# ---- design 1 ----
===== src/rtl/seg_scan.sv =====
// Multiplexed hex 7-segment scanner driven by segclk rising edges.
// Display values are double-buffered and swap in only at a frame wrap.
module seg_scan #(
    parameter int NDIG       = 4,
    parameter int ACTIVE_LOW = 1
) (
    input  logic              clk,
    input  logic              clr_n,
    input  logic              segclk,
    input  logic              load,
    input  logic [4*NDIG-1:0] digits_in,
    input  logic [NDIG-1:0]   blank_in,
    input  logic [NDIG-1:0]   dp_in,
    output logic              load_ack,
    output logic [NDIG-1:0]   an,
    output logic [6:0]        seg,
    output logic              dp
);

    localparam int            IW   = (NDIG > 1) ? $clog2(NDIG) : 1;
    localparam logic [IW-1:0] LAST = IW'(NDIG - 1);
    localparam logic          INV  = (ACTIVE_LOW != 0);

    // Active-high {g..a} pattern for one hex nibble.
    function automatic logic [6:0] hexdec(input logic [3:0] v);
        logic [6:0] s;
        case (v)
            4'h0:    s = 7'b0111111;
            4'h1:    s = 7'b0000110;
            4'h2:    s = 7'b1011011;
            4'h3:    s = 7'b1001111;
            4'h4:    s = 7'b1100110;
            4'h5:    s = 7'b1101101;
            4'h6:    s = 7'b1111101;
            4'h7:    s = 7'b0000111;
            4'h8:    s = 7'b1111111;
            4'h9:    s = 7'b1101111;
            4'hA:    s = 7'b1110111;
            4'hB:    s = 7'b1111100;
            4'hC:    s = 7'b0111001;
            4'hD:    s = 7'b1011110;
            4'hE:    s = 7'b1111001;
            4'hF:    s = 7'b1110001;
            default: s = 7'b0000000;
        endcase
        return s;
    endfunction

    logic              segclk_d_r;
    logic [IW-1:0]     idx_r;
    logic [4*NDIG-1:0] stg_dig_r, act_dig_r;
    logic [NDIG-1:0]   stg_blk_r, act_blk_r;
    logic [NDIG-1:0]   stg_dp_r, act_dp_r;
    logic              pending_r;
    logic              ack_r;
    logic [NDIG-1:0]   an_r;
    logic [6:0]        seg_r;
    logic              dp_r;

    logic              tick_s;
    logic              wrap_s;
    logic              commit_s;
    logic              cur_blank_s;
    logic [3:0]        cur_digit_s;
    logic [NDIG-1:0]   onehot_s;
    logic [NDIG-1:0]   an_nxt_s;
    logic [6:0]        seg_nxt_s;
    logic              dp_nxt_s;

    // Edge detect, frame wrap and commit decode.
    always_comb begin
        tick_s      = segclk & ~segclk_d_r;
        wrap_s      = tick_s & (idx_r == LAST);
        commit_s    = wrap_s & pending_r;
        cur_blank_s = act_blk_r[idx_r];
        cur_digit_s = act_dig_r[4*idx_r +: 4];
        onehot_s    = {{(NDIG-1){1'b0}}, 1'b1} << idx_r;
    end

    // Next output values, active-high; anodes stay dark for one cycle after each tick.
    always_comb begin
        an_nxt_s  = {NDIG{1'b0}};
        seg_nxt_s = 7'b0000000;
        dp_nxt_s  = 1'b0;
        if (cur_blank_s) begin
            an_nxt_s  = {NDIG{1'b0}};
            seg_nxt_s = 7'b0000000;
            dp_nxt_s  = 1'b0;
        end else begin
            seg_nxt_s = hexdec(cur_digit_s);
            dp_nxt_s  = act_dp_r[idx_r];
            if (tick_s) begin
                an_nxt_s = {NDIG{1'b0}};
            end else begin
                an_nxt_s = onehot_s;
            end
        end
    end

    // Edge-detect history and scan index.
    always_ff @(posedge clk or negedge clr_n) begin
        if (!clr_n) begin
            segclk_d_r <= 1'b0;
            idx_r      <= {IW{1'b0}};
        end else begin
            segclk_d_r <= segclk;
            if (tick_s) begin
                idx_r <= wrap_s ? {IW{1'b0}} : idx_r + {{(IW-1){1'b0}}, 1'b1};
            end
        end
    end

    // Staging buffer; a load coinciding with a commit stays pending for the next frame.
    always_ff @(posedge clk or negedge clr_n) begin
        if (!clr_n) begin
            stg_dig_r <= {(4*NDIG){1'b0}};
            stg_blk_r <= {NDIG{1'b0}};
            stg_dp_r  <= {NDIG{1'b0}};
            pending_r <= 1'b0;
        end else if (load) begin
            stg_dig_r <= digits_in;
            stg_blk_r <= blank_in;
            stg_dp_r  <= dp_in;
            pending_r <= 1'b1;
        end else if (commit_s) begin
            pending_r <= 1'b0;
        end
    end

    // Active display buffer, swapped only at a frame wrap.
    always_ff @(posedge clk or negedge clr_n) begin
        if (!clr_n) begin
            act_dig_r <= {(4*NDIG){1'b0}};
            act_blk_r <= {NDIG{1'b1}};
            act_dp_r  <= {NDIG{1'b0}};
            ack_r     <= 1'b0;
        end else begin
            ack_r <= commit_s;
            if (commit_s) begin
                act_dig_r <= stg_dig_r;
                act_blk_r <= stg_blk_r;
                act_dp_r  <= stg_dp_r;
            end
        end
    end

    // Registered pin drive with board polarity applied.
    always_ff @(posedge clk or negedge clr_n) begin
        if (!clr_n) begin
            an_r  <= {NDIG{INV}};
            seg_r <= {7{INV}};
            dp_r  <= INV;
        end else begin
            an_r  <= an_nxt_s ^ {NDIG{INV}};
            seg_r <= seg_nxt_s ^ {7{INV}};
            dp_r  <= dp_nxt_s ^ INV;
        end
    end

    assign load_ack = ack_r;
    assign an       = an_r;
    assign seg      = seg_r;
    assign dp       = dp_r;

endmodule


===== config.mk =====
export PLATFORM = sky130hd
export DESIGN_NAME = seg_scan
export DESIGN_NICKNAME = d
export VERILOG_FILES = /design/src/rtl/seg_scan.sv
export SDC_FILE = /design/constraint.sdc
export NUM_CORES = 1
export LEC_CHECK = 0
export CORE_MARGIN = 4
export CORE_UTILIZATION = 46
export DETAILED_ROUTE_END_ITERATION = 7
export HOLD_SLACK_MARGIN = 0.05
export MAX_ROUTING_LAYER = met4
export PLACE_DENSITY = 0.74
export SETUP_SLACK_MARGIN = 0.5
export SYNTH_ARGS = -nofsm -noshare
export SYNTH_HDL_FRONTEND = slang
export SYNTH_SLANG_ARGS = --single-unit
export TNS_END_PERCENT = 50

===== constraint.sdc =====
create_clock -name clk -period 5.7 [get_ports clk]
set_input_delay 1.71 -clock clk [delete_from_list [all_inputs] [get_ports clk]]
set_output_delay 1.71 -clock clk [all_outputs]
set_load 0.005 [all_outputs]

Fig. 1: design 1, routed metal, one color a layer
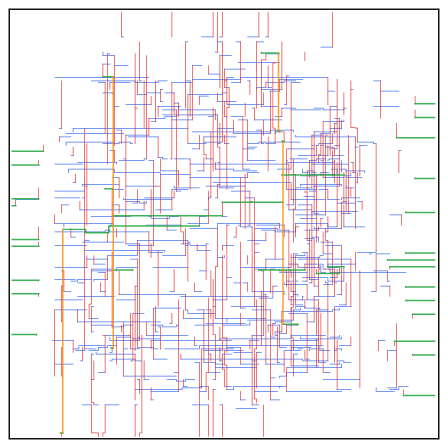
layer	color	wire length
met3	green	235 um
met2	red	2220 um
met4	orange	148 um
met1	blue	1910 um

==> through the flow <==
stage               std cells  power [uW]  cell area [um^2]  hold WS, ps  utilization [%]
floorplan                 187        1170              2780          451                -
global placement          295        1330              3230          460             54.8
detailed placement        295        1360              3230          471             54.8
CTS                       311        1700              3400          486             57.8
global route              311        1800              3400          506             57.8
finish                    311        1680              3400          486             57.8
==> logic make-up (layout without fill, tap and decap cells) <==
group                    after synthesis  in the layout
AND-OR/OR-AND                         16             16
adder cells (fa/ha/maj)               10             10
buffers and inverters                 16             65
flip-flops                            65             65
multiplexers                          57             57
AND/OR/NAND/NOR                       23             23
==> final timing paths <==
path | from | endpoint | slack [ps]
max in group asynchronous | clr_n | act_dp_r[3] | 3630
worst min register to register | stg_blk_r[3] | act_blk_r[3] | 490
min in group asynchronous | clr_n | idx_r[1] | 1510
worst max-delay path | load | stg_blk_r[1] | 2560
worst max register to register | idx_r[0] | seg[6] | 3450
worst min-delay path | stg_blk_r[3] | act_blk_r[3] | 490
==> where the power goes <==
group | total [uW] | switching [uW] | internal (uW)
registers | 725 | 81.2 | 644
logic | 613 | 280 | 332
clock network | 341 | 161 | 180
==> flow_summary.json <==
{
  "cellPowerDensity_nw_per_um2": 493,
  "routabilityCongestion": 0.826,
  "layout.nonclk_buf_share_pct": 12.1,
  "clk_pin_slew_ps": 70,
  "cp.arrival_ps": 3360,
  "hold_path_depth": 1,
  "grt.total_usage_pct": 14.0,
  "cap_violations": 0,
  "wl_per_cell_um": 14.5,
  "seq_share_pct": 48.4,
  "final_layout_size_suffix_gt1_share_pct": 33.1,
  "crit_cells": 2,
  "critPathLaunchType": "input pin",
  "synthDistinctLibCells": 31,
  "die_y_um": 85.8,
  "synth.most_common_cell": "dfrtp_1",
  "numClockSinks": 65,
  "fin_worst_skew_ps": 9.50,
  "grt_setup_unrepaired": "false",
  "finalCritPeriodShare_pct": 55.2,
  "grt_pass1_vias": 1586,
  "worst_slew_pin_slew_ps": 1120,
  "drt_iter0_markers": 89,
  "slowest_stage": "clkdlybuf4s50_1",
  "final.setup.tns_ps": 0,
  "wl_met1_mm": 1.91,
  "ys_area_um2": 2780,
  "synth_area_um2": 2780,
  "status": "completed"
}

# ---- design 2 ----
Fig. 2: design 2, met3 routing
The bar under the picture is 20 um long.
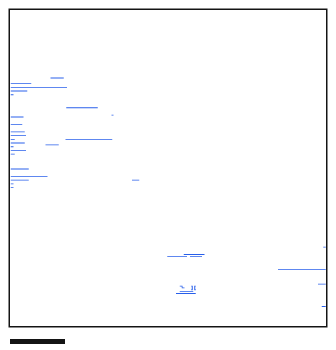
Fig. 3: design 2, close-up of the layout
Window x 38 to 78, y 15 to 55 um. Cells in gray, sequential cells in the stronger gray; small squares are vias.
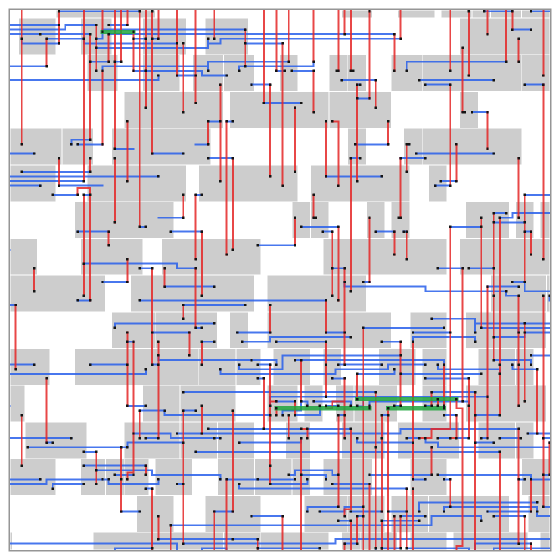
==> src/rtl/leak_pkg.sv <==
// Shared types and widths for the leak scheduler and its multiplier datapath.
package leak_pkg;
    localparam int LEAK_DATA_W = 8;
    localparam int LEAK_PROD_W = 16;

    typedef enum logic [2:0] {
        IDLE,
        READ,
        WAIT,
        WRITE,
        FIN
    } leak_state_t;
endpackage

==> src/rtl/leak_scheduler_if.sv <==
// Membrane memory port shared between the leak scheduler (master) and the memory/integrator side (slave).
interface leak_scheduler_if #(
    parameter int ADDR_W = 8
);
    import leak_pkg::*;

    logic [ADDR_W-1:0]      mem_addr;
    logic                   mem_rd_en;
    logic [LEAK_DATA_W-1:0] mem_rd_data;
    logic                   mem_wr_en;
    logic [LEAK_DATA_W-1:0] mem_wr_data;
    logic                   hold;

    modport master (
        output mem_addr, mem_rd_en, mem_wr_en, mem_wr_data,
        input  mem_rd_data, hold
    );

    modport slave (
        input  mem_addr, mem_rd_en, mem_wr_en, mem_wr_data,
        output mem_rd_data, hold
    );
endinterface

==> src/rtl/leak_unit.sv <==
// Leak multiplier: unsigned 8x8 product, high byte kept, low byte truncated (no rounding).
module leak_unit
    import leak_pkg::*;
(
    input  logic [LEAK_DATA_W-1:0] membrane_potential,
    input  logic [LEAK_DATA_W-1:0] leak_weight,
    output logic [LEAK_DATA_W-1:0] leak_output
);
    logic [LEAK_PROD_W-1:0] prod;

    assign prod        = LEAK_PROD_W'(membrane_potential) * LEAK_PROD_W'(leak_weight);
    assign leak_output = LEAK_DATA_W'(prod >> LEAK_DATA_W);
endmodule

==> src/rtl/leak_scheduler.sv <==
// Per-tick leak sweep over all neurons with read-modify-write through one shared leak_unit.
// Define LEAK_OVERRUN_CNT_EN to build the saturating ignored-tick counter behind overrun_cnt.
module leak_scheduler
    import leak_pkg::*;
#(
    parameter int NUM_NEURONS = 256,
    parameter int ADDR_W      = 8,
    parameter int DATA_W      = 8
) (
    input  logic              clk,
    input  logic              rst,
    input  logic              tick,
    input  logic [DATA_W-1:0] leak_weight,
    leak_scheduler_if.master  mem,
    output logic              busy,
    output logic              done,
    output logic              overrun,
    output logic [7:0]        overrun_cnt
);
    localparam logic [ADDR_W-1:0] LAST_IDX = ADDR_W'(NUM_NEURONS - 1);

    leak_state_t       state_reg;
    logic [ADDR_W-1:0] idx_reg;
    logic [DATA_W-1:0] wgt_reg;
    logic [DATA_W-1:0] mp_reg;
    logic              overrun_reg;
    logic [DATA_W-1:0] leaked;
    logic              rd_en;
    logic              wr_en;
    logic              tick_ignored;

    // Any tick outside IDLE (FIN included) is dropped, never restarts the sweep.
    assign tick_ignored = tick && (state_reg != IDLE);

    always_ff @(posedge clk) begin
        if (rst) begin
            state_reg   <= IDLE;
            idx_reg     <= '0;
            wgt_reg     <= '0;
            mp_reg      <= '0;
            overrun_reg <= 1'b0;
        end else begin
            if (tick_ignored)
                overrun_reg <= 1'b1;
            case (state_reg)
                IDLE: begin
                    if (tick) begin
                        wgt_reg   <= leak_weight;
                        idx_reg   <= '0;
                        state_reg <= READ;
                    end
                end
                READ: begin
                    if (!mem.hold)
                        state_reg <= WAIT;
                end
                WAIT: begin
                    mp_reg    <= mem.mem_rd_data;
                    state_reg <= WRITE;
                end
                WRITE: begin
                    if (idx_reg == LAST_IDX) begin
                        state_reg <= FIN;
                    end else begin
                        idx_reg   <= idx_reg + ADDR_W'(1);
                        state_reg <= READ;
                    end
                end
                FIN:     state_reg <= IDLE;
                default: state_reg <= IDLE;
            endcase
        end
    end

    leak_unit u_leak_unit (
        .membrane_potential (mp_reg),
        .leak_weight        (wgt_reg),
        .leak_output        (leaked)
    );

    // The integrator gets the memory only between neurons, so hold gates just the read.
    assign rd_en = (state_reg == READ) && !mem.hold;
    assign wr_en = (state_reg == WRITE);

    assign mem.mem_rd_en   = rd_en;
    assign mem.mem_wr_en   = wr_en;
    assign mem.mem_addr    = (rd_en || wr_en) ? idx_reg : '0;
    assign mem.mem_wr_data = wr_en ? leaked : '0;

    assign busy    = (state_reg == READ) || (state_reg == WAIT) || (state_reg == WRITE);
    assign done    = (state_reg == FIN);
    assign overrun = overrun_reg;

`ifdef LEAK_OVERRUN_CNT_EN
    logic [7:0] ovr_cnt_reg;

    always_ff @(posedge clk) begin
        if (rst)
            ovr_cnt_reg <= '0;
        else if (tick_ignored && (ovr_cnt_reg != 8'hFF))
            ovr_cnt_reg <= ovr_cnt_reg + 8'd1;
    end

    assign overrun_cnt = ovr_cnt_reg;
`else
    assign overrun_cnt = '0;
`endif
endmodule
==> src/flat_wrapper.sv <==
// flat-port wrapper written by rule: the top's interface ports become plain ports
module leak_scheduler_flat import leak_pkg::*;
#(
    parameter int NUM_NEURONS = 256,
    parameter int ADDR_W      = 8,
    parameter int DATA_W      = 8
)
  (clk, rst, tick, leak_weight, busy, done, overrun, overrun_cnt, mem_mem_addr, mem_mem_rd_en, mem_mem_wr_en, mem_mem_wr_data, mem_mem_rd_data, mem_hold);
  leak_scheduler_if #(.ADDR_W(ADDR_W)) mem_i ();
  input  logic clk;
  input  logic rst;
  input  logic tick;
  input  logic [DATA_W-1:0] leak_weight;
  output logic busy;
  output logic done;
  output logic overrun;
  output logic [7:0] overrun_cnt;
  output wire logic [$bits(mem_i.mem_addr)-1:0] mem_mem_addr;
  output wire logic [$bits(mem_i.mem_rd_en)-1:0] mem_mem_rd_en;
  output wire logic [$bits(mem_i.mem_wr_en)-1:0] mem_mem_wr_en;
  output wire logic [$bits(mem_i.mem_wr_data)-1:0] mem_mem_wr_data;
  input wire logic [$bits(mem_i.mem_rd_data)-1:0] mem_mem_rd_data;
  input wire logic [$bits(mem_i.hold)-1:0] mem_hold;
  assign mem_mem_addr = mem_i.mem_addr;
  assign mem_mem_rd_en = mem_i.mem_rd_en;
  assign mem_mem_wr_en = mem_i.mem_wr_en;
  assign mem_mem_wr_data = mem_i.mem_wr_data;
  assign mem_i.mem_rd_data = mem_mem_rd_data;
  assign mem_i.hold = mem_hold;
  leak_scheduler #(.NUM_NEURONS(NUM_NEURONS), .ADDR_W(ADDR_W), .DATA_W(DATA_W)) u_core (.clk(clk), .rst(rst), .tick(tick), .leak_weight(leak_weight), .mem(mem_i), .busy(busy), .done(done), .overrun(overrun), .overrun_cnt(overrun_cnt));
endmodule
==> config.mk <==
export PLATFORM = sky130hd
export DESIGN_NAME = leak_scheduler_flat
export DESIGN_NICKNAME = d
export VERILOG_FILES = /design/src/rtl/leak_pkg.sv /design/src/rtl/leak_scheduler_if.sv /design/src/rtl/leak_unit.sv /design/src/rtl/leak_scheduler.sv /design/src/flat_wrapper.sv
export SDC_FILE = /design/constraint.sdc
export NUM_CORES = 1
export LEC_CHECK = 0
export CORE_MARGIN = 1
export CORE_UTILIZATION = 26
export CTS_BUF_LIST = sky130_fd_sc_hd__clkbuf_16
export DETAILED_ROUTE_END_ITERATION = 6
export PLACE_DENSITY = 0.52
export SLEW_MARGIN = 0
export SYNTH_ARGS = -nofsm -noshare
export SYNTH_HDL_FRONTEND = slang
export SYNTH_SLANG_ARGS = --single-unit
==> constraint.sdc <==
create_clock -name clk -period 4.25 [get_ports clk]
set_input_delay 0.425 -clock clk [delete_from_list [all_inputs] [get_ports clk]]
set_output_delay 0.425 -clock clk [all_outputs]
set_load 0.02 [all_outputs]
==> flow_summary.json <==
{
  "status": "finished with violations",
  "violations": "negative setup slack",
  "endpoint_kind": "output pin",
  "holdBufCountCts": 0,
  "grt_max_degree": 24,
  "clkPwrFrac_pct": 39.4,
  "synth_top_area_share_pct": 20.9,
  "setup_ws_ps": -313,
  "clockRootBuffer": "clkbuf_16",
  "setup_violations": 8,
  "top_power_group": "registers",
  "ff_count": 28,
  "numClockSinks": 28,
  "grt_setup_unrepaired": "true",
  "worst_r2r_endpoint": "u_core.idx_reg[5]",
  "cts_tree": "built",
  "grt_util_met1_pct": 17.0,
  "maxSlewViolCount": 0,
  "total_power_uw": 704,
  "ios": 49,
  "n_all_buffers": 93
}
About Fig. 2:
main direction	horizontal
wire length on this layer	189 um
GRT met3 Usage: 1.26%
Vias: 2896

About Fig. 3:
layer	color
met3	green
met1	blue
met2	red
cells with their middle in the window	94
most frequent	fa_1 (14), buf_4 (13), inv_1 (11)
sequential cells in the window	0

==> cells in the final DEF, fill, tap and decap left out, types with 8 or more instances in the layout <==
| cell | instances |
|---|---|
| xnor2_1 | 8 |
| and2_4 | 10 |
| nor2b_1 | 9 |
| inv_1 | 39 |
| nand2_1 | 38 |
| nor2_1 | 26 |
| clkdlybuf4s50_1 | 32 |
| buf_4 | 54 |
| mux2i_1 | 10 |
| and2_1 | 35 |
| ha_4 | 8 |
| ha_1 | 24 |
| dfxtp_1 | 17 |
| fa_1 | 31 |
| nand3_1 | 10 |
| a21oi_1 | 14 |
| conb_1 | 8 |
==> worst register-to-register path: stages, from the launching register on <==
cell	delay [ps]
dfxtp_1	540
nand3b_4	240
inv_2	290
o21ai_4	150
a211oi_1	320
xnor2_1	160
nor2_1	50
==> logic make-up (layout without fill, tap and decap cells) <==
logic type	Yosys count	count (layout)	share of synthesized area, %
simple gates	164	164	26.0
fa+ha+maj	69	69	33.5
buf+inv	63	143	8.57
compound gates	48	48	9.12
flops	28	28	16.7
mux	12	12	3.61
xor+xnor	9	9	2.35
other cells	1	8	0.112

# ---- design 3 ----
Fig. 4: design 3, routed clock nets over the placement
The bar under the picture is 20 um long.
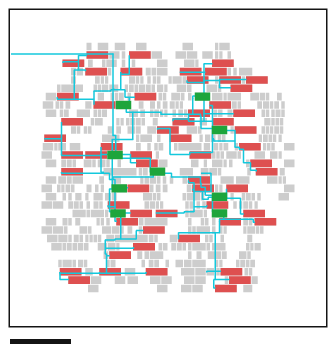
===== config.mk =====
export PLATFORM = sky130hd
export DESIGN_NAME = enemy_spawn_sched
export DESIGN_NICKNAME = d
export VERILOG_FILES = /design/src/rtl/enemy_spawn_sched.sv
export SDC_FILE = /design/constraint.sdc
export NUM_CORES = 1
export LEC_CHECK = 0
export ABC_AREA = 1
export CAP_MARGIN = 20
export CORE_MARGIN = 10
export CORE_UTILIZATION = 45
export CTS_CLUSTER_SIZE = 30
export DETAILED_ROUTE_END_ITERATION = 10
export GPL_ROUTABILITY_DRIVEN = 1
export PLACE_DENSITY = 0.7
export SYNTH_ARGS = -nofsm -noshare
export SYNTH_HDL_FRONTEND = slang
export SYNTH_SLANG_ARGS = --single-unit

===== constraint.sdc =====
create_clock -name clk_run -period 3.62 [get_ports clk_run]
set_clock_uncertainty 0.1 [all_clocks]
set_input_delay 0.724 -clock clk_run [delete_from_list [all_inputs] [get_ports clk_run]]
set_output_delay 0.724 -clock clk_run [all_outputs]
set_load 0.02 [all_outputs]

===== src/rtl/enemy_spawn_sched.sv =====
`default_nettype none
// ============================================================================
// Module  : enemy_spawn_sched
// Brief   : Frame-paced enemy spawn scheduler with kill-driven difficulty.
// Revision: 1.0 - initial release
// ============================================================================
module enemy_spawn_sched #(
    parameter int RAND_WIDTH      = 16,
    parameter int X_MAX           = 590,
    parameter int BASE_INTERVAL   = 60,
    parameter int INTERVAL_STEP   = 4,
    parameter int MIN_INTERVAL    = 15,
    parameter int KILLS_PER_LEVEL = 10,
    parameter int MAX_LEVEL       = 15,
    parameter int ACK_TIMEOUT     = 8
) (
    input  logic                  clk_run,
    input  logic                  rst,
    input  logic                  en_i,
    input  logic [RAND_WIDTH-1:0] rand_i,
    input  logic                  v_sync_i,
    input  logic                  crash_enemy_bullet_i,
    input  logic                  crash_me_enemy_i,
    input  logic                  spawn_ack1_i,
    input  logic                  spawn_ack2_i,
    output logic                  spawn_req_o,
    output logic                  spawn_type_o,
    output logic [9:0]            spawn_x_o,
    output logic [3:0]            level_o,
    output logic [15:0]           kill_cnt_o,
    output logic                  halted_o
);

    localparam logic [2:0] c_IDLE = 3'd0;
    localparam logic [2:0] c_WAIT = 3'd1;
    localparam logic [2:0] c_PICK = 3'd2;
    localparam logic [2:0] c_REQ  = 3'd3;
    localparam logic [2:0] c_HALT = 3'd4;

    localparam int         c_KM_W    = (KILLS_PER_LEVEL > 1) ? $clog2(KILLS_PER_LEVEL) : 1;
    localparam logic [8:0] c_BASE    = 9'(BASE_INTERVAL);
    localparam logic [8:0] c_STEP    = 9'(INTERVAL_STEP);
    localparam logic [8:0] c_MIN     = 9'(MIN_INTERVAL);
    localparam logic [7:0] c_ACK_TO  = 8'(ACK_TIMEOUT);
    localparam logic [9:0] c_XMAX    = 10'(X_MAX);
    localparam logic [9:0] c_XWRAP   = 10'(X_MAX + 1);
    localparam logic [3:0] c_MAXLVL  = 4'(MAX_LEVEL);
    localparam logic [c_KM_W-1:0] c_KM_LAST = c_KM_W'(KILLS_PER_LEVEL - 1);

    logic [2:0]        r_state;
    logic [2:0]        w_next_state;
    logic              r_vs_meta;
    logic              r_vs_sync;
    logic              r_vs_prev;
    logic              r_bullet_prev;
    logic [7:0]        r_frame_cnt;
    logic [7:0]        r_to_cnt;
    logic [c_KM_W-1:0] r_kill_mod;

    logic       w_frame_tick;
    logic       w_kill_pulse;
    logic [7:0] w_frame_next;
    logic [7:0] w_to_next;
    logic [8:0] w_dec;
    logic [8:0] w_diff;
    logic [7:0] w_interval;
    logic       w_interval_hit;
    logic       w_timeout_hit;
    logic       w_ack_match;
    logic       w_pick_type;
    logic [9:0] w_raw;
    logic [9:0] w_pick_x;
    logic       w_unused_rand;

    assign w_frame_tick = r_vs_sync & ~r_vs_prev;
    assign w_kill_pulse = crash_enemy_bullet_i & ~r_bullet_prev;

    // Signed compare so a large level never wraps the interval to a big value.
    assign w_dec      = {5'd0, level_o} * c_STEP;
    assign w_diff     = c_BASE - w_dec;
    assign w_interval = ($signed(w_diff) < $signed(c_MIN)) ? c_MIN[7:0] : w_diff[7:0];

    assign w_frame_next   = r_frame_cnt + {7'd0, w_frame_tick};
    assign w_to_next      = r_to_cnt + {7'd0, w_frame_tick};
    assign w_interval_hit = (w_frame_next >= w_interval);
    assign w_timeout_hit  = (w_to_next >= c_ACK_TO);
    assign w_ack_match    = spawn_type_o ? spawn_ack2_i : spawn_ack1_i;

    assign w_pick_type   = (rand_i[RAND_WIDTH-1 -: 4] < level_o);
    assign w_raw         = rand_i[9:0];
    assign w_pick_x      = (w_raw <= c_XMAX) ? w_raw : (w_raw - c_XWRAP);
    assign w_unused_rand = ^rand_i[RAND_WIDTH-5:10];

    always_ff @(posedge clk_run) begin
        if (rst) begin
            r_state <= c_IDLE;
        end else begin
            r_state <= w_next_state;
        end
    end

    always_comb begin
        w_next_state = r_state;
        if (r_state == c_HALT) begin
            w_next_state = c_HALT;
        end else if (crash_me_enemy_i) begin
            w_next_state = c_HALT;
        end else if (!en_i) begin
            w_next_state = c_IDLE;
        end else begin
            case (r_state)
                c_IDLE:  w_next_state = c_WAIT;
                c_WAIT:  if (w_interval_hit) w_next_state = c_PICK;
                c_PICK:  w_next_state = c_REQ;
                // Ack is checked first so it wins over a same-cycle timeout.
                c_REQ:   if (w_ack_match || w_timeout_hit) w_next_state = c_WAIT;
                default: w_next_state = c_IDLE;
            endcase
        end
    end

    always_comb begin
        spawn_req_o = (r_state == c_REQ);
        halted_o    = (r_state == c_HALT);
    end

    always_ff @(posedge clk_run) begin
        if (rst) begin
            r_vs_meta     <= 1'b0;
            r_vs_sync     <= 1'b0;
            r_vs_prev     <= 1'b0;
            r_bullet_prev <= 1'b0;
            r_frame_cnt   <= 8'd0;
            r_to_cnt      <= 8'd0;
            r_kill_mod    <= '0;
            spawn_type_o  <= 1'b0;
            spawn_x_o     <= 10'd0;
            level_o       <= 4'd0;
            kill_cnt_o    <= 16'd0;
        end else begin
            r_vs_meta     <= v_sync_i;
            r_vs_sync     <= r_vs_meta;
            r_vs_prev     <= r_vs_sync;
            r_bullet_prev <= crash_enemy_bullet_i;

            r_frame_cnt <= (r_state == c_WAIT && w_next_state == c_WAIT) ? w_frame_next : 8'd0;
            r_to_cnt    <= (r_state == c_REQ && w_next_state == c_REQ) ? w_to_next : 8'd0;

            if (r_state == c_PICK) begin
                spawn_type_o <= w_pick_type;
                spawn_x_o    <= w_pick_x;
            end

            if (w_kill_pulse && en_i && r_state != c_HALT) begin
                if (kill_cnt_o != 16'hFFFF) begin
                    kill_cnt_o <= kill_cnt_o + 16'd1;
                end
                if (r_kill_mod == c_KM_LAST) begin
                    r_kill_mod <= '0;
                    if (level_o != c_MAXLVL) begin
                        level_o <= level_o + 4'd1;
                    end
                end else begin
                    r_kill_mod <= r_kill_mod + c_KM_W'(1);
                end
            end
        end
    end

endmodule
`default_nettype wire


==> flow_summary.json <==
{
  "warnings": 29,
  "hold_slack_ps": 311,
  "synth.most_common_cell": "nand2_1",
  "path_class": "reg2reg",
  "period_minus_slack_ps": 2620,
  "synth_top_area_share_pct": 37.4,
  "synthDistinctLibCells": 40,
  "layout.nonclk_buf_share_pct": 14.1,
  "holdBufCountCts": 0,
  "cts_buffers": 9,
  "crit_top_cell": "nand3_1",
  "dr_total_vias": 2842,
  "ys_area_um2": 3100,
  "layout.nets": 539,
  "fillerInstances": 626,
  "clockRootBuffer": "clkbuf_8",
  "comb_area_share_pct": 41.0,
  "max_freq_ghz": 0.381,
  "grt.total_usage_pct": 13.2,
  "cts-root-to-sink-buffers": 2,
  "wl_mm": 6.77,
  "largest_register_ffs": 16,
  "placed_cell_area_um2": 3730,
  "netlist_instances": 435,
  "layout.comb_gates.multi_input": 294,
  "status": "completed",
  "flop_cell": "dfxtp_1"
}
## Picture notes: Fig. 4
[flip-flops] red | count: 58
[cells driving clock nets] green | count: 9
[clock wires] cyan | length: 764 um
routed clock nets	10
Clock Power Share: 46.0%
Clock Power: 651 uW
Latency at later pin: 330 ps

## cells in the final DEF (no fill, tap or decap), types with 4 or more instances in the layout
cell             count
nand2_1             78
xor2_1               9
o21ai_1              4
o211ai_1             5
ha_1                17
nand4_1              6
nand3_1             26
nor2_1              48
o21bai_1             4
o21ai_0             23
a21oi_1             21
dfxtp_1             58
inv_1               76
nor3_1              16
clkdlybuf4s50_1     54
conb_1               7
clkbuf_8             9
## where the power goes
| part | leakage [uW] | total, uW | switching (uW) | internal [uW] |
|---|---|---|---|---|
| Combinational | 0.00116 | 106 | 58.3 | 47.6 |
| Sequential | 0.000471 | 657 | 8.38 | 648 |
| Clock | 0.000105 | 651 | 265 | 386 |
## cell families (layout without fill, tap and decap cells)
family                     count (synthesis)  after routing  synth area share [%]
and+or+nand+nor                          192            192                  28.5
DFF                                       58             58                  37.4
other                                      1              7                 0.121
adders and majority gates                 17             17                  6.85
xor gates and xnor gates                  12             12                  3.39
buffers and inverters                     89            151                  11.1
AOI/OAI and AO/OA                         66             66                  12.6
## through the flow
step	utilization, %	cells	power, uW
after floorplan	-	441	732
after global placement	55.3	567	776
after detailed placement	55.3	567	778
after CTS	58.5	583	1430
after global routing	58.5	583	1470
final	58.5	583	1410

# ---- design 4 ----
Fig. 5: design 4, close-up of the layout
Window x 30 to 70, y 17 to 57 um. Cells in gray, sequential cells in the stronger gray; small squares are vias.
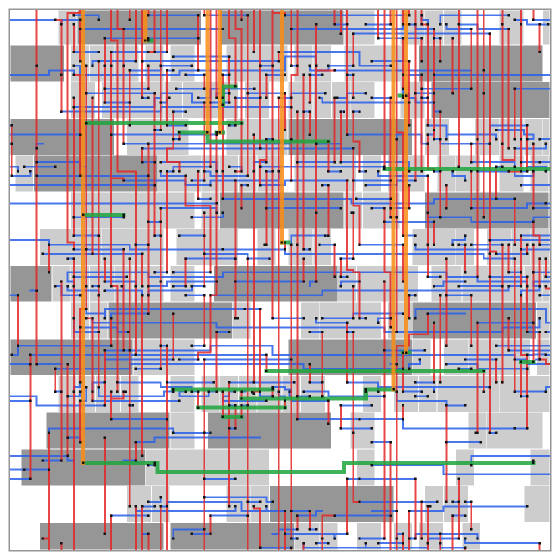
Fig. 6: design 4, routed clock nets over the placement
The bar under the picture is 20 um long.
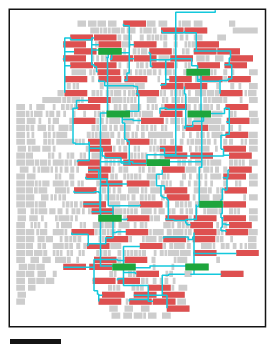
$ cat src/rtl/fuzzy_pkg.sv
// Shared definitions for the fuzzy inference stage: degree width, sequencer
// code constants, set counts, FSM state encoding and the consequent helper.
package fuzzy_pkg;

  localparam int W_DEF = 8;
  localparam int N_IN  = 3;
  localparam int N_OUT = 5;

  localparam logic [5:0] CODE_START = 6'b010000;
  localparam logic [5:0] CODE_END   = 6'b100000;

  typedef enum logic [1:0] {
    IDLE  = 2'd0,
    ACC   = 2'd1,
    DRAIN = 2'd2,
    DONE  = 2'd3
  } state_t;

  // Output set index for error set i and delta-error set j (NG..PG = 0..4).
  function automatic logic [2:0] consequent(input logic [1:0] i, input logic [1:0] j);
    return {1'b0, i} + {1'b0, j};
  endfunction

endpackage

$ cat src/rtl/fuzzy_tnorm.sv
// Combinational t-norm for rule firing strength.
// Default build: minimum of the two degrees.
// With FUZZY_PROD_TNORM_EN defined: (a*b) >> W, truncated (algebraic product).
module fuzzy_tnorm import fuzzy_pkg::*; #(
  parameter int W = W_DEF
) (
  input  logic [W-1:0] a,
  input  logic [W-1:0] b,
  output logic [W-1:0] y
);

`ifdef FUZZY_PROD_TNORM_EN
  logic [2*W-1:0] prod_s;

  // Full-width product; the upper half is the scaled strength.
  always_comb begin
    prod_s = a * b;
    y      = W'(prod_s >> W);
  end
`else
  // Minimum of the two membership degrees.
  always_comb begin
    if (a < b) begin
      y = a;
    end else begin
      y = b;
    end
  end
`endif

endmodule

$ cat src/rtl/fuzzy_inferencia.sv
// Mamdani inference stage fed by the rule sequencer. Per rule code it forms
// the firing strength of two antecedent degrees (stage 1) and max-merges it
// into one of five output-set accumulators (stage 2). END publishes the
// aggregate with a one-cycle done pulse. Optional build macro:
// FUZZY_PROD_TNORM_EN (product t-norm instead of min, see fuzzy_tnorm).
module fuzzy_inferencia import fuzzy_pkg::*; #(
  parameter int W = W_DEF
) (
  input  logic                 clk,
  input  logic                 rst,
  input  logic                 en,
  input  logic [5:0]           regra,
  input  logic [N_IN*W-1:0]    mu_e,
  input  logic [N_IN*W-1:0]    mu_de,
  output logic [N_OUT*W-1:0]   agg,
  output logic                 done,
  output logic [3:0]           rule_cnt,
  output logic                 busy
);

  state_t state_r;
  state_t state_s;

  logic                      is_start_s;
  logic                      is_end_s;
  logic                      is_rule_s;
  logic [1:0]                idx_e_s;
  logic [1:0]                idx_de_s;
  logic [W-1:0]              sel_e_s;
  logic [W-1:0]              sel_de_s;
  logic [W-1:0]              fire_s;

  logic                      clear_s;
  logic                      capture_s;
  logic                      publish_s;

  logic                      s1_valid_r;
  logic [W-1:0]              s1_fire_r;
  logic [2:0]                s1_k_r;

  logic [N_OUT-1:0][W-1:0]   acc_r;
  logic [3:0]                cnt_r;
  logic [N_OUT*W-1:0]        agg_r;
  logic [3:0]                rule_cnt_r;
  logic                      done_r;
  logic                      busy_r;

  // Decode the sequencer code; RULE needs both indices inside 0..2.
  always_comb begin
    idx_e_s    = regra[3:2];
    idx_de_s   = regra[1:0];
    is_start_s = (regra == CODE_START);
    is_end_s   = (regra == CODE_END);
    is_rule_s  = (regra[5:4] == 2'b00) && (idx_e_s != 2'd3) && (idx_de_s != 2'd3);
  end

  // Select the antecedent degrees addressed by the rule (index 3 never used).
  always_comb begin
    case (idx_e_s)
      2'd0:    sel_e_s = mu_e[0*W +: W];
      2'd1:    sel_e_s = mu_e[1*W +: W];
      2'd2:    sel_e_s = mu_e[2*W +: W];
      default: sel_e_s = {W{1'b0}};
    endcase
    case (idx_de_s)
      2'd0:    sel_de_s = mu_de[0*W +: W];
      2'd1:    sel_de_s = mu_de[1*W +: W];
      2'd2:    sel_de_s = mu_de[2*W +: W];
      default: sel_de_s = {W{1'b0}};
    endcase
  end

  fuzzy_tnorm #(.W(W)) u_tnorm (
    .a (sel_e_s),
    .b (sel_de_s),
    .y (fire_s)
  );

  // Next-state and datapath strobes; en=0 holds the FSM where it is.
  always_comb begin
    state_s   = state_r;
    clear_s   = 1'b0;
    capture_s = 1'b0;
    publish_s = 1'b0;
    if (en) begin
      case (state_r)
        IDLE: begin
          if (is_start_s) begin
            state_s = ACC;
            clear_s = 1'b1;
          end else begin
            state_s = IDLE;
          end
        end
        ACC: begin
          if (is_start_s) begin
            clear_s = 1'b1;
          end else if (is_end_s) begin
            state_s = DRAIN;
          end else if (is_rule_s) begin
            capture_s = 1'b1;
          end else begin
            state_s = ACC;
          end
        end
        DRAIN: begin
          state_s = DONE;
        end
        DONE: begin
          state_s   = IDLE;
          publish_s = 1'b1;
        end
        default: begin
          state_s = IDLE;
        end
      endcase
    end else begin
      state_s = state_r;
    end
  end

  // FSM state register.
  always_ff @(posedge clk or negedge rst) begin
    if (!rst) begin
      state_r <= IDLE;
    end else begin
      state_r <= state_s;
    end
  end

  // Stage 1: capture firing strength and consequent; valid only for a sampled RULE.
  always_ff @(posedge clk or negedge rst) begin
    if (!rst) begin
      s1_valid_r <= 1'b0;
      s1_fire_r  <= {W{1'b0}};
      s1_k_r     <= 3'd0;
    end else begin
      s1_valid_r <= capture_s;
      if (capture_s) begin
        s1_fire_r <= fire_s;
        s1_k_r    <= consequent(idx_e_s, idx_de_s);
      end
    end
  end

  // Stage 2 max-merge and rule count; a frame (re)start clear overrides the merge.
  always_ff @(posedge clk or negedge rst) begin
    if (!rst) begin
      acc_r <= {(N_OUT*W){1'b0}};
      cnt_r <= 4'd0;
    end else if (clear_s) begin
      acc_r <= {(N_OUT*W){1'b0}};
      cnt_r <= 4'd0;
    end else begin
      for (int n = 0; n < N_OUT; n++) begin
        if (s1_valid_r && (s1_k_r == 3'(n)) && (s1_fire_r > acc_r[n])) begin
          acc_r[n] <= s1_fire_r;
        end
      end
      if (capture_s && (cnt_r != 4'd15)) begin
        cnt_r <= cnt_r + 4'd1;
      end
    end
  end

  // Registered outputs: publish on leaving DONE, busy spans START..done.
  always_ff @(posedge clk or negedge rst) begin
    if (!rst) begin
      agg_r      <= {(N_OUT*W){1'b0}};
      rule_cnt_r <= 4'd0;
      done_r     <= 1'b0;
      busy_r     <= 1'b0;
    end else begin
      done_r <= publish_s;
      if (publish_s) begin
        agg_r      <= acc_r;
        rule_cnt_r <= cnt_r;
        busy_r     <= 1'b0;
      end else if (clear_s) begin
        busy_r <= 1'b1;
      end
    end
  end

  assign agg      = agg_r;
  assign rule_cnt = rule_cnt_r;
  assign done     = done_r;
  assign busy     = busy_r;

endmodule

$ cat config.mk
export PLATFORM = sky130hd
export DESIGN_NAME = fuzzy_inferencia
export DESIGN_NICKNAME = d
export VERILOG_FILES = /design/src/rtl/fuzzy_pkg.sv /design/src/rtl/fuzzy_tnorm.sv /design/src/rtl/fuzzy_inferencia.sv
export SDC_FILE = /design/constraint.sdc
export NUM_CORES = 1
export LEC_CHECK = 0
export ABC_AREA = 1
export CORE_ASPECT_RATIO = 1.25
export CORE_MARGIN = 2
export CORE_UTILIZATION = 50
export CTS_CLUSTER_DIAMETER = 80
export CTS_CLUSTER_SIZE = 14
export DETAILED_ROUTE_END_ITERATION = 10
export GPL_TIMING_DRIVEN = 0
export PLACE_DENSITY = 0.86
export SYNTH_ARGS = -nofsm -noshare
export SYNTH_HDL_FRONTEND = slang
export SYNTH_SLANG_ARGS = --single-unit
$ cat constraint.sdc
create_clock -name clk -period 3.9 [get_ports clk]
set_clock_uncertainty 0.2 [all_clocks]
set_input_delay 0.585 -clock clk [delete_from_list [all_inputs] [get_ports clk]]
set_output_delay 0.585 -clock clk [all_outputs]
set_load 0.01 [all_outputs]
==> flow_summary.json <==
{
  "clockRootBuffer": "clkbuf_16",
  "biggestCellCategory": "logic gates",
  "grt-ovfl-total": 0,
  "grt_pass1_vias": 4932,
  "synthAoiAreaFrac_pct": 12.4,
  "powerSeq_uw": 1780,
  "yosysWarnings": 0,
  "mostFrequentLayoutCell": "nand2_1",
  "violations": "negative hold slack",
  "dieArea_um2": 12300,
  "status": "finished with violations",
  "avgSynthCellArea_um2": 8.34,
  "nClkBuffers": 9,
  "synth_area_um2": 5720,
  "drt_iter0_markers": 352,
  "synth.most_common_cell": "nand2_1",
  "routabilityCongestion": 0.897,
  "hold_slack_ps": -11.6,
  "place_ws_ps": 116,
  "hold_violations": 9,
  "netlist_instances": 686,
  "ys_seq_share_pct": 45.5
}
Notes on Fig. 5 above:
layer	color
met4	orange
met1	blue
met2	red
met3	green
netlist names of flops here include	acc_r (14), agg (3), s1_fire_r (3)
cells with their middle in the window	139
most frequent	nand2_1 (37), dfrtp_1 (20), ha_1 (16)
sequential cells in the window	20

Notes on Fig. 6 above:
[clock wires] cyan | length: 1230 um
[flip-flops] red | count: 104
[cells driving clock nets] green | count: 9
routed clock nets	10

## state kept, by name, summed over array words and instances, names as in the netlist, named ones only
| name | flops |
|---|---|
| acc_r | 40 |
| agg | 40 |
| busy | 1 |
| cnt_r | 4 |
| done | 1 |
| rule_cnt | 4 |
| s1_fire_r | 8 |
| s1_k_r | 3 |
| s1_valid_r | 1 |
| state_r | 1 |
## stage by stage
step	setup TNS [ps]	util, %
2_1_floorplan	0	-
3_3_place_gp	-178500	62.1
6_report	0	65.1
5_1_grt	0	65.1
3_5_place_dp	0	62.3
4_1_cts	0	65.1
## path summary, 6_finish.rpt
kind                               from            to  slack, ps  cells after the start
max                            regra[1]  s1_fire_r[4]        490                     13
min                                 rst       agg[34]        -10                      1
max reg2reg                s1_fire_r[7]     acc_r[16]       1310                      8
min reg2reg                s1_fire_r[0]  s1_fire_r[0]        290                      2
max in group asynchronous           rst      acc_r[3]       2820                      2
min in group clk           s1_fire_r[0]  s1_fire_r[0]        290                      2
## layer usage
layer	routed length, um	share of wire (%)
met3	744	5.3
met2	7000	49
met1	5820	41
met4	582	4.1
met5	0	0

# ---- design 5 ----
`config.mk`:
```
export PLATFORM = sky130hd
export DESIGN_NAME = count_monitor_display
export DESIGN_NICKNAME = d
export VERILOG_FILES = /design/src/rtl/count_monitor_display.sv
export SDC_FILE = /design/constraint.sdc
export NUM_CORES = 1
export LEC_CHECK = 0
export CELL_PAD_IN_SITES_DETAIL_PLACEMENT = 1
export CELL_PAD_IN_SITES_GLOBAL_PLACEMENT = 2
export CORE_ASPECT_RATIO = 1.2
export CORE_MARGIN = 2
export CORE_UTILIZATION = 34
export DETAILED_ROUTE_END_ITERATION = 16
export PLACE_DENSITY = 0.86
export SLEW_MARGIN = 20
export SYNTH_ARGS = -nofsm -noshare
export SYNTH_HDL_FRONTEND = slang
export SYNTH_SLANG_ARGS = --single-unit
```
`constraint.sdc`:
```
create_clock -name clk -period 2.46 [get_ports clk]
set_clock_uncertainty 0.15 [all_clocks]
set_input_delay 0.492 -clock clk [delete_from_list [all_inputs] [get_ports clk]]
set_output_delay 0.492 -clock clk [all_outputs]
set_load 0.01 [all_outputs]
```
`src/rtl/count_monitor_display.sv`:
```
// count_monitor_display
//   Observation stage for a 4-bit free-running counter. Every cycle it samples
//   the counter, flags illegal steps (sticky), counts F->0 wrap-arounds in a
//   2-digit BCD tally, and scans a 4-digit active-low 7-segment display:
//     digit0 = current count (hex), digit1 = error indicator ('E' or blank),
//     digit2 = tally ones, digit3 = tally tens.
//
// Parameters
//   SCAN_DIV  clock cycles each digit is held before the scan advances (>= 2)
//   SATURATE  1: tally holds at 99; 0: tally rolls 99 -> 00
//
// Ports
//   clk         clock, all state on rising edge
//   rstn        asynchronous active-low reset
//   count_in    counter value, sampled every cycle
//   clr         synchronous clear of tally, error flag and history
//   wrap_pulse  one-cycle pulse per detected F->0 wrap
//   wraps_bcd   wrap tally, [7:4] tens, [3:0] ones
//   step_err    sticky illegal-step flag
//   an_n        digit enables, active-low
//   seg_n       segments, active-low, bit0 = a ... bit6 = g
module count_monitor_display #(
  parameter int unsigned SCAN_DIV = 4,
  parameter bit          SATURATE = 1'b1
) (
  input  logic       clk,
  input  logic       rstn,
  input  logic [3:0] count_in,
  input  logic       clr,
  output logic       wrap_pulse,
  output logic [7:0] wraps_bcd,
  output logic       step_err,
  output logic [3:0] an_n,
  output logic [6:0] seg_n
);

  localparam int unsigned      DW       = $clog2(SCAN_DIV);
  localparam logic [DW-1:0]    DIV_LAST = DW'(SCAN_DIV - 1);

  typedef enum logic [1:0] {
    DIG_COUNT = 2'd0,
    DIG_ERR   = 2'd1,
    DIG_ONES  = 2'd2,
    DIG_TENS  = 2'd3
  } digit_e;

  logic [3:0]    prev_q, prev_d;
  logic          prev_valid_q, prev_valid_d;
  logic          wrap_q, wrap_d;
  logic [7:0]    wraps_q, wraps_d;
  logic          err_q, err_d;
  logic [DW-1:0] div_q, div_d;
  digit_e        dig_q, dig_d;
  logic [3:0]    an_q, an_d;
  logic [6:0]    seg_q, seg_d;

  logic [3:0]    prev_inc;
  logic          wrap_det;
  logic          step_ok;

  function automatic logic [6:0] hex7(input logic [3:0] v);
    logic [6:0] s;
    case (v)
      4'h0: s = 7'h40;  4'h1: s = 7'h79;  4'h2: s = 7'h24;  4'h3: s = 7'h30;
      4'h4: s = 7'h19;  4'h5: s = 7'h12;  4'h6: s = 7'h02;  4'h7: s = 7'h78;
      4'h8: s = 7'h00;  4'h9: s = 7'h10;  4'hA: s = 7'h08;  4'hB: s = 7'h03;
      4'hC: s = 7'h46;  4'hD: s = 7'h21;  4'hE: s = 7'h06;  default: s = 7'h0E;
    endcase
    return s;
  endfunction

  function automatic logic [7:0] bcd_inc(input logic [7:0] v);
    logic [7:0] r;
    if (v[3:0] != 4'd9) begin
      r = {v[7:4], v[3:0] + 4'd1};
    end else if (v[7:4] != 4'd9) begin
      r = {v[7:4] + 4'd1, 4'd0};
    end else begin
      r = SATURATE ? 8'h99 : 8'h00;
    end
    return r;
  endfunction

  assign prev_inc = prev_q + 4'd1;
  assign wrap_det = prev_valid_q && (prev_q == 4'hF) && (count_in == 4'h0);
  // 0 is always accepted: the upstream counter may be reset/resynchronised.
  assign step_ok  = (count_in == prev_q) || (count_in == prev_inc) || (count_in == 4'h0);

  always_comb begin
    prev_d       = count_in;
    prev_valid_d = 1'b1;
    wrap_d       = 1'b0;
    wraps_d      = wraps_q;
    err_d        = err_q;
    div_d        = div_q;
    dig_d        = dig_q;
    an_d         = 4'hF;
    seg_d        = 7'h7F;

    // clr overrides any wrap or error detected in the same cycle.
    if (clr) begin
      prev_valid_d = 1'b0;
      wraps_d      = '0;
      err_d        = 1'b0;
    end else begin
      wrap_d = wrap_det;
      if (wrap_det) wraps_d = bcd_inc(wraps_q);
      if (prev_valid_q && !step_ok) err_d = 1'b1;
    end

    // Scan state is independent of clr.
    if (div_q == DIV_LAST) begin
      div_d = '0;
      dig_d = digit_e'(dig_q + 2'd1);
    end else begin
      div_d = div_q + DW'(1);
    end

    // Display registers take the current digit index and the source
    // registers as they stand this cycle, so they lag the index by one cycle.
    an_d = ~(4'b0001 << dig_q);
    case (dig_q)
      DIG_COUNT: seg_d = hex7(prev_q);
      DIG_ERR:   seg_d = err_q ? 7'h06 : 7'h7F;
      DIG_ONES:  seg_d = hex7(wraps_q[3:0]);
      default:   seg_d = hex7(wraps_q[7:4]);
    endcase
  end

  always_ff @(posedge clk or negedge rstn) begin
    if (!rstn) begin
      prev_q       <= '0;
      prev_valid_q <= 1'b0;
      wrap_q       <= 1'b0;
      wraps_q      <= '0;
      err_q        <= 1'b0;
      div_q        <= '0;
      dig_q        <= DIG_COUNT;
      an_q         <= '1;
      seg_q        <= '1;
    end else begin
      prev_q       <= prev_d;
      prev_valid_q <= prev_valid_d;
      wrap_q       <= wrap_d;
      wraps_q      <= wraps_d;
      err_q        <= err_d;
      div_q        <= div_d;
      dig_q        <= dig_d;
      an_q         <= an_d;
      seg_q        <= seg_d;
    end
  end

  assign wrap_pulse = wrap_q;
  assign wraps_bcd  = wraps_q;
  assign step_err   = err_q;
  assign an_n       = an_q;
  assign seg_n      = seg_q;

endmodule
```
Fig. 7: design 5, close-up of the layout
Window x 18 to 58, y 7 to 47 um. Cells in gray, sequential cells in the stronger gray; small squares are vias.
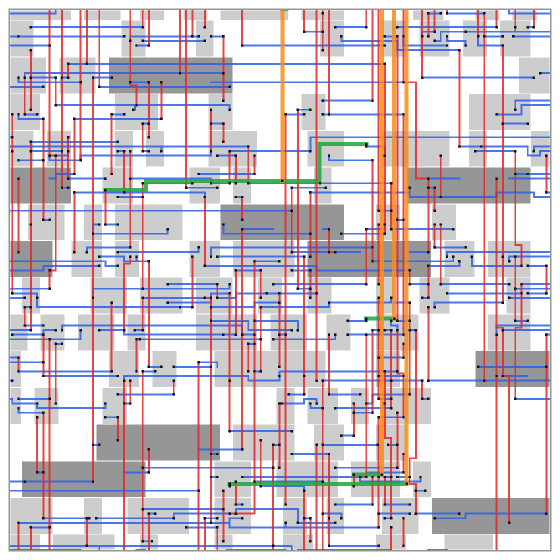
layer	color
met1	blue
met2	red
met4	orange
met3	green
cells with their middle in the window	89
netlist names of flops here include	wraps_bcd (4)
sequential cells in the window	8
most frequent	a21oi_1 (9), dfrtp_1 (7)

Fig. 8: design 5, met3 routing
The bar under the picture is 20 um long.
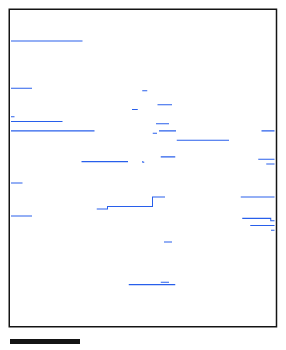
share of all routed wire	3.6%
longest straight run	23.7 um
nets with wire on the layer	22
main direction	horizontal
Vias: 1813
final WL: 5.49 mm

==> flow_summary.json <==
{
  "status": "completed",
  "antenna_found_initial": 0,
  "stdcell_count": 354,
  "netlist_instances": 235,
  "endpoint_kind": "flip-flop",
  "clkPwrFrac_pct": 38.6,
  "antenna_cells": 0,
  "hold_path_depth": 1,
  "yosysWarnings": 0,
  "seq_area_um2": 764,
  "path_class": "in2reg",
  "placed_cells": 346,
  "finalCritPeriodShare_pct": 89.7,
  "crit_path_max_fanout": 5,
  "viasPerCell": 5.12,
  "crit_required_ps": 2470,
  "grt.total_usage_pct": 17.0,
  "layout.nonclk_buf_share_pct": 14.6,
  "ff2ff_path_depth": 5,
  "fillerInstances": 730,
  "comb_area_share_pct": 45.8,
  "min_from": "div_q[0]"
}
Fig. 9: design 5, routed metal, one color a layer
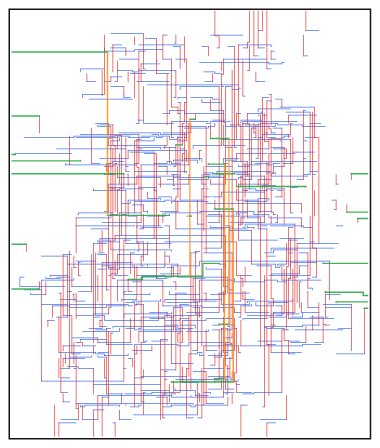
layer	color	wire length
met1	blue	2520 um
met4	orange	190 um
met3	green	197 um
met2	red	2580 um

-- cells by family after synthesis --
group | count (synthesis) | synth area share, %
adder cells (fa/ha/maj) | 26 | 15.2
XOR/XNOR | 9 | 3.69
AND/OR/NAND/NOR | 73 | 17.7
buffers and inverters | 34 | 8.08
AND-OR/OR-AND | 58 | 16.0
flip-flops | 30 | 35.8
multiplexers | 5 | 3.51
-- power by group through the flow --
stage	sequential [uW]	combinational, uW	clock (uW)
floorplan	539	61.0	0
global placement	534	132	0
detailed placement	535	132	0
CTS	526	133	424
global route	529	145	449
finish	526	131	413
-- state kept, by name, indices dropped and copies added (netlist names) --
name          cells
wraps_bcd         8
seg_n             7
an_n              4
prev_q            4
dig_q             2
div_q             2
prev_valid_q      1
step_err          1
wrap_pulse        1
-- per-layer routing --
layer / share of wire, % / up-vias / global-route usage, % / wire, um
li1: - / 889 / - / -
met3: 3.6 / 11 / 3.60 / 197
met2: 47 / 32 / 28.5 / 2580
met5: 0 / - / 0 / 0
met4: 3.4 / 0 / 7.42 / 189
met1: 46 / 881 / 21.1 / 2520

# ---- design 6 ----
## config.mk

```make
export PLATFORM = sky130hd
export DESIGN_NAME = write_back_stage
export DESIGN_NICKNAME = d
export VERILOG_FILES = /design/src/rtl/write_back_stage.sv
export SDC_FILE = /design/constraint.sdc
export NUM_CORES = 1
export LEC_CHECK = 0
export CORE_MARGIN = 4
export CORE_UTILIZATION = 54
export CTS_CLUSTER_DIAMETER = 150
export DETAILED_ROUTE_END_ITERATION = 8
export GPL_ROUTABILITY_DRIVEN = 0
export PLACE_DENSITY = 0.78
export RECOVER_POWER = 100
export SYNTH_ARGS = -nofsm -noshare
export SYNTH_HDL_FRONTEND = slang
export SYNTH_SLANG_ARGS = --single-unit
```

## constraint.sdc

```tcl
create_clock -name CLK -period 7.6 [get_ports CLK]
set_input_delay 1.9 -clock CLK [delete_from_list [all_inputs] [get_ports CLK]]
set_output_delay 1.9 -clock CLK [all_outputs]
set_load 0.05 [all_outputs]
```

## src/rtl/write_back_stage.sv

```systemverilog
// write_back_stage: final pipeline stage. Commits ALU or memory data into an
// 8-entry register file, the stack pointer register (SPR) and the PC-load
// outputs. Memory-sourced ops that arrive before their data is ready are
// parked in a one-deep latch while the upstream pipeline is stalled.
//
// Handshake: MEM_DATA_IN is valid only in a cycle where MEM_READY=1. A memory
// op commits at the first rising edge that sees MEM_READY=1. STALL_OUT is high
// in every cycle in which that commit cannot happen yet, so upstream holds.
module write_back_stage #(
    parameter int unsigned           DATA_WIDTH = 16,
    parameter logic [DATA_WIDTH-1:0] SP_INIT    = 16'hFFFF
) (
    input  logic                  CLK,
    input  logic                  RST_N,
    input  logic [2:0]            writeAd_IN,
    input  logic                  ADR_MUX_IN,
    input  logic                  write_IN,
    input  logic                  PC_load_IN,
    input  logic                  SPR_w_IN,
    input  logic                  SPR_i_IN,
    input  logic                  SPR_d_IN,
    input  logic [DATA_WIDTH-1:0] ALU_DATA_IN,
    input  logic [DATA_WIDTH-1:0] MEM_DATA_IN,
    input  logic                  MEM_READY,
    input  logic [2:0]            rdAdA_IN,
    input  logic [2:0]            rdAdB_IN,
    output logic [DATA_WIDTH-1:0] rdDataA_OUT,
    output logic [DATA_WIDTH-1:0] rdDataB_OUT,
    output logic [DATA_WIDTH-1:0] SPR_OUT,
    output logic                  PC_load_OUT,
    output logic [DATA_WIDTH-1:0] PC_value_OUT,
    output logic                  STALL_OUT,
    output logic                  o_dbg_state
);

    typedef enum logic {
        S_IDLE = 1'b0,
        S_WAIT = 1'b1
    } state_e;

    localparam logic [DATA_WIDTH-1:0] ONE = DATA_WIDTH'(1);

    state_e                r_state;
    state_e                w_next_state;

    // Control bundle parked while waiting for memory data. ADR_MUX is not
    // stored: anything parked is by definition a memory op.
    logic [2:0]            r_wad;
    logic                  r_write;
    logic                  r_pc_load;
    logic                  r_spr_w;
    logic                  r_spr_i;
    logic                  r_spr_d;

    logic [DATA_WIDTH-1:0] r_regs [8];
    logic [DATA_WIDTH-1:0] r_spr;
    logic                  r_pc_load_out;
    logic [DATA_WIDTH-1:0] r_pc_value;

    logic                  w_in_active;
    logic                  w_in_mem_op;
    logic                  w_commit;
    logic                  w_latch;
    logic                  w_stall;
    logic [2:0]            w_eff_wad;
    logic                  w_eff_write;
    logic                  w_eff_pc_load;
    logic                  w_eff_spr_w;
    logic                  w_eff_spr_i;
    logic                  w_eff_spr_d;
    logic [DATA_WIDTH-1:0] w_eff_data;
    logic                  w_rf_we;
    logic [DATA_WIDTH-1:0] w_spr_next;

    assign w_in_active = write_IN | PC_load_IN | SPR_w_IN;
    assign w_in_mem_op = w_in_active & ADR_MUX_IN;

    // State register: IDLE accepts new ops, WAIT holds a parked memory op.
    always_ff @(posedge CLK or negedge RST_N) begin
        if (!RST_N) begin
            r_state <= S_IDLE;
        end else begin
            r_state <= w_next_state;
        end
    end

    // Next state plus the effective op (live inputs in IDLE, parked bundle in WAIT).
    always_comb begin
        w_next_state  = r_state;
        w_commit      = 1'b0;
        w_latch       = 1'b0;
        w_stall       = 1'b0;
        w_eff_wad     = writeAd_IN;
        w_eff_write   = write_IN;
        w_eff_pc_load = PC_load_IN;
        w_eff_spr_w   = SPR_w_IN;
        w_eff_spr_i   = SPR_i_IN;
        w_eff_spr_d   = SPR_d_IN;
        w_eff_data    = ADR_MUX_IN ? MEM_DATA_IN : ALU_DATA_IN;
        case (r_state)
            S_IDLE: begin
                if (w_in_mem_op && !MEM_READY) begin
                    // Data not here yet: park the whole op, including i/d.
                    w_latch      = 1'b1;
                    w_stall      = 1'b1;
                    w_next_state = S_WAIT;
                end else begin
                    w_commit = 1'b1;
                end
            end
            S_WAIT: begin
                w_eff_wad     = r_wad;
                w_eff_write   = r_write;
                w_eff_pc_load = r_pc_load;
                w_eff_spr_w   = r_spr_w;
                w_eff_spr_i   = r_spr_i;
                w_eff_spr_d   = r_spr_d;
                w_eff_data    = MEM_DATA_IN;
                if (MEM_READY) begin
                    w_commit     = 1'b1;
                    w_next_state = S_IDLE;
                end else begin
                    w_stall = 1'b1;
                end
            end
            default: begin
                w_next_state = S_IDLE;
            end
        endcase
    end

    // Park the control bundle when a memory op must wait for its data.
    always_ff @(posedge CLK or negedge RST_N) begin
        if (!RST_N) begin
            r_wad     <= 3'd0;
            r_write   <= 1'b0;
            r_pc_load <= 1'b0;
            r_spr_w   <= 1'b0;
            r_spr_i   <= 1'b0;
            r_spr_d   <= 1'b0;
        end else if (w_latch) begin
            r_wad     <= writeAd_IN;
            r_write   <= write_IN;
            r_pc_load <= PC_load_IN;
            r_spr_w   <= SPR_w_IN;
            r_spr_i   <= SPR_i_IN;
            r_spr_d   <= SPR_d_IN;
        end
    end

    assign w_rf_we = w_commit & w_eff_write;

    // Register file write on commit.
    always_ff @(posedge CLK or negedge RST_N) begin
        if (!RST_N) begin
            for (int i = 0; i < 8; i++) begin
                r_regs[i] <= '0;
            end
        end else if (w_rf_we) begin
            r_regs[w_eff_wad] <= w_eff_data;
        end
    end

    // SPR next value: write beats inc/dec; inc and dec together cancel.
    always_comb begin
        w_spr_next = r_spr;
        if (w_commit) begin
            if (w_eff_spr_w) begin
                w_spr_next = w_eff_data;
            end else if (w_eff_spr_i && w_eff_spr_d) begin
                w_spr_next = r_spr;
            end else if (w_eff_spr_i) begin
                w_spr_next = r_spr + ONE;
            end else if (w_eff_spr_d) begin
                w_spr_next = r_spr - ONE;
            end
        end
    end

    // SPR register.
    always_ff @(posedge CLK or negedge RST_N) begin
        if (!RST_N) begin
            r_spr <= SP_INIT;
        end else begin
            r_spr <= w_spr_next;
        end
    end

    // PC load pulse and target; target holds between loads.
    always_ff @(posedge CLK or negedge RST_N) begin
        if (!RST_N) begin
            r_pc_load_out <= 1'b0;
            r_pc_value    <= '0;
        end else begin
            r_pc_load_out <= w_commit & w_eff_pc_load;
            if (w_commit && w_eff_pc_load) begin
                r_pc_value <= w_eff_data;
            end
        end
    end

    // Read ports with write-through bypass of the value being committed.
    always_comb begin
        rdDataA_OUT = r_regs[rdAdA_IN];
        rdDataB_OUT = r_regs[rdAdB_IN];
        if (w_rf_we && (rdAdA_IN == w_eff_wad)) begin
            rdDataA_OUT = w_eff_data;
        end
        if (w_rf_we && (rdAdB_IN == w_eff_wad)) begin
            rdDataB_OUT = w_eff_data;
        end
    end

    assign SPR_OUT      = r_spr;
    assign PC_load_OUT  = r_pc_load_out;
    assign PC_value_OUT = r_pc_value;
    assign STALL_OUT    = w_stall;
    assign o_dbg_state  = (r_state == S_WAIT);

endmodule

```

Fig. 10: design 6, close-up of the layout
Window x 51 to 91, y 23 to 63 um. Cells in gray, sequential cells in the stronger gray; small squares are vias.
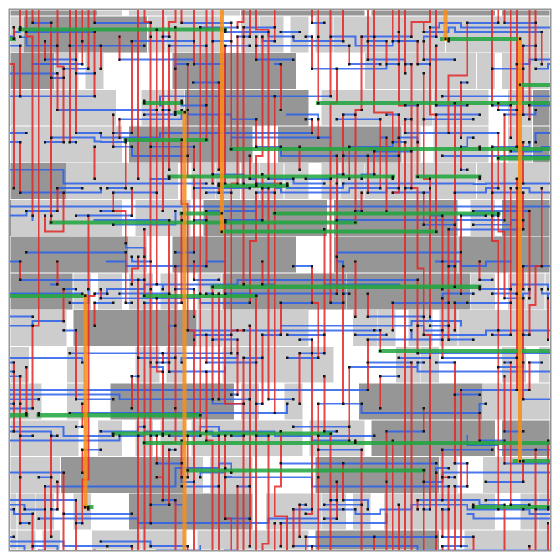
layer	color
met2	red
met3	green
met4	orange
met1	blue
sequential cells in the window	22
cells with their middle in the window	111
netlist names of flops here include	r_regs (22)
most frequent	dfrtp_1 (22), mux4_2 (15), nand2_1 (14)

Fig. 11: design 6, routed metal, one color a layer
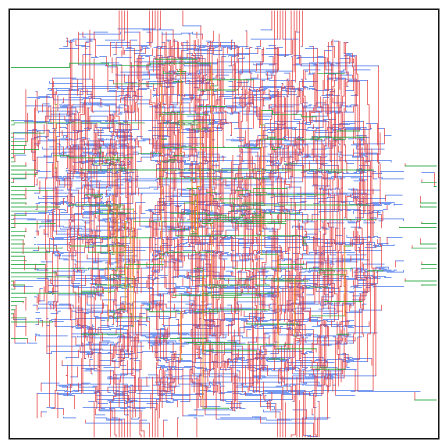
layer	color	wire length
met4	orange	607 um
met2	red	13300 um
met3	green	2020 um
met1	blue	10200 um

==> flow_summary.json <==
{
  "crit_path_max_fanout": 32,
  "layout.nonclk_buf_share_pct": 14.5,
  "slew_headroom_pct": -160,
  "fin_worst_skew_ps": 5.95,
  "worst_r2r_endpoint": "SPR_OUT[15]",
  "drtPass1Iterations": 5,
  "grt_max_degree": 100,
  "io_buffer_count": 116,
  "status": "finished with violations",
  "clkPwrFrac_pct": 16.1,
  "synth-edff-count": 0,
  "crit_start": "SPR_w_IN",
  "final.setup.tns_ps": 0,
  "violations": "max-capacitance violations, max-slew violations",
  "ctsResizeCount": 0,
  "path_class": "in2out",
  "maxSlewViolCount": 300,
  "busiest_layer": "met2",
  "power_leakage_uw": 0.00494,
  "vdd_drop_max_v": 0.000269,
  "cap_violations": 8,
  "clk_pin_slew_ps": 60,
  "wl_met3_mm": 2.02,
  "clockRootBuffer": "clkbuf_16",
  "crit_top_cell": "o21ai_0",
  "switching_share_pct": 41.1,
  "wl_mm": 26.1,
  "clk_latency_ps": 430,
  "wl_met1_mm": 10.2
}
## worst register-to-register path, cell delays in order, from the launching register on
cell and delay [ps]:
dfrtp_1 740, mux2i_1 250, clkbuf_1 670, inv_1 250, xnor2_1 220, o21ai_0 2030
or3_1 270, nor3_1 50, or3b_1 370
## per-stage QoR
step	util, %	hold slack (ps)	std cells	worst slack (ps)
6_report	68.1	491	1255	719
5_1_grt	68.1	509	1255	559
4_1_cts	68.5	496	1255	1210
3_5_place_dp	65.3	485	1223	1220
3_3_place_gp	65.3	474	1223	1240
2_1_floorplan	-	461	923	1420
## how the worst min path moves through the flow
stage                    start         end  slack [ps]
floorplan            r_regs[0]   r_regs[0]         460
global placement     r_regs[5]   r_regs[5]         470
detailed placement   r_regs[9]   r_regs[9]         490
CTS                 SPR_OUT[7]  SPR_OUT[7]         500
global route        SPR_OUT[7]  SPR_OUT[7]         510
finish              SPR_OUT[7]  SPR_OUT[7]         490
## registers in the layout, indices dropped and copies added (netlist names)
signal,count
r_write,1
r_spr_w,1
PC_value_OUT,16
r_pc_load,1
PC_load_OUT,1
o_dbg_state,1
r_spr_d,1
r_spr_i,1
r_regs,128
SPR_OUT,16
r_wad,3

# ---- design 7 ----
Fig. 12: design 7, met3 routing
The bar under the picture is 20 um long.
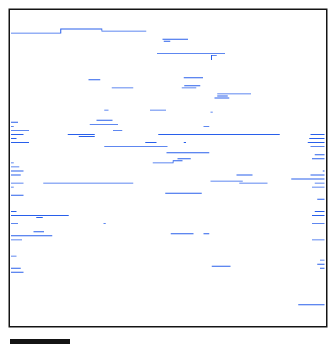
Fig. 13: design 7, placed standard cells
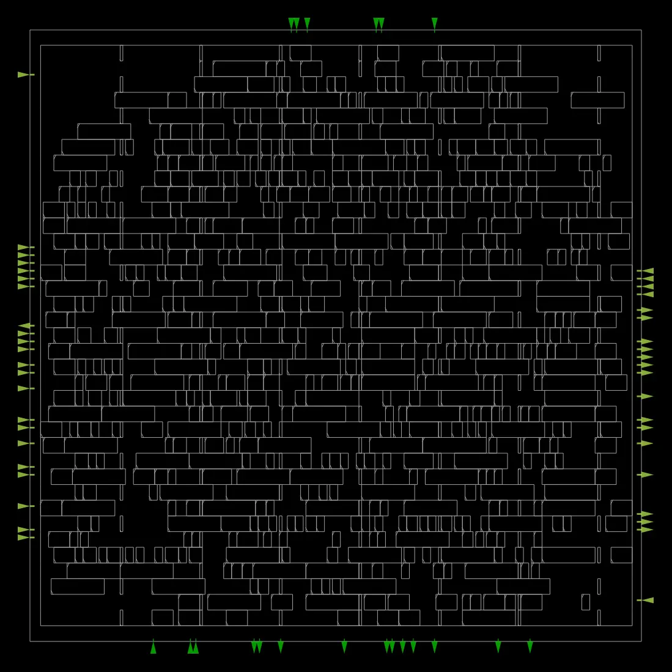
Fig. 14: design 7, routed clock nets over the placement
The bar under the picture is 20 um long.
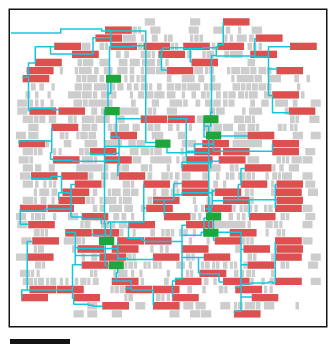
File: src/rtl/fx_div_unit.sv
// fx_div_unit: sequential unsigned fixed-point divider coprocessor.
// Computes floor((dividend << FRAC) / divisor) with a restoring
// shift-subtract engine, one quotient bit per clock (QW iterations).
// Divide-by-zero saturates the quotient to all ones and flags it.
//
// Ports:
//   clk            rising-edge clock
//   rst_n          asynchronous active-low reset
//   start_i        launch request, sampled on the rising edge
//   dividend_i     unsigned dividend (DW bits), sampled with start_i
//   divisor_i      unsigned divisor (VW bits), sampled with start_i
//   busy_o         high while iterating
//   done_o         one-cycle completion pulse
//   quotient_o     result (QW = DW+FRAC bits), held until next completion
//   div_by_zero_o  set with done_o when the divisor was zero
module fx_div_unit #(
    parameter int unsigned DW   = 16,
    parameter int unsigned VW   = 16,
    parameter int unsigned FRAC = 8
) (
    input  logic                 clk,
    input  logic                 rst_n,
    input  logic                 start_i,
    input  logic [DW-1:0]        dividend_i,
    input  logic [VW-1:0]        divisor_i,
    output logic                 busy_o,
    output logic                 done_o,
    output logic [DW+FRAC-1:0]   quotient_o,
    output logic                 div_by_zero_o
);

    localparam int unsigned QW = DW + FRAC;
    localparam int unsigned CW = $clog2(QW + 1);

    typedef enum logic [1:0] {
        ST_IDLE = 2'd0,
        ST_RUN  = 2'd1,
        ST_DONE = 2'd2
    } state_e;

    state_e          state_q, state_d;
    logic [QW-1:0]   ext_q, ext_d;     // extended dividend, shifted out MSB first
    logic [VW-1:0]   div_q, div_d;
    logic [VW-1:0]   rem_q, rem_d;     // partial remainder, always < divisor
    logic [QW-1:0]   acc_q, acc_d;     // quotient bits gathered so far
    logic [CW-1:0]   cnt_q, cnt_d;
    logic [QW-1:0]   quot_q, quot_d;
    logic            dbz_q, dbz_d;
    logic            busy_q, busy_d;
    logic            done_q, done_d;

    logic [VW:0]     rem_shift;
    logic [VW:0]     trial;
    logic            qbit;

    // Trial subtraction in VW+1 bits; the sign bit is reliable because the
    // shifted remainder is always below twice the divisor.
    always_comb begin
        rem_shift = {rem_q, ext_q[QW-1]};
        trial     = rem_shift - {1'b0, div_q};
        qbit      = ~trial[VW];
    end

    // Next-state and datapath update.
    always_comb begin
        state_d = state_q;
        ext_d   = ext_q;
        div_d   = div_q;
        rem_d   = rem_q;
        acc_d   = acc_q;
        cnt_d   = cnt_q;
        quot_d  = quot_q;
        dbz_d   = dbz_q;
        busy_d  = 1'b0;
        done_d  = 1'b0;

        case (state_q)
            ST_IDLE, ST_DONE: begin
                // DONE accepts a new launch exactly like IDLE (back-to-back).
                state_d = ST_IDLE;
                if (start_i) begin
                    if (divisor_i != '0) begin
                        ext_d   = {dividend_i, {FRAC{1'b0}}};
                        div_d   = divisor_i;
                        rem_d   = '0;
                        acc_d   = '0;
                        cnt_d   = CW'(QW);
                        state_d = ST_RUN;
                        busy_d  = 1'b1;
                    end else begin
                        quot_d  = '1;
                        dbz_d   = 1'b1;
                        state_d = ST_DONE;
                        done_d  = 1'b1;
                    end
                end
            end

            ST_RUN: begin
                rem_d = qbit ? trial[VW-1:0] : rem_shift[VW-1:0];
                ext_d = {ext_q[QW-2:0], 1'b0};
                acc_d = {acc_q[QW-2:0], qbit};
                cnt_d = cnt_q - CW'(1);
                if (cnt_q == CW'(1)) begin
                    quot_d  = acc_d;
                    dbz_d   = 1'b0;
                    state_d = ST_DONE;
                    done_d  = 1'b1;
                end else begin
                    busy_d  = 1'b1;
                end
            end

            default: begin
                state_d = ST_IDLE;
            end
        endcase
    end

    // State and datapath registers.
    always_ff @(posedge clk or negedge rst_n) begin
        if (!rst_n) begin
            state_q <= ST_IDLE;
            ext_q   <= '0;
            div_q   <= '0;
            rem_q   <= '0;
            acc_q   <= '0;
            cnt_q   <= '0;
            quot_q  <= '0;
            dbz_q   <= 1'b0;
            busy_q  <= 1'b0;
            done_q  <= 1'b0;
        end else begin
            state_q <= state_d;
            ext_q   <= ext_d;
            div_q   <= div_d;
            rem_q   <= rem_d;
            acc_q   <= acc_d;
            cnt_q   <= cnt_d;
            quot_q  <= quot_d;
            dbz_q   <= dbz_d;
            busy_q  <= busy_d;
            done_q  <= done_d;
        end
    end

    assign busy_o        = busy_q;
    assign done_o        = done_q;
    assign quotient_o    = quot_q;
    assign div_by_zero_o = dbz_q;

endmodule

File: config.mk
export PLATFORM = sky130hd
export DESIGN_NAME = fx_div_unit
export DESIGN_NICKNAME = d
export VERILOG_FILES = /design/src/rtl/fx_div_unit.sv
export SDC_FILE = /design/constraint.sdc
export NUM_CORES = 1
export LEC_CHECK = 0
export CORE_MARGIN = 1.5
export CORE_UTILIZATION = 48
export DETAILED_ROUTE_END_ITERATION = 6
export PLACE_DENSITY_LB_ADDON = 0.15
export RECOVER_POWER = 25
export SETUP_SLACK_MARGIN = 0.1
export SYNTH_ARGS = -nofsm -noshare
export SYNTH_HDL_FRONTEND = slang
export SYNTH_SLANG_ARGS = --single-unit
File: constraint.sdc
create_clock -name clk -period 2.8 [get_ports clk]
set_input_delay 0.56 -clock clk [delete_from_list [all_inputs] [get_ports clk]]
set_output_delay 0.56 -clock clk [all_outputs]
set_load 0.005 [all_outputs]
==> flow_summary.json <==
{
  "drtPass1Iterations": 5,
  "p_sw_uw": 3700,
  "area_delta_synth_final_pct": 21.3,
  "ys_sh_adder_pct": 4.81,
  "mostFrequentLayoutCell": "dfrtp_1",
  "synthAoiAreaFrac_pct": 16.3,
  "worst_slew_pin_slew_ps": 1510,
  "netlist_instances": 559,
  "drc_errors": 0,
  "grt_use_met2_pct": 31.2,
  "max_freq_ghz": 0.381,
  "violations": "max-capacitance violations, max-slew violations",
  "status": "finished with violations",
  "dr_total_vias": 4134,
  "fin_worst_skew_ps": 13.9,
  "grt_pass1_vias": 3941,
  "maxSlewViolCount": 28,
  "cap_violations": 1,
  "clockRootBuffer": "clkbuf_8",
  "htree_levels": 3,
  "simple_gate_share_pct": 17.1,
  "syn-num-nets": 613,
  "hold_violations": 0
}
Notes on Fig. 12 above:
wire length on this layer	512 um
longest straight run	40.5 um
main direction	horizontal

Notes on Fig. 13 above:
FP Rows: 37
core box area: 10300 um^2

Notes on Fig. 14 above:
[cells driving clock nets] green | count: 9
[clock wires] cyan | length: 1210 um
[flip-flops] red | count: 105
routed clock nets	10
flops lie	all over the die

## critical path, cell delays in order, from the launching register on
cell and delay, ps:
dfrtp_1 390, inv_2 80, ha_4 140, inv_1 60, fa_2 350, a21o_1 220
o21ai_2 180, a31o_4 220, a21oi_4 80, xor2_4 240, buf_6 140, buf_4 110
mux2i_2 210, o21ai_1 90
## stage by stage
step / hold WS [ps] / area (um^2) / setup WS [ps] / power, uW / cells
3_3_place_gp: 468 / 5930 / 153 / 7480 / 748
5_1_grt: 535 / 6180 / 45.7 / 9610 / 767
2_1_floorplan: 264 / 5090 / 317 / 6230 / 559
6_report: 508 / 6180 / 178 / 8830 / 767
4_1_cts: 101 / 6150 / 141 / 8700 / 765
3_5_place_dp: 474 / 5930 / 81.3 / 7650 / 748
## layer usage
layer,part of all wire (%),vias up,routed length (um)
met5,0,-,0
met4,1.3,0,150
met3,4.6,12,511
met2,45,112,4960
met1,50,1977,5520
li1,-,2033,-
## final cells by class
type                       count  area [um^2]  area share (%)
sequential                   105         2630            42.5
multi-input combinational    404         2290            37.0
timing repair buffer          84          797            12.9
tap                          136          170            2.75
clock buffer                  10          128            2.07
clock inverter                 6         83.8            1.36
inverter                      22         82.6            1.34

# ---- design 8 ----
Fig. 15: design 8, met3 routing
The bar under the picture is 20 um long.
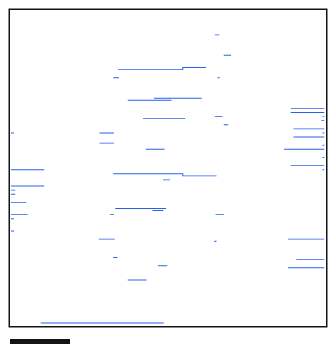
File: config.mk
export PLATFORM = sky130hd
export DESIGN_NAME = qick_xcom_tx
export DESIGN_NICKNAME = d
export VERILOG_FILES = /design/src/rtl/qick_xcom_tx.sv
export SDC_FILE = /design/constraint.sdc
export NUM_CORES = 1
export LEC_CHECK = 0
export CAP_MARGIN = 20
export CORE_MARGIN = 5
export CORE_UTILIZATION = 40
export CTS_BUF_LIST = sky130_fd_sc_hd__clkbuf_8
export DETAILED_ROUTE_END_ITERATION = 10
export GPL_ROUTABILITY_DRIVEN = 0
export PLACE_DENSITY_LB_ADDON = 0.25
export SYNTH_ARGS = -nofsm -noshare
export SYNTH_HDL_FRONTEND = slang
export SYNTH_SLANG_ARGS = --single-unit
File: constraint.sdc
create_clock -name x_clk_i -period 2.7 [get_ports x_clk_i]
set_clock_uncertainty 0.2 [all_clocks]
set_input_delay 0.27 -clock x_clk_i [delete_from_list [all_inputs] [get_ports x_clk_i]]
set_output_delay 0.27 -clock x_clk_i [all_outputs]
set_load 0.1 [all_outputs]
File: src/rtl/qick_xcom_tx.sv
// qick_xcom_tx: XCOM network transmit stage.
// This block accepts one command through a 4-phase req/ack handshake.
// It then serialises the opcode and a length-coded payload onto a
// three-wire link: valid, toggle clock and data. Data is sent MSB first.
// Each bit lasts 2H cycles. The link clock toggles at mid-bit.
module qick_xcom_tx (
  input  logic        x_clk_i,
  input  logic        x_rst_ni,
  input  logic        cmd_net_req_i,
  output logic        cmd_net_ack_o,
  input  logic [7:0]  cmd_op_i,
  input  logic [31:0] cmd_dt_i,
  input  logic [3:0]  tx_cfg_i,
  output logic        tx_vld_o,
  output logic        tx_ck_o,
  output logic        tx_dt_o,
  output logic        tx_busy_o,
  output logic [7:0]  tx_cnt_do
);

  typedef enum logic {
    ST_IDLE = 1'b0,
    ST_TX   = 1'b1
  } state_t;

  state_t      state_q, state_d;
  logic [39:0] sr_q;        // frame, left aligned; sr_q[39] is on the wire
  logic [5:0]  bit_cnt_q;   // bits remaining after the current one
  logic [3:0]  half_cnt_q;  // cycles left in the current half-bit, minus one
  logic [3:0]  hcfg_q;      // captured H-1
  logic        half_q;      // 0: first half of bit, 1: second half
  logic        ck_q;
  logic        ack_q;
  logic [7:0]  frm_cnt_q;

  logic        capture;
  logic        last_bit;
  logic [39:0] frame_d;
  logic [5:0]  nbits_m1_d;

  // Build the left-aligned frame and its bit count from the length code
  always_comb begin
    // NOTE: every combinational output gets a default first, so no path can infer a latch.
    frame_d    = {cmd_op_i, 32'h0};
    nbits_m1_d = 6'd7;
    case (cmd_op_i[2:1])
      2'b01: begin
        frame_d    = {cmd_op_i, cmd_dt_i[7:0], 24'h0};
        nbits_m1_d = 6'd15;
      end
      2'b10: begin
        frame_d    = {cmd_op_i, cmd_dt_i[15:0], 16'h0};
        nbits_m1_d = 6'd23;
      end
      2'b11: begin
        frame_d    = {cmd_op_i, cmd_dt_i};
        nbits_m1_d = 6'd39;
      end
      default: ;
    endcase
  end

  // Next-state logic: capture in IDLE only when the previous handshake has closed
  always_comb begin
    state_d  = state_q;
    capture  = 1'b0;
    last_bit = 1'b0;
    case (state_q)
      ST_IDLE: begin
        if (cmd_net_req_i && !ack_q) begin
          capture = 1'b1;
          state_d = ST_TX;
        end
      end
      ST_TX: begin
        if (half_cnt_q == 4'd0 && half_q && bit_cnt_q == 6'd0) begin
          last_bit = 1'b1;
          state_d  = ST_IDLE;
        end
      end
      default: state_d = ST_IDLE;
    endcase
  end

  // State register
  always_ff @(posedge x_clk_i or negedge x_rst_ni) begin
    if (!x_rst_ni) begin
      state_q <= ST_IDLE;
    end else begin
      // NOTE: sequential state uses non-blocking assignments, so every register samples pre-edge values.
      state_q <= state_d;
    end
  end

  // Shift register, bit/half-bit timing and link clock toggle
  always_ff @(posedge x_clk_i or negedge x_rst_ni) begin
    if (!x_rst_ni) begin
      sr_q       <= '0;
      bit_cnt_q  <= '0;
      half_cnt_q <= '0;
      hcfg_q     <= '0;
      half_q     <= 1'b0;
      ck_q       <= 1'b0;
    end else if (capture) begin
      sr_q       <= frame_d;
      bit_cnt_q  <= nbits_m1_d;
      half_cnt_q <= tx_cfg_i;
      hcfg_q     <= tx_cfg_i;
      half_q     <= 1'b0;
    end else if (state_q == ST_TX) begin
      if (half_cnt_q != 4'd0) begin
        half_cnt_q <= half_cnt_q - 4'd1;
      end else if (!half_q) begin
        half_q     <= 1'b1;
        ck_q       <= ~ck_q;
        half_cnt_q <= hcfg_q;
      end else if (!last_bit) begin
        sr_q       <= {sr_q[38:0], 1'b0};
        bit_cnt_q  <= bit_cnt_q - 6'd1;
        half_q     <= 1'b0;
        half_cnt_q <= hcfg_q;
      end
    end
  end

  // Acknowledge: set on capture, released when the request is seen low, in any state
  always_ff @(posedge x_clk_i or negedge x_rst_ni) begin
    if (!x_rst_ni) begin
      ack_q <= 1'b0;
    end else if (capture) begin
      ack_q <= 1'b1;
    end else if (ack_q && !cmd_net_req_i) begin
      ack_q <= 1'b0;
    end
  end

  // Completed-frame counter, wraps naturally at 8 bits
  always_ff @(posedge x_clk_i or negedge x_rst_ni) begin
    if (!x_rst_ni) begin
      frm_cnt_q <= '0;
    end else if (last_bit) begin
      frm_cnt_q <= frm_cnt_q + 8'd1;
    end
  end

  assign cmd_net_ack_o = ack_q;
  assign tx_vld_o      = (state_q == ST_TX);
  assign tx_busy_o     = (state_q != ST_IDLE);
  assign tx_dt_o       = (state_q == ST_TX) & sr_q[39];
  assign tx_ck_o       = ck_q;
  assign tx_cnt_do     = frm_cnt_q;

endmodule

==> flow_summary.json <==
{
  "path_class": "reg2reg",
  "ff2ff_path_depth": 7,
  "p_sw_uw": 1080,
  "post_cts_buffers": 0,
  "yosysWarnings": 0,
  "wl_met3_um": 348,
  "placed_cell_area_um2": 4300,
  "place_ws_ps": 288,
  "cts-root-to-sink-buffers": 2,
  "synthXorXnorAreaFrac_pct": 1.93,
  "status": "completed",
  "clk_pin_slew_ps": 70,
  "cp.arrival_ps": 2440,
  "hold_violations": 0,
  "syn-num-nets": 389,
  "max_freq_ghz": 0.415,
  "wl_mm": 8.42,
  "ctsResizeCount": 0,
  "ant_nets": 0,
  "top_area_cell": "dfrtp_1",
  "netlist_instances": 338,
  "r2r-start": "half_cnt_q[0]",
  "avgSynthCellArea_um2": 10.7,
  "synth-edff-count": 0,
  "die_w_um": 105,
  "vdd_drop_max_v": 0.000462,
  "setup_ws_ps": 291
}
About Fig. 15:
wire length on this layer	349 um
longest straight run	40.7 um
nets with wire on the layer	37

## what timing repair did
action	4_1_cts	5_1_grt
hold buffers	1	0
endpoints found under the hold margin	19	0
setup endpoints to repair	0	0
## critical path: cells and delay by family, from the launching register on
family / cells / cell delay, ps
AOI/OAI and AO/OA: 2 / 490
muxes: 1 / 370
buffers and inverters: 2 / 340
adders and majority gates: 1 / 270
DFF: 1 / 410
and+or+nand+nor: 1 / 200
## cell usage after synthesis (all sizes together) (2+ instances only)
cell     count
o211ai       5
ha           4
a22o        24
xnor2        7
nor2        32
mux2        47
buf         18
nand3        2
nor2b        2
o22a         3
nand2       36
a21oi       11
a221oi       8
mux2i       10
and3         4
nand4        5
nand4bb      2
dfrtp       66
o21ai        7
a21boi       2
clkbuf       6
nor3         4
a31oi        4
inv          7
and2         2
a21o         3
nor3b        3
## power by group through the flow
stage	Sequential, uW	Combinational [uW]	Clock, uW
after floorplan	1480	853	0
after global placement	1490	1100	0
after detailed placement	1500	1140	0
after CTS	1490	1140	819
after global routing	1530	1260	868
final	1490	1130	797

# ---- design 9 ----
Fig. 16: design 9, met3 routing
The bar under the picture is 20 um long.
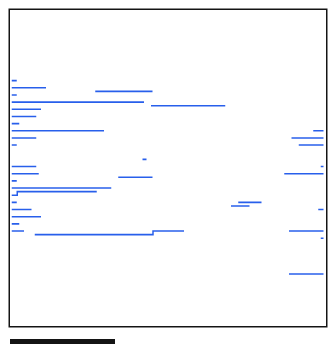
Fig. 17: design 9, placed standard cells
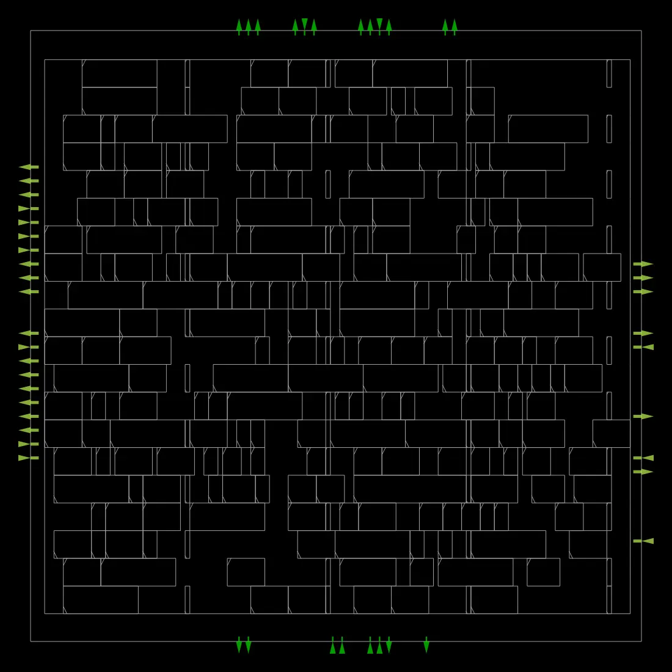
==> src/rtl/fetch_seq_if.sv <==
// Bundle of CODE-fetch handshake and sequencer status signals.
// Handshake: code_req is the request (valid) from the sequencer and code_rdy
// is the memory's ready; a byte transfers only in a cycle where both are 1.
interface fetch_seq_if;
    logic [7:0] code_data;
    logic       code_rdy;
    logic [1:0] len_lut;
    logic [1:0] cyc_lut;
    logic       hold;
    logic       code_req;
    logic       pc_inc;
    logic [2:0] state;
    logic [1:0] cycles;
    logic [7:0] IR;
    logic [7:0] direct;
    logic [7:0] operand2;
    logic       ins_start;
    logic       ins_end;

    // Sequencer side.
    modport slave (
        input  code_data, code_rdy, len_lut, cyc_lut, hold,
        output code_req, pc_inc, state, cycles, IR, direct, operand2,
               ins_start, ins_end
    );

    // Memory/decoder/environment side.
    modport master (
        output code_data, code_rdy, len_lut, cyc_lut, hold,
        input  code_req, pc_inc, state, cycles, IR, direct, operand2,
               ins_start, ins_end
    );
endinterface

==> src/rtl/fetch_seq.sv <==
// Instruction fetch sequencer: steps phases S1..S6 per machine cycle, fetches
// the opcode and up to two operand bytes in fixed slots, and counts down the
// machine cycles of each instruction. The phase register is exposed on state.
module fetch_seq (
    input  logic       clk,
    input  logic       rst,
    fetch_seq_if.slave bus
);

    typedef enum logic [2:0] {
        ST_IDLE = 3'd0,
        ST_S1   = 3'd1,
        ST_S2   = 3'd2,
        ST_S3   = 3'd3,
        ST_S4   = 3'd4,
        ST_S5   = 3'd5,
        ST_S6   = 3'd6
    } state_t;

    state_t     r_state;
    state_t     w_state_nxt;

    logic [1:0] r_cycles;     // machine cycles left after the current one
    logic [1:0] r_mc;         // index of the current machine cycle
    logic [1:0] r_len;        // byte length of the current instruction (1..3)
    logic [7:0] r_ir;
    logic [7:0] r_direct;
    logic [7:0] r_operand2;
    logic       r_pc_inc;
    logic       r_ins_start;

    logic       w_slot_op;
    logic       w_slot_b2;
    logic       w_slot_b3;
    logic       w_slot;
    logic       w_req;
    logic       w_stall;
    logic       w_acc_op;
    logic       w_acc_b2;
    logic       w_acc_b3;
    logic       w_ins_end;
    logic [1:0] w_len_dec;
    logic [1:0] w_cyc_init;

    // Slot decode, stall/handshake, opcode decode and next phase.
    always_comb begin
        w_state_nxt = r_state;
        w_slot_op   = 1'b0;
        w_slot_b2   = 1'b0;
        w_slot_b3   = 1'b0;
        w_slot      = 1'b0;
        w_req       = 1'b0;
        w_stall     = 1'b0;
        w_acc_op    = 1'b0;
        w_acc_b2    = 1'b0;
        w_acc_b3    = 1'b0;
        w_ins_end   = 1'b0;
        w_len_dec   = 2'd1;
        w_cyc_init  = 2'd0;

        // Opcode in C1 S1, second byte in C1 S4, third byte in C2 S1.
        w_slot_op = (r_state == ST_S1) && (r_mc == 2'd0);
        w_slot_b2 = (r_state == ST_S4) && (r_mc == 2'd0) && (r_len >= 2'd2);
        w_slot_b3 = (r_state == ST_S1) && (r_mc == 2'd1) && (r_len == 2'd3);
        w_slot    = w_slot_op || w_slot_b2 || w_slot_b3;

        w_req    = w_slot && !bus.hold && !rst;
        w_stall  = bus.hold || (w_slot && !bus.code_rdy);
        w_acc_op = w_slot_op && w_req && bus.code_rdy;
        w_acc_b2 = w_slot_b2 && w_req && bus.code_rdy;
        w_acc_b3 = w_slot_b3 && w_req && bus.code_rdy;

        w_ins_end = (r_state == ST_S6) && (r_cycles == 2'd0) && !bus.hold && !rst;

        // Length code 00 behaves as a single-byte opcode.
        w_len_dec = (bus.len_lut == 2'b00) ? 2'd1 : bus.len_lut;

        case (bus.cyc_lut)
            2'b00:   w_cyc_init = 2'd0;
            2'b01:   w_cyc_init = 2'd1;
            default: w_cyc_init = 2'd3;
        endcase
        // A three-byte opcode needs C2 S1 for its last byte, so it spans
        // at least two machine cycles.
        if ((w_len_dec == 2'd3) && (bus.cyc_lut == 2'b00)) begin
            w_cyc_init = 2'd1;
        end

        case (r_state)
            ST_IDLE: w_state_nxt = ST_S1;
            ST_S1:   if (!w_stall) w_state_nxt = ST_S2;
            ST_S2:   if (!w_stall) w_state_nxt = ST_S3;
            ST_S3:   if (!w_stall) w_state_nxt = ST_S4;
            ST_S4:   if (!w_stall) w_state_nxt = ST_S5;
            ST_S5:   if (!w_stall) w_state_nxt = ST_S6;
            ST_S6:   if (!w_stall) w_state_nxt = ST_S1;
            default: w_state_nxt = ST_IDLE;
        endcase
    end

    // Phase register.
    always_ff @(posedge clk) begin
        if (rst) begin
            r_state <= ST_IDLE;
        end else begin
            r_state <= w_state_nxt;
        end
    end

    // Instruction bytes, cycle countdown and registered pulses.
    always_ff @(posedge clk) begin
        if (rst) begin
            r_cycles    <= 2'd0;
            r_mc        <= 2'd0;
            r_len       <= 2'd1;
            r_ir        <= 8'h00;
            r_direct    <= 8'h00;
            r_operand2  <= 8'h00;
            r_pc_inc    <= 1'b0;
            r_ins_start <= 1'b0;
        end else begin
            r_pc_inc    <= w_acc_op || w_acc_b2 || w_acc_b3;
            r_ins_start <= w_acc_op;
            if (w_acc_op) begin
                r_ir     <= bus.code_data;
                r_len    <= w_len_dec;
                r_cycles <= w_cyc_init;
                r_mc     <= 2'd0;
            end
            if (w_acc_b2) begin
                r_direct <= bus.code_data;
            end
            if (w_acc_b3) begin
                r_operand2 <= bus.code_data;
            end
            // Leaving S6: either step to the next machine cycle or restart
            // at the opcode slot of the next instruction.
            if ((r_state == ST_S6) && !w_stall) begin
                if (r_cycles != 2'd0) begin
                    r_cycles <= r_cycles - 2'd1;
                    r_mc     <= r_mc + 2'd1;
                end else begin
                    r_mc <= 2'd0;
                end
            end
        end
    end

    assign bus.code_req  = w_req;
    assign bus.pc_inc    = r_pc_inc;
    assign bus.state     = r_state;
    assign bus.cycles    = r_cycles;
    assign bus.IR        = r_ir;
    assign bus.direct    = r_direct;
    assign bus.operand2  = r_operand2;
    assign bus.ins_start = r_ins_start;
    assign bus.ins_end   = w_ins_end;

endmodule

==> src/flat_wrapper.sv <==
// flat-port wrapper written by rule: the top's interface ports become plain ports
module fetch_seq_flat 
  (clk, rst, bus_code_data, bus_code_rdy, bus_len_lut, bus_cyc_lut, bus_hold, bus_code_req, bus_pc_inc, bus_state, bus_cycles, bus_IR, bus_direct, bus_operand2, bus_ins_start, bus_ins_end);
  fetch_seq_if bus_i ();
  input  logic clk;
  input  logic rst;
  input wire logic [$bits(bus_i.code_data)-1:0] bus_code_data;
  input wire logic [$bits(bus_i.code_rdy)-1:0] bus_code_rdy;
  input wire logic [$bits(bus_i.len_lut)-1:0] bus_len_lut;
  input wire logic [$bits(bus_i.cyc_lut)-1:0] bus_cyc_lut;
  input wire logic [$bits(bus_i.hold)-1:0] bus_hold;
  output wire logic [$bits(bus_i.code_req)-1:0] bus_code_req;
  output wire logic [$bits(bus_i.pc_inc)-1:0] bus_pc_inc;
  output wire logic [$bits(bus_i.state)-1:0] bus_state;
  output wire logic [$bits(bus_i.cycles)-1:0] bus_cycles;
  output wire logic [$bits(bus_i.IR)-1:0] bus_IR;
  output wire logic [$bits(bus_i.direct)-1:0] bus_direct;
  output wire logic [$bits(bus_i.operand2)-1:0] bus_operand2;
  output wire logic [$bits(bus_i.ins_start)-1:0] bus_ins_start;
  output wire logic [$bits(bus_i.ins_end)-1:0] bus_ins_end;
  assign bus_i.code_data = bus_code_data;
  assign bus_i.code_rdy = bus_code_rdy;
  assign bus_i.len_lut = bus_len_lut;
  assign bus_i.cyc_lut = bus_cyc_lut;
  assign bus_i.hold = bus_hold;
  assign bus_code_req = bus_i.code_req;
  assign bus_pc_inc = bus_i.pc_inc;
  assign bus_state = bus_i.state;
  assign bus_cycles = bus_i.cycles;
  assign bus_IR = bus_i.IR;
  assign bus_direct = bus_i.direct;
  assign bus_operand2 = bus_i.operand2;
  assign bus_ins_start = bus_i.ins_start;
  assign bus_ins_end = bus_i.ins_end;
  fetch_seq u_core (.clk(clk), .rst(rst), .bus(bus_i));
endmodule
==> config.mk <==
export PLATFORM = sky130hd
export DESIGN_NAME = fetch_seq_flat
export DESIGN_NICKNAME = d
export VERILOG_FILES = /design/src/rtl/fetch_seq_if.sv /design/src/rtl/fetch_seq.sv /design/src/flat_wrapper.sv
export SDC_FILE = /design/constraint.sdc
export NUM_CORES = 1
export LEC_CHECK = 0
export CORE_MARGIN = 1
export CORE_UTILIZATION = 45
export CTS_CLUSTER_DIAMETER = 100
export CTS_CLUSTER_SIZE = 16
export DETAILED_ROUTE_END_ITERATION = 6
export PLACE_DENSITY = 0.78
export RECOVER_POWER = 50
export SLEW_MARGIN = 20
export SYNTH_ARGS = -nofsm -noshare
export SYNTH_HDL_FRONTEND = slang
export SYNTH_SLANG_ARGS = --single-unit
==> constraint.sdc <==
create_clock -name clk -period 2.3 [get_ports clk]
set_input_delay 0.23 -clock clk [delete_from_list [all_inputs] [get_ports clk]]
set_output_delay 0.23 -clock clk [all_outputs]
set_load 0.005 [all_outputs]
==> flow_summary.json <==
{
  "maxSlewViolCount": 0,
  "wl_met2_mm": 1.94,
  "layout.nets": 230,
  "seq_area_um2": 702,
  "synthAoiAreaFrac_pct": 12.5,
  "period_minus_slack_ps": 2160,
  "p_comb_share_pct": 10.0,
  "worst_r2r_endpoint": "u_core.bus.cycles[0]",
  "slowest_stage": "clkdlybuf4s50_1",
  "ys_ff": 35,
  "cts_tree": "built",
  "cpLargestDelayFamily": "buffers and inverters",
  "cp.arrival_ps": 1930,
  "common_cells": "dfxtp_1 (35), nor2_1 (23), nand2_1 (20), mux2i_1 (17), a21oi_1 (8)",
  "stdcell_count": 257,
  "cap_violations": 0,
  "antenna_found_initial": 0,
  "fp_util_pct": 48.4,
  "status": "completed",
  "synthXorXnorAreaFrac_pct": 0
}
## Picture notes: Fig. 16
nets with wire on the layer	32
wire length on this layer	223 um
longest straight run	24.8 um
share of all routed wire	6.1%
main direction	horizontal

## Picture notes: Fig. 17
core box area: 3130 um^2
fillcell total: 262

==> final cells by class <==
type,count,share of cell area [%]
inverter,7,1.49
multi-input combinational,109,33.5
clock inverter,2,1.67
clock buffer,6,2.44
timing repair buffer,54,24.8
sequential,35,33.4
tap,44,2.62
==> cell usage in the layout (no fill, tap or decap), types with 3 or more instances in the layout <==
cell type and n:
a21oi_1 8, a211oi_1 3, dfxtp_1 34, nand2_1 20, inv_1 6, nand3b_1 3
mux2i_1 17, nor2_1 23, buf_4 5, a21oi_2 3, dlygate4sd3_1 29, clkdlybuf4s50_1 19
clkbuf_4 5, a31oi_1 3, nand2b_1 3
==> what timing repair did <==
item / CTS / global route
endpoints found under the setup margin: 0 / 1
buffers inserted: 0 / 1
gates resized: 0 / 1
==> state kept, by name, summed over array words and instances, names as in the netlist <==
| name | flops |
|---|---|
| u_core.r_mc | 2 |
| u_core.bus.state | 3 |
| u_core.bus.ins_start | 1 |
| u_core.bus.direct | 8 |
| u_core.r_len | 2 |
| u_core.bus.cycles | 2 |
| u_core.bus.IR | 8 |
| u_core.bus.pc_inc | 1 |
| u_core.bus.operand2 | 8 |

# ---- design 10 ----
Fig. 18: design 10, placed standard cells
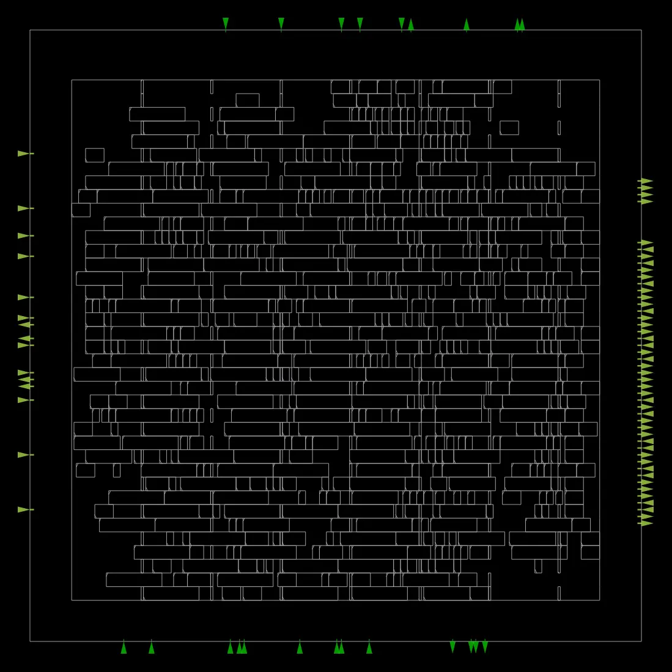
Fig. 19: design 10, met3 routing
The bar under the picture is 20 um long.
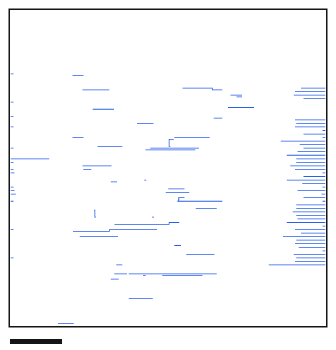
File: src/rtl/alu_pkg.sv
// Shared ALU definitions: opcode map, flag bit positions and the command
// sequencer state encoding.
package alu_pkg;

  localparam logic [3:0] OP_ADD  = 4'b0000;
  localparam logic [3:0] OP_SUB  = 4'b0001;
  localparam logic [3:0] OP_AND  = 4'b0010;
  localparam logic [3:0] OP_OR   = 4'b0011;
  localparam logic [3:0] OP_XOR  = 4'b0100;
  localparam logic [3:0] OP_NOT  = 4'b0101;
  localparam logic [3:0] OP_SHL  = 4'b0110;
  localparam logic [3:0] OP_SHR  = 4'b0111;
  localparam logic [3:0] OP_SAR  = 4'b1000;
  localparam logic [3:0] OP_SLTU = 4'b1001;
  localparam logic [3:0] OP_SLT  = 4'b1010;
  localparam logic [3:0] OP_LAST = 4'b1010;

  localparam int FLG_N = 3;
  localparam int FLG_Z = 2;
  localparam int FLG_V = 1;
  localparam int FLG_C = 0;

  typedef enum logic [1:0] {
    SEQ_IDLE  = 2'd0,
    SEQ_ISSUE = 2'd1,
    SEQ_WAIT  = 2'd2,
    SEQ_RESP  = 2'd3
  } seq_state_e;

  function automatic logic op_legal(input logic [3:0] op);
    return op <= OP_LAST;
  endfunction

endpackage

File: src/rtl/alu_cmd_fifo.sv
// Command FIFO for the ALU sequencer. Head is the oldest entry, read
// combinationally; pushes are ignored when full and pops when empty.
module alu_cmd_fifo #(
  parameter int DEPTH = 4,
  parameter int W     = 24
) (
  input  logic                     clk,
  input  logic                     rst_n,
  input  logic                     push,
  input  logic                     pop,
  input  logic [W-1:0]             wdata,
  output logic [W-1:0]             head,
  output logic [$clog2(DEPTH):0]   count,
  output logic                     full,
  output logic                     empty
);
  import alu_pkg::*;

  localparam int AW = $clog2(DEPTH);
  localparam logic [AW:0]   CNT_ONE  = 1;
  localparam logic [AW:0]   CNT_FULL = (AW + 1)'(DEPTH);
  localparam logic [AW-1:0] PTR_ONE  = 1;

  logic [W-1:0]  mem [DEPTH];
  logic [AW-1:0] wr_ptr;
  logic [AW-1:0] rd_ptr;
  logic          do_push;
  logic          do_pop;

  assign full    = (count == CNT_FULL);
  assign empty   = (count == '0);
  assign do_push = push & ~full;
  assign do_pop  = pop & ~empty;
  assign head    = mem[rd_ptr];

  // Pointers wrap naturally because DEPTH is a power of two.
  always_ff @(posedge clk or negedge rst_n) begin
    if (!rst_n) begin
      wr_ptr <= '0;
      rd_ptr <= '0;
      count  <= '0;
    end else begin
      if (do_push) wr_ptr <= wr_ptr + PTR_ONE;
      if (do_pop)  rd_ptr <= rd_ptr + PTR_ONE;
      case ({do_push, do_pop})
        2'b10:   count <= count + CNT_ONE;
        2'b01:   count <= count - CNT_ONE;
        default: count <= count;
      endcase
    end
  end

  always_ff @(posedge clk) begin
    if (do_push) mem[wr_ptr] <= wdata;
  end

endmodule

File: src/rtl/alu_cmd_sequencer.sv
// Issues queued ALU commands one at a time, captures the registered result
// and returns it with its tag; illegal opcodes are answered locally.
module alu_cmd_sequencer #(
  parameter int DEPTH = 4,
  parameter int TAG_W = 4
) (
  input  logic                   clk,
  input  logic                   rst_n,
  input  logic                   cmd_valid,
  output logic                   cmd_ready,
  input  logic [7:0]             cmd_a,
  input  logic [7:0]             cmd_b,
  input  logic [3:0]             cmd_op,
  input  logic [TAG_W-1:0]       cmd_tag,
  output logic                   alu_en,
  output logic [7:0]             alu_a,
  output logic [7:0]             alu_b,
  output logic [3:0]             alu_op,
  input  logic [7:0]             alu_out,
  input  logic [3:0]             alu_flags,
  output logic                   rsp_valid,
  input  logic                   rsp_ready,
  output logic [7:0]             rsp_data,
  output logic [3:0]             rsp_flags,
  output logic [TAG_W-1:0]       rsp_tag,
  output logic                   rsp_err,
  output logic [$clog2(DEPTH):0] fifo_count
);
  import alu_pkg::*;

  localparam int FW = 20 + TAG_W;

  logic [FW-1:0]    head;
  logic [7:0]       head_a;
  logic [7:0]       head_b;
  logic [3:0]       head_op;
  logic [TAG_W-1:0] head_tag;
  logic             full;
  logic             empty;
  logic             push;
  logic             pop;
  logic             dispatch;
  seq_state_e       state;

  assign {head_a, head_b, head_op, head_tag} = head;

  assign cmd_ready = ~full;
  assign push      = cmd_valid & cmd_ready;
  // A completed response hands straight over to the next head entry.
  assign dispatch  = (state == SEQ_IDLE) | ((state == SEQ_RESP) & rsp_ready);
  assign pop       = dispatch & ~empty;
  assign alu_en    = (state == SEQ_ISSUE);
  assign rsp_valid = (state == SEQ_RESP);

  alu_cmd_fifo #(
    .DEPTH(DEPTH),
    .W    (FW)
  ) u_fifo (
    .clk  (clk),
    .rst_n(rst_n),
    .push (push),
    .pop  (pop),
    .wdata({cmd_a, cmd_b, cmd_op, cmd_tag}),
    .head (head),
    .count(fifo_count),
    .full (full),
    .empty(empty)
  );

  always_ff @(posedge clk or negedge rst_n) begin
    if (!rst_n) begin
      state     <= SEQ_IDLE;
      alu_a     <= '0;
      alu_b     <= '0;
      alu_op    <= '0;
      rsp_data  <= '0;
      rsp_flags <= '0;
      rsp_tag   <= '0;
      rsp_err   <= 1'b0;
    end else begin
      case (state)
        SEQ_ISSUE: state <= SEQ_WAIT;
        // The ALU registered its result on the ISSUE edge.
        SEQ_WAIT: begin
          rsp_data  <= alu_out;
          rsp_flags <= alu_flags;
          rsp_err   <= 1'b0;
          state     <= SEQ_RESP;
        end
        default: begin
          if (dispatch) begin
            if (empty) begin
              state <= SEQ_IDLE;
            end else if (op_legal(head_op)) begin
              alu_a   <= head_a;
              alu_b   <= head_b;
              alu_op  <= head_op;
              rsp_tag <= head_tag;
              state   <= SEQ_ISSUE;
            end else begin
              rsp_data  <= '0;
              rsp_flags <= '0;
              rsp_err   <= 1'b1;
              rsp_tag   <= head_tag;
              state     <= SEQ_RESP;
            end
          end
        end
      endcase
    end
  end

endmodule

File: config.mk
export PLATFORM = sky130hd
export DESIGN_NAME = alu_cmd_sequencer
export DESIGN_NICKNAME = d
export VERILOG_FILES = /design/src/rtl/alu_pkg.sv /design/src/rtl/alu_cmd_fifo.sv /design/src/rtl/alu_cmd_sequencer.sv
export SDC_FILE = /design/constraint.sdc
export NUM_CORES = 1
export LEC_CHECK = 0
export ABC_AREA = 1
export CAP_MARGIN = 15
export CORE_MARGIN = 8
export CORE_UTILIZATION = 55
export CTS_CLUSTER_DIAMETER = 30
export CTS_CLUSTER_SIZE = 12
export DETAILED_ROUTE_END_ITERATION = 8
export GPL_ROUTABILITY_DRIVEN = 0
export MAX_ROUTING_LAYER = met4
export PLACE_DENSITY = 0.77
export SLEW_MARGIN = 20
export SYNTH_ARGS = -nofsm -noshare
export SYNTH_HDL_FRONTEND = slang
export SYNTH_HIERARCHICAL = 1
export SYNTH_SLANG_ARGS = --single-unit
File: constraint.sdc
create_clock -name clk -period 2.7 [get_ports clk]
set_input_delay 0.405 -clock clk [delete_from_list [all_inputs] [get_ports clk]]
set_output_delay 0.405 -clock clk [all_outputs]
set_load 0.01 [all_outputs]
==> flow_summary.json <==
{
  "p_int_uw": 5830,
  "period_minus_slack_ps": 2220,
  "placed_cell_area_um2": 7010,
  "comb-power_uw": 3670,
  "antenna_found_initial": 0,
  "placed_cells": 747,
  "cts-root-to-sink-buffers": 2,
  "final_layout_size_suffix_gt1_share_pct": 13.1,
  "status": "completed",
  "yosysWarnings": 6,
  "ctsResizeCount": 0,
  "grt_pass1_wl_mm": 20.2,
  "syn-num-nets": 589,
  "place_ws_ps": 375,
  "ys_seq_share_pct": 66.0,
  "powerSeq_uw": 3320,
  "synthXorXnorAreaFrac_pct": 0.143,
  "ys_area_um2": 6120,
  "synth.most_common_cell": "nand2_1",
  "drtPass1Iterations": 4,
  "maxSlewViolCount": 0,
  "highest_layer": "met4",
  "simple_gate_share_pct": 15.8,
  "synth_area_um2": 6120
}
About Fig. 18:
Non-Filler Instances: 780
Finished Core Util: 70.3%
FP Rows: 38

About Fig. 19:
wire length on this layer	811 um
longest straight run	33.6 um
Vias: 4007
GRT met3 Usage: 5.12%
final WL: 12.5 mm

flip-flops by register name (all words and copies together), names as in the netlist:
signal and flops:
u_fifo/count 3, rsp_tag 4, u_fifo/wr_ptr 2, alu_op 4, state 2, rsp_data 8
u_fifo/mem 96, u_fifo/rd_ptr 2, alu_a 8, rsp_err 1, alu_b 8, rsp_flags 4
area by class of cell:
| type | count | area, um^2 |
|---|---|---|
| Clock buffer | 17 | 414 |
| Clock inverter | 15 | 188 |
| Fill cell | 767 | 3220 |
| Inverter | 78 | 295 |
| Multi-Input combinational cell | 296 | 1620 |
| Sequential cell | 142 | 4030 |
| Tap cell | 140 | 175 |
| Timing Repair Buffer | 92 | 896 |
final timing paths:
path	end	cells past startpoint	slack (ps)	startpoint
worst max-delay path	alu_en	3	480	state[1]
worst min-delay path	rsp_flags[1]	3	430	alu_flags[1]
worst max register to register	u_fifo/count[2]	15	510	u_fifo/count[0]
worst min register to register	alu_a[2]	2	470	alu_a[2]
max in group asynchronous	rsp_data[2]	2	1860	rst_n
min in group asynchronous	alu_op[1]	2	440	rst_n
critical path: stages, from the launching register on:
cell and delay [ps]:
dfrtp_1 420, inv_1 90, ha_1 220, clkdlybuf4s50_1 560

# ---- design 11 ----
Fig. 20: design 11, routed clock nets over the placement
The bar under the picture is 100 um long.
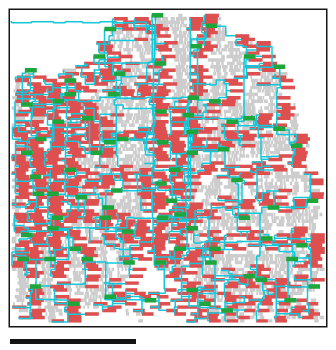
Fig. 21: design 11, routed metal, one color a layer
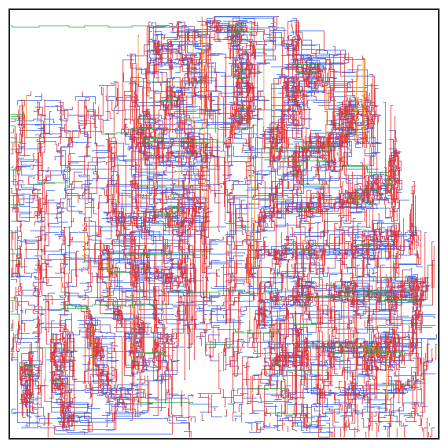
[src/rtl/magnitude_sqrt_pkg.sv]
// -----------------------------------------------------------------------------
// magnitude_sqrt_pkg
//   Shared widths and the per-stage pipeline record for the streaming integer
//   square root that follows the magnitude block.
//   - sqrt_out_size(): root width for a given radicand width.
//   - SQRT_* constants: widths for the default 16-bit I/Q datapath.
//   - sqrt_stage_t: what every root stage hands to the next one.
// -----------------------------------------------------------------------------
package magnitude_sqrt_pkg;

   function automatic int sqrt_out_size(input int in_size);
      return (in_size + 1) / 2;
   endfunction

   localparam int SQRT_DATA_SIZE = 16;
   localparam int SQRT_IN_SIZE   = 2*SQRT_DATA_SIZE + 1;
   localparam int SQRT_OUT_SIZE  = sqrt_out_size(SQRT_IN_SIZE);
   localparam int SQRT_REM_W     = SQRT_OUT_SIZE + 2;
   localparam int SQRT_RAD_W     = 2*SQRT_OUT_SIZE;

   typedef struct packed {
      logic [SQRT_REM_W-1:0]    rem;
      logic [SQRT_OUT_SIZE-1:0] root;
      logic [SQRT_RAD_W-1:0]    radicand;
      logic                     en;
      logic                     sof;
      logic                     eof;
   } sqrt_stage_t;

endpackage

[src/rtl/magnitude_sqrt_stage.sv]
// -----------------------------------------------------------------------------
// magnitude_sqrt_stage
//   One restoring digit-by-digit iteration followed by its pipeline register.
//   Produces one root bit (MSB first) per instance.
// Ports
//   clk         rising-edge clock
//   rst_n       asynchronous active-low reset (clears en/sof/eof; data too
//               when RST_DATA is set)
//   prev_stage  record from the previous stage (or the zero-extended input)
//   stage       registered record after this iteration
// Data registers load only when the sample they carry is valid, so the last
// stage holds the most recent result between valid samples.
// -----------------------------------------------------------------------------
module magnitude_sqrt_stage
   import magnitude_sqrt_pkg::*;
#(
   parameter bit RST_DATA = 1'b0
) (
   input  logic        clk,
   input  logic        rst_n,
   input  sqrt_stage_t prev_stage,
   output sqrt_stage_t stage
);

   localparam int OW = SQRT_OUT_SIZE;
   localparam int RW = SQRT_REM_W;
   localparam int DW = SQRT_RAD_W;

   // The shifted remainder is kept two bits wider than stored; the top bits are
   // always zero in practice but take part in the compare so nothing is dropped.
   logic [RW+1:0] rem_wide;
   logic [RW-1:0] trial;
   logic          take;
   logic [RW-1:0] rem_nxt;
   logic [OW-1:0] root_nxt;
   logic [DW-1:0] rad_nxt;

   always_comb begin
      rem_wide = {prev_stage.rem, prev_stage.radicand[DW-1 -: 2]};
      trial    = {prev_stage.root, 2'b01};
      take     = (rem_wide >= {2'b00, trial});
      rem_nxt  = take ? RW'(rem_wide - {2'b00, trial}) : RW'(rem_wide);
      root_nxt = {prev_stage.root[OW-2:0], take};
      rad_nxt  = {prev_stage.radicand[DW-3:0], 2'b00};
   end

   // ---- stage register ----
   logic          vld_p1, sof_p1, eof_p1;
   logic [RW-1:0] rem_p1;
   logic [OW-1:0] root_p1;
   logic [DW-1:0] rad_p1;

   always_ff @(posedge clk or negedge rst_n) begin
      if (!rst_n) begin
         vld_p1 <= 1'b0;
         sof_p1 <= 1'b0;
         eof_p1 <= 1'b0;
      end else begin
         vld_p1 <= prev_stage.en;
         sof_p1 <= prev_stage.sof;
         eof_p1 <= prev_stage.eof;
      end
   end

   if (RST_DATA) begin : g_rst_data
      always_ff @(posedge clk or negedge rst_n) begin
         if (!rst_n) begin
            rem_p1  <= '0;
            root_p1 <= '0;
            rad_p1  <= '0;
         end else if (prev_stage.en) begin
            rem_p1  <= rem_nxt;
            root_p1 <= root_nxt;
            rad_p1  <= rad_nxt;
         end
      end
   end else begin : g_hold_data
      always_ff @(posedge clk) begin
         if (prev_stage.en) begin
            rem_p1  <= rem_nxt;
            root_p1 <= root_nxt;
            rad_p1  <= rad_nxt;
         end
      end
   end

   assign stage = '{rem: rem_p1, root: root_p1, radicand: rad_p1,
                    en: vld_p1, sof: sof_p1, eof: eof_p1};

endmodule

[src/rtl/magnitude_sqrt.sv]
// -----------------------------------------------------------------------------
// magnitude_sqrt
//   Streaming integer square root: turns the power word I^2+Q^2 from the
//   magnitude block back into amplitude |I+jQ|. One sample per clock, no
//   backpressure, sof/eof carried with their sample.
// Ports
//   data_clk_i  clock (rising edge)
//   data_rst_i  asynchronous active-low reset
//   data_i      unsigned power, IN_SIZE bits
//   data_en_i   data_i valid
//   data_sof_i  start of frame, qualified by data_en_i
//   data_eof_i  end of frame, qualified by data_en_i
//   data_o      amplitude, OUT_SIZE bits, holds while data_en_o is low
//   data_en_o   one-cycle pulse per input sample
//   data_sof_o  sof of the emerging sample
//   data_eof_o  eof of the emerging sample
// Configuration
//   MAGNITUDE_SQRT_ROUND_EN defined: round to nearest, one extra register,
//   latency OUT_SIZE+1. Undefined: floor root, latency OUT_SIZE.
// The stage record widths come from magnitude_sqrt_pkg, so DATA_SIZE must
// match SQRT_DATA_SIZE there.
// -----------------------------------------------------------------------------
module magnitude_sqrt
   import magnitude_sqrt_pkg::*;
#(
   parameter  int DATA_SIZE = SQRT_DATA_SIZE,
   localparam int IN_SIZE   = 2*DATA_SIZE + 1,
   localparam int OUT_SIZE  = sqrt_out_size(IN_SIZE)
) (
   input  logic                data_clk_i,
   input  logic                data_rst_i,
   input  logic [IN_SIZE-1:0]  data_i,
   input  logic                data_en_i,
   input  logic                data_sof_i,
   input  logic                data_eof_i,
   output logic [OUT_SIZE-1:0] data_o,
   output logic                data_en_o,
   output logic                data_sof_o,
   output logic                data_eof_o
);

`ifdef MAGNITUDE_SQRT_ROUND_EN
   localparam bit LAST_RST = 1'b0;
`else
   // Without the round register the last root stage drives the outputs
   // directly, so it must clear its data on reset.
   localparam bit LAST_RST = 1'b1;
`endif

   sqrt_stage_t chain [0:SQRT_OUT_SIZE];

   // Entry: zero-extend the odd-width radicand to an even number of bits.
   assign chain[0] = '{rem: '0, root: '0, radicand: SQRT_RAD_W'(data_i),
                       en: data_en_i,
                       sof: data_sof_i & data_en_i,
                       eof: data_eof_i & data_en_i};

   for (genvar k = 0; k < SQRT_OUT_SIZE; k++) begin : g_stage
      magnitude_sqrt_stage #(
         .RST_DATA((k == SQRT_OUT_SIZE-1) && LAST_RST)
      ) u_stage (
         .clk        (data_clk_i),
         .rst_n      (data_rst_i),
         .prev_stage (chain[k]),
         .stage      (chain[k+1])
      );
   end

`ifdef MAGNITUDE_SQRT_ROUND_EN
   // Final remainder is N - r^2; rounding up exactly when it exceeds r means
   // N > r^2 + r + 1/4. Integer N never lands on the tie.
   function automatic logic [OUT_SIZE-1:0] round_root(
      input logic [SQRT_OUT_SIZE-1:0] root,
      input logic [SQRT_REM_W-1:0]    rem
   );
      return (rem > {2'b00, root}) ? OUT_SIZE'(root + 1'b1) : OUT_SIZE'(root);
   endfunction

   // ---- round register ----
   logic [OUT_SIZE-1:0] amp_p1;
   logic                vld_p1, sof_p1, eof_p1;

   always_ff @(posedge data_clk_i or negedge data_rst_i) begin
      if (!data_rst_i) begin
         amp_p1 <= '0;
         vld_p1 <= 1'b0;
         sof_p1 <= 1'b0;
         eof_p1 <= 1'b0;
      end else begin
         vld_p1 <= chain[SQRT_OUT_SIZE].en;
         sof_p1 <= chain[SQRT_OUT_SIZE].sof;
         eof_p1 <= chain[SQRT_OUT_SIZE].eof;
         if (chain[SQRT_OUT_SIZE].en)
            amp_p1 <= round_root(chain[SQRT_OUT_SIZE].root, chain[SQRT_OUT_SIZE].rem);
      end
   end

   assign data_o     = amp_p1;
   assign data_en_o  = vld_p1;
   assign data_sof_o = sof_p1;
   assign data_eof_o = eof_p1;
`else
   assign data_o     = OUT_SIZE'(chain[SQRT_OUT_SIZE].root);
   assign data_en_o  = chain[SQRT_OUT_SIZE].en;
   assign data_sof_o = chain[SQRT_OUT_SIZE].sof;
   assign data_eof_o = chain[SQRT_OUT_SIZE].eof;
`endif

endmodule

[config.mk]
export PLATFORM = sky130hd
export DESIGN_NAME = magnitude_sqrt
export DESIGN_NICKNAME = d
export VERILOG_FILES = /design/src/rtl/magnitude_sqrt_pkg.sv /design/src/rtl/magnitude_sqrt_stage.sv /design/src/rtl/magnitude_sqrt.sv
export SDC_FILE = /design/constraint.sdc
export NUM_CORES = 1
export LEC_CHECK = 0
export CAP_MARGIN = 5
export CORE_UTILIZATION = 55
export CTS_CLUSTER_SIZE = 25
export DETAILED_ROUTE_END_ITERATION = 16
export GPL_ROUTABILITY_DRIVEN = 0
export PLACE_DENSITY = 0.72
export REMOVE_ABC_BUFFERS = 1
export SYNTH_ARGS = -nofsm -noshare
export SYNTH_HDL_FRONTEND = slang
export SYNTH_SLANG_ARGS = --single-unit
[constraint.sdc]
create_clock -name data_clk_i -period 3.6 [get_ports data_clk_i]
set_clock_uncertainty 0.05 [all_clocks]
set_input_delay 0.72 -clock data_clk_i [delete_from_list [all_inputs] [get_ports data_clk_i]]
set_output_delay 0.72 -clock data_clk_i [all_outputs]
set_load 0.01 [all_outputs]
==> flow_summary.json <==
{
  "wl_per_cell_um": 17.3,
  "flop_cell": "edfxtp_1",
  "slowest_stage": "or4_1",
  "wl_mm": 60.4,
  "die_w_um": 250,
  "period_minus_slack_ps": 3320,
  "total_power_uw": 20500,
  "cp.arrival_ps": 3650,
  "seq_area_um2": 22300,
  "status": "completed",
  "warnings": 41,
  "die_y_um": 250,
  "vdd_drop_max_v": 0.000462,
  "placed_cell_area_um2": 35300,
  "grt_setup_unrepaired": "false",
  "power_leakage_uw": 0.0149,
  "crit_path_end": "g_stage[14].u_stage.rem_p1[6]",
  "comb_area_share_pct": 27.7,
  "final.setup.tns_ps": 0,
  "max_freq_ghz": 0.301,
  "n_all_inverters": 208,
  "crit_cells": 8,
  "grt-ovfl-total": 0,
  "grt_pass1_vias": 19700,
  "seq_share_pct": 58.6
}
## Picture notes: Fig. 20
[flip-flops] red | count: 754
[clock wires] cyan | length: 8620 um
[cells driving clock nets] green | count: 79
flops lie	all over the die

## Picture notes: Fig. 21
layer	color	wire length
met3	green	2520 um
met2	red	31.2 mm
met4	orange	1670 um
met1	blue	24.9 mm

[state kept, by name, indices dropped and copies added, names as in the netlist]
register and cells:
g_stage.u_stage.eof_p1 17, g_stage.u_stage.rad_p1 272, g_stage.u_stage.rem_p1 278, g_stage.u_stage.root_p1 153
g_stage.u_stage.sof_p1 17, g_stage.u_stage.vld_p1 17
[power by group through the flow]
| stage | Clock (uW) | Combinational, uW | Sequential [uW] |
|---|---|---|---|
| final | 8440 | 1460 | 10600 |
| after global routing | 8950 | 1630 | 10600 |
| after CTS | 8620 | 1460 | 10600 |
| after detailed placement | 0 | 1450 | 10800 |
| after global placement | 0 | 1400 | 10700 |
| after floorplan | 0 | 1020 | 10700 |
[layer usage]
metal	wire [um]	part of all wire [%]	up-vias	global-route usage, %
met2	31200	52	453	35.2
met4	1670	2.8	0	6.78
met3	2520	4.2	120	3.62
li1	-	-	9589	-
met5	0	0	-	0
met1	24900	41	9478	23.3
[cells by family after synthesis]
logic type / share of synthesized area, %
AND-OR/OR-AND: 8.71
XOR/XNOR: 5.24
adder cells (fa/ha/maj): 6.27
buffers and inverters: 3.23
flip-flops: 65.7
multiplexers: 1.41
other: 0.0111
AND/OR/NAND/NOR: 9.42


==> notes/layouts.md <==
Pictures saved along the way, in no particular order.

Close-up of the layout.
Plate I
Window x 105 to 145, y 55 to 95 um. Cells in gray, sequential cells in the stronger gray; small squares are vias.
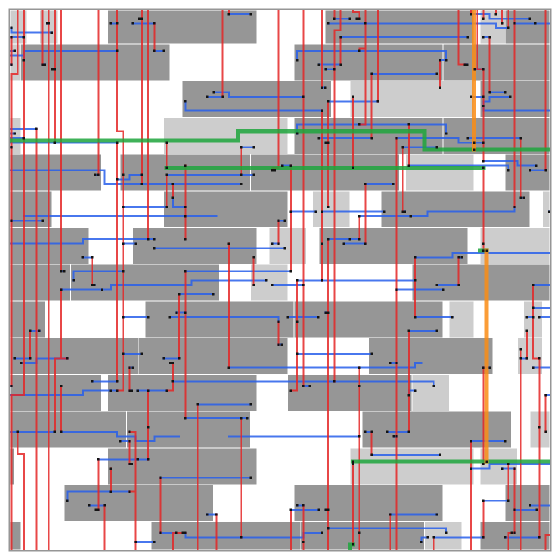
Plate II
Window x 41 to 81, y 16 to 56 um. Cells in gray, sequential cells in the stronger gray; small squares are vias.
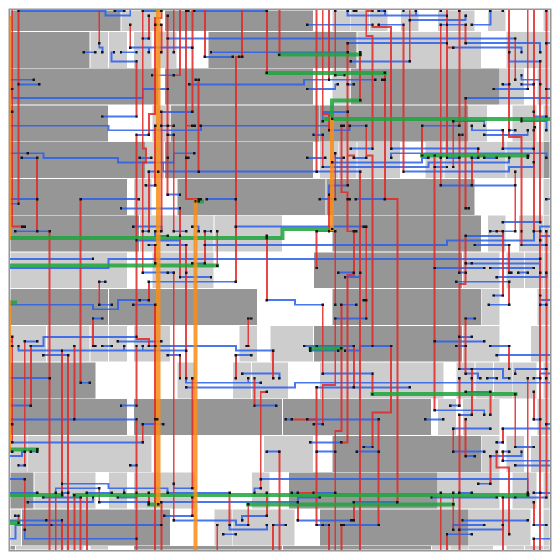
Plate III
Window x 23 to 63, y 6 to 46 um. Cells in gray, sequential cells in the stronger gray; small squares are vias.
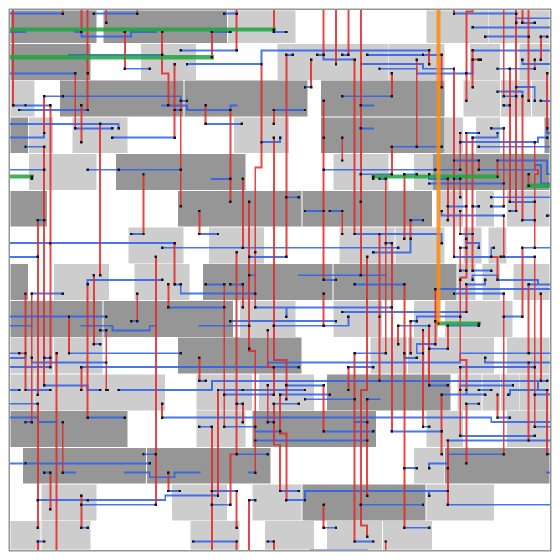
Plate IV
Window x 32 to 72, y 11 to 51 um. Cells in gray, sequential cells in the stronger gray; small squares are vias.
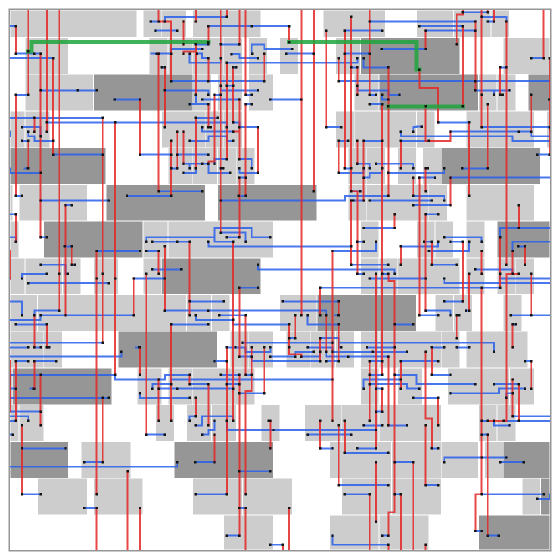
Plate V
Window x 33 to 73, y 12 to 52 um. Cells in gray, sequential cells in the stronger gray; small squares are vias.
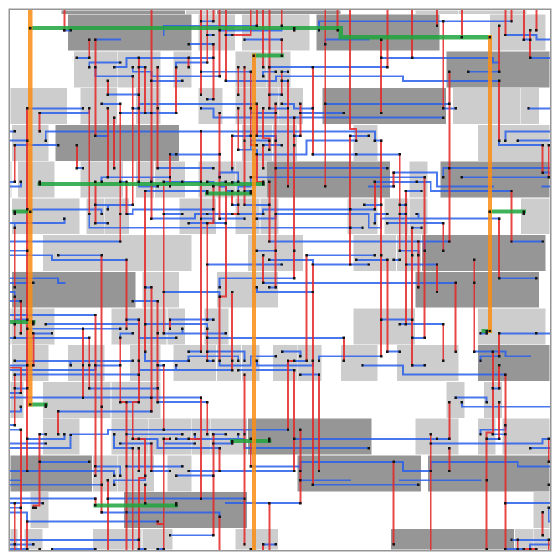
Plate VI
Window x 33 to 73, y 12 to 52 um. Cells in gray, sequential cells in the stronger gray; small squares are vias.
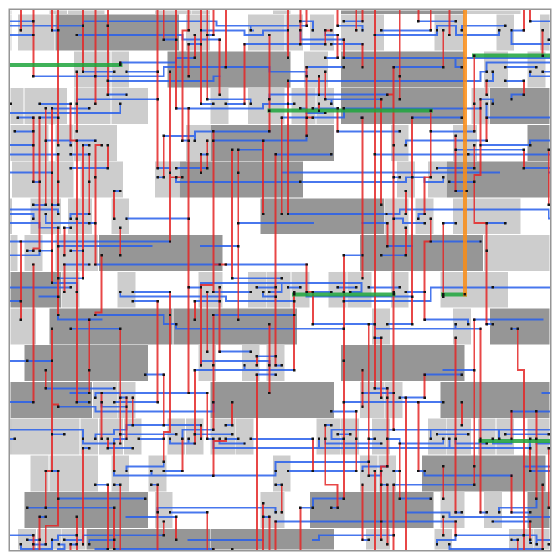
design 8 -> Plate V
design 7 -> Plate VI
design 10 -> Plate II
design 1 -> Plate III
design 11 -> Plate I
design 3 -> Plate IV

Key to Plate IV:
layer	color
met2	red
met3	green
met1	blue
most frequent	inv_1 (22), nand2_1 (16), dfxtp_1 (16)
sequential cells in the window	16
netlist names of flops here include	level_o (4), spawn_x_o (4), r_frame_cnt (3)
cells with their middle in the window	128


==> screenshots <==
Routed clock nets over the placement.
(a)
The bar under the picture is 20 um long.
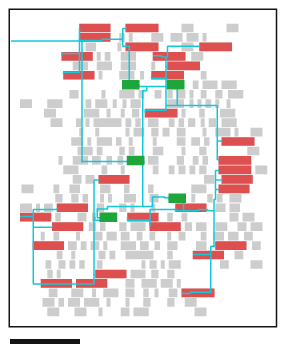
(b)
The bar under the picture is 50 um long.
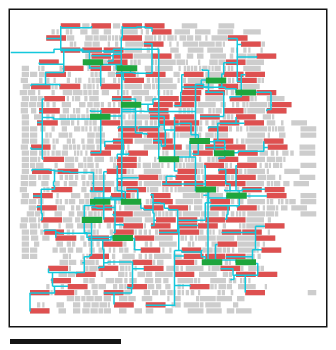
(c)
The bar under the picture is 20 um long.
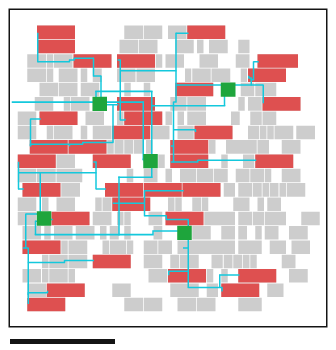
(d)
The bar under the picture is 20 um long.
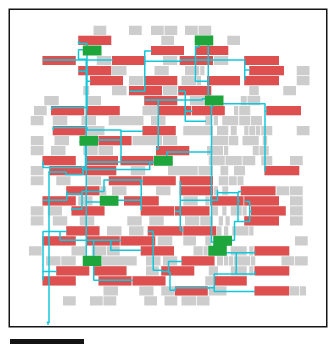
(e)
The bar under the picture is 20 um long.
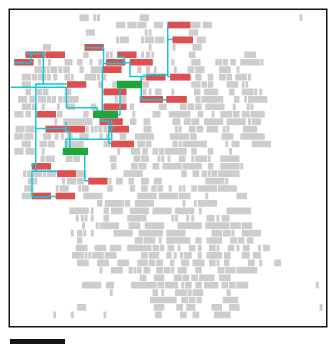
(f)
The bar under the picture is 20 um long.
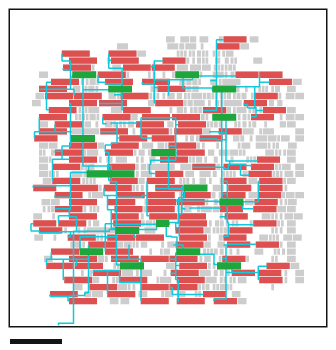
design 10: (f)
design 1: (d)
design 9: (c)
design 6: (b)
design 5: (a)
design 2: (e)

Key to (b):
[clock wires] cyan | length: 2040 um
[cells driving clock nets] green | count: 17
[flip-flops] red | count: 170
routed clock nets	18

Power figures rest on the tool's default switching activity, not on a simulated workload.
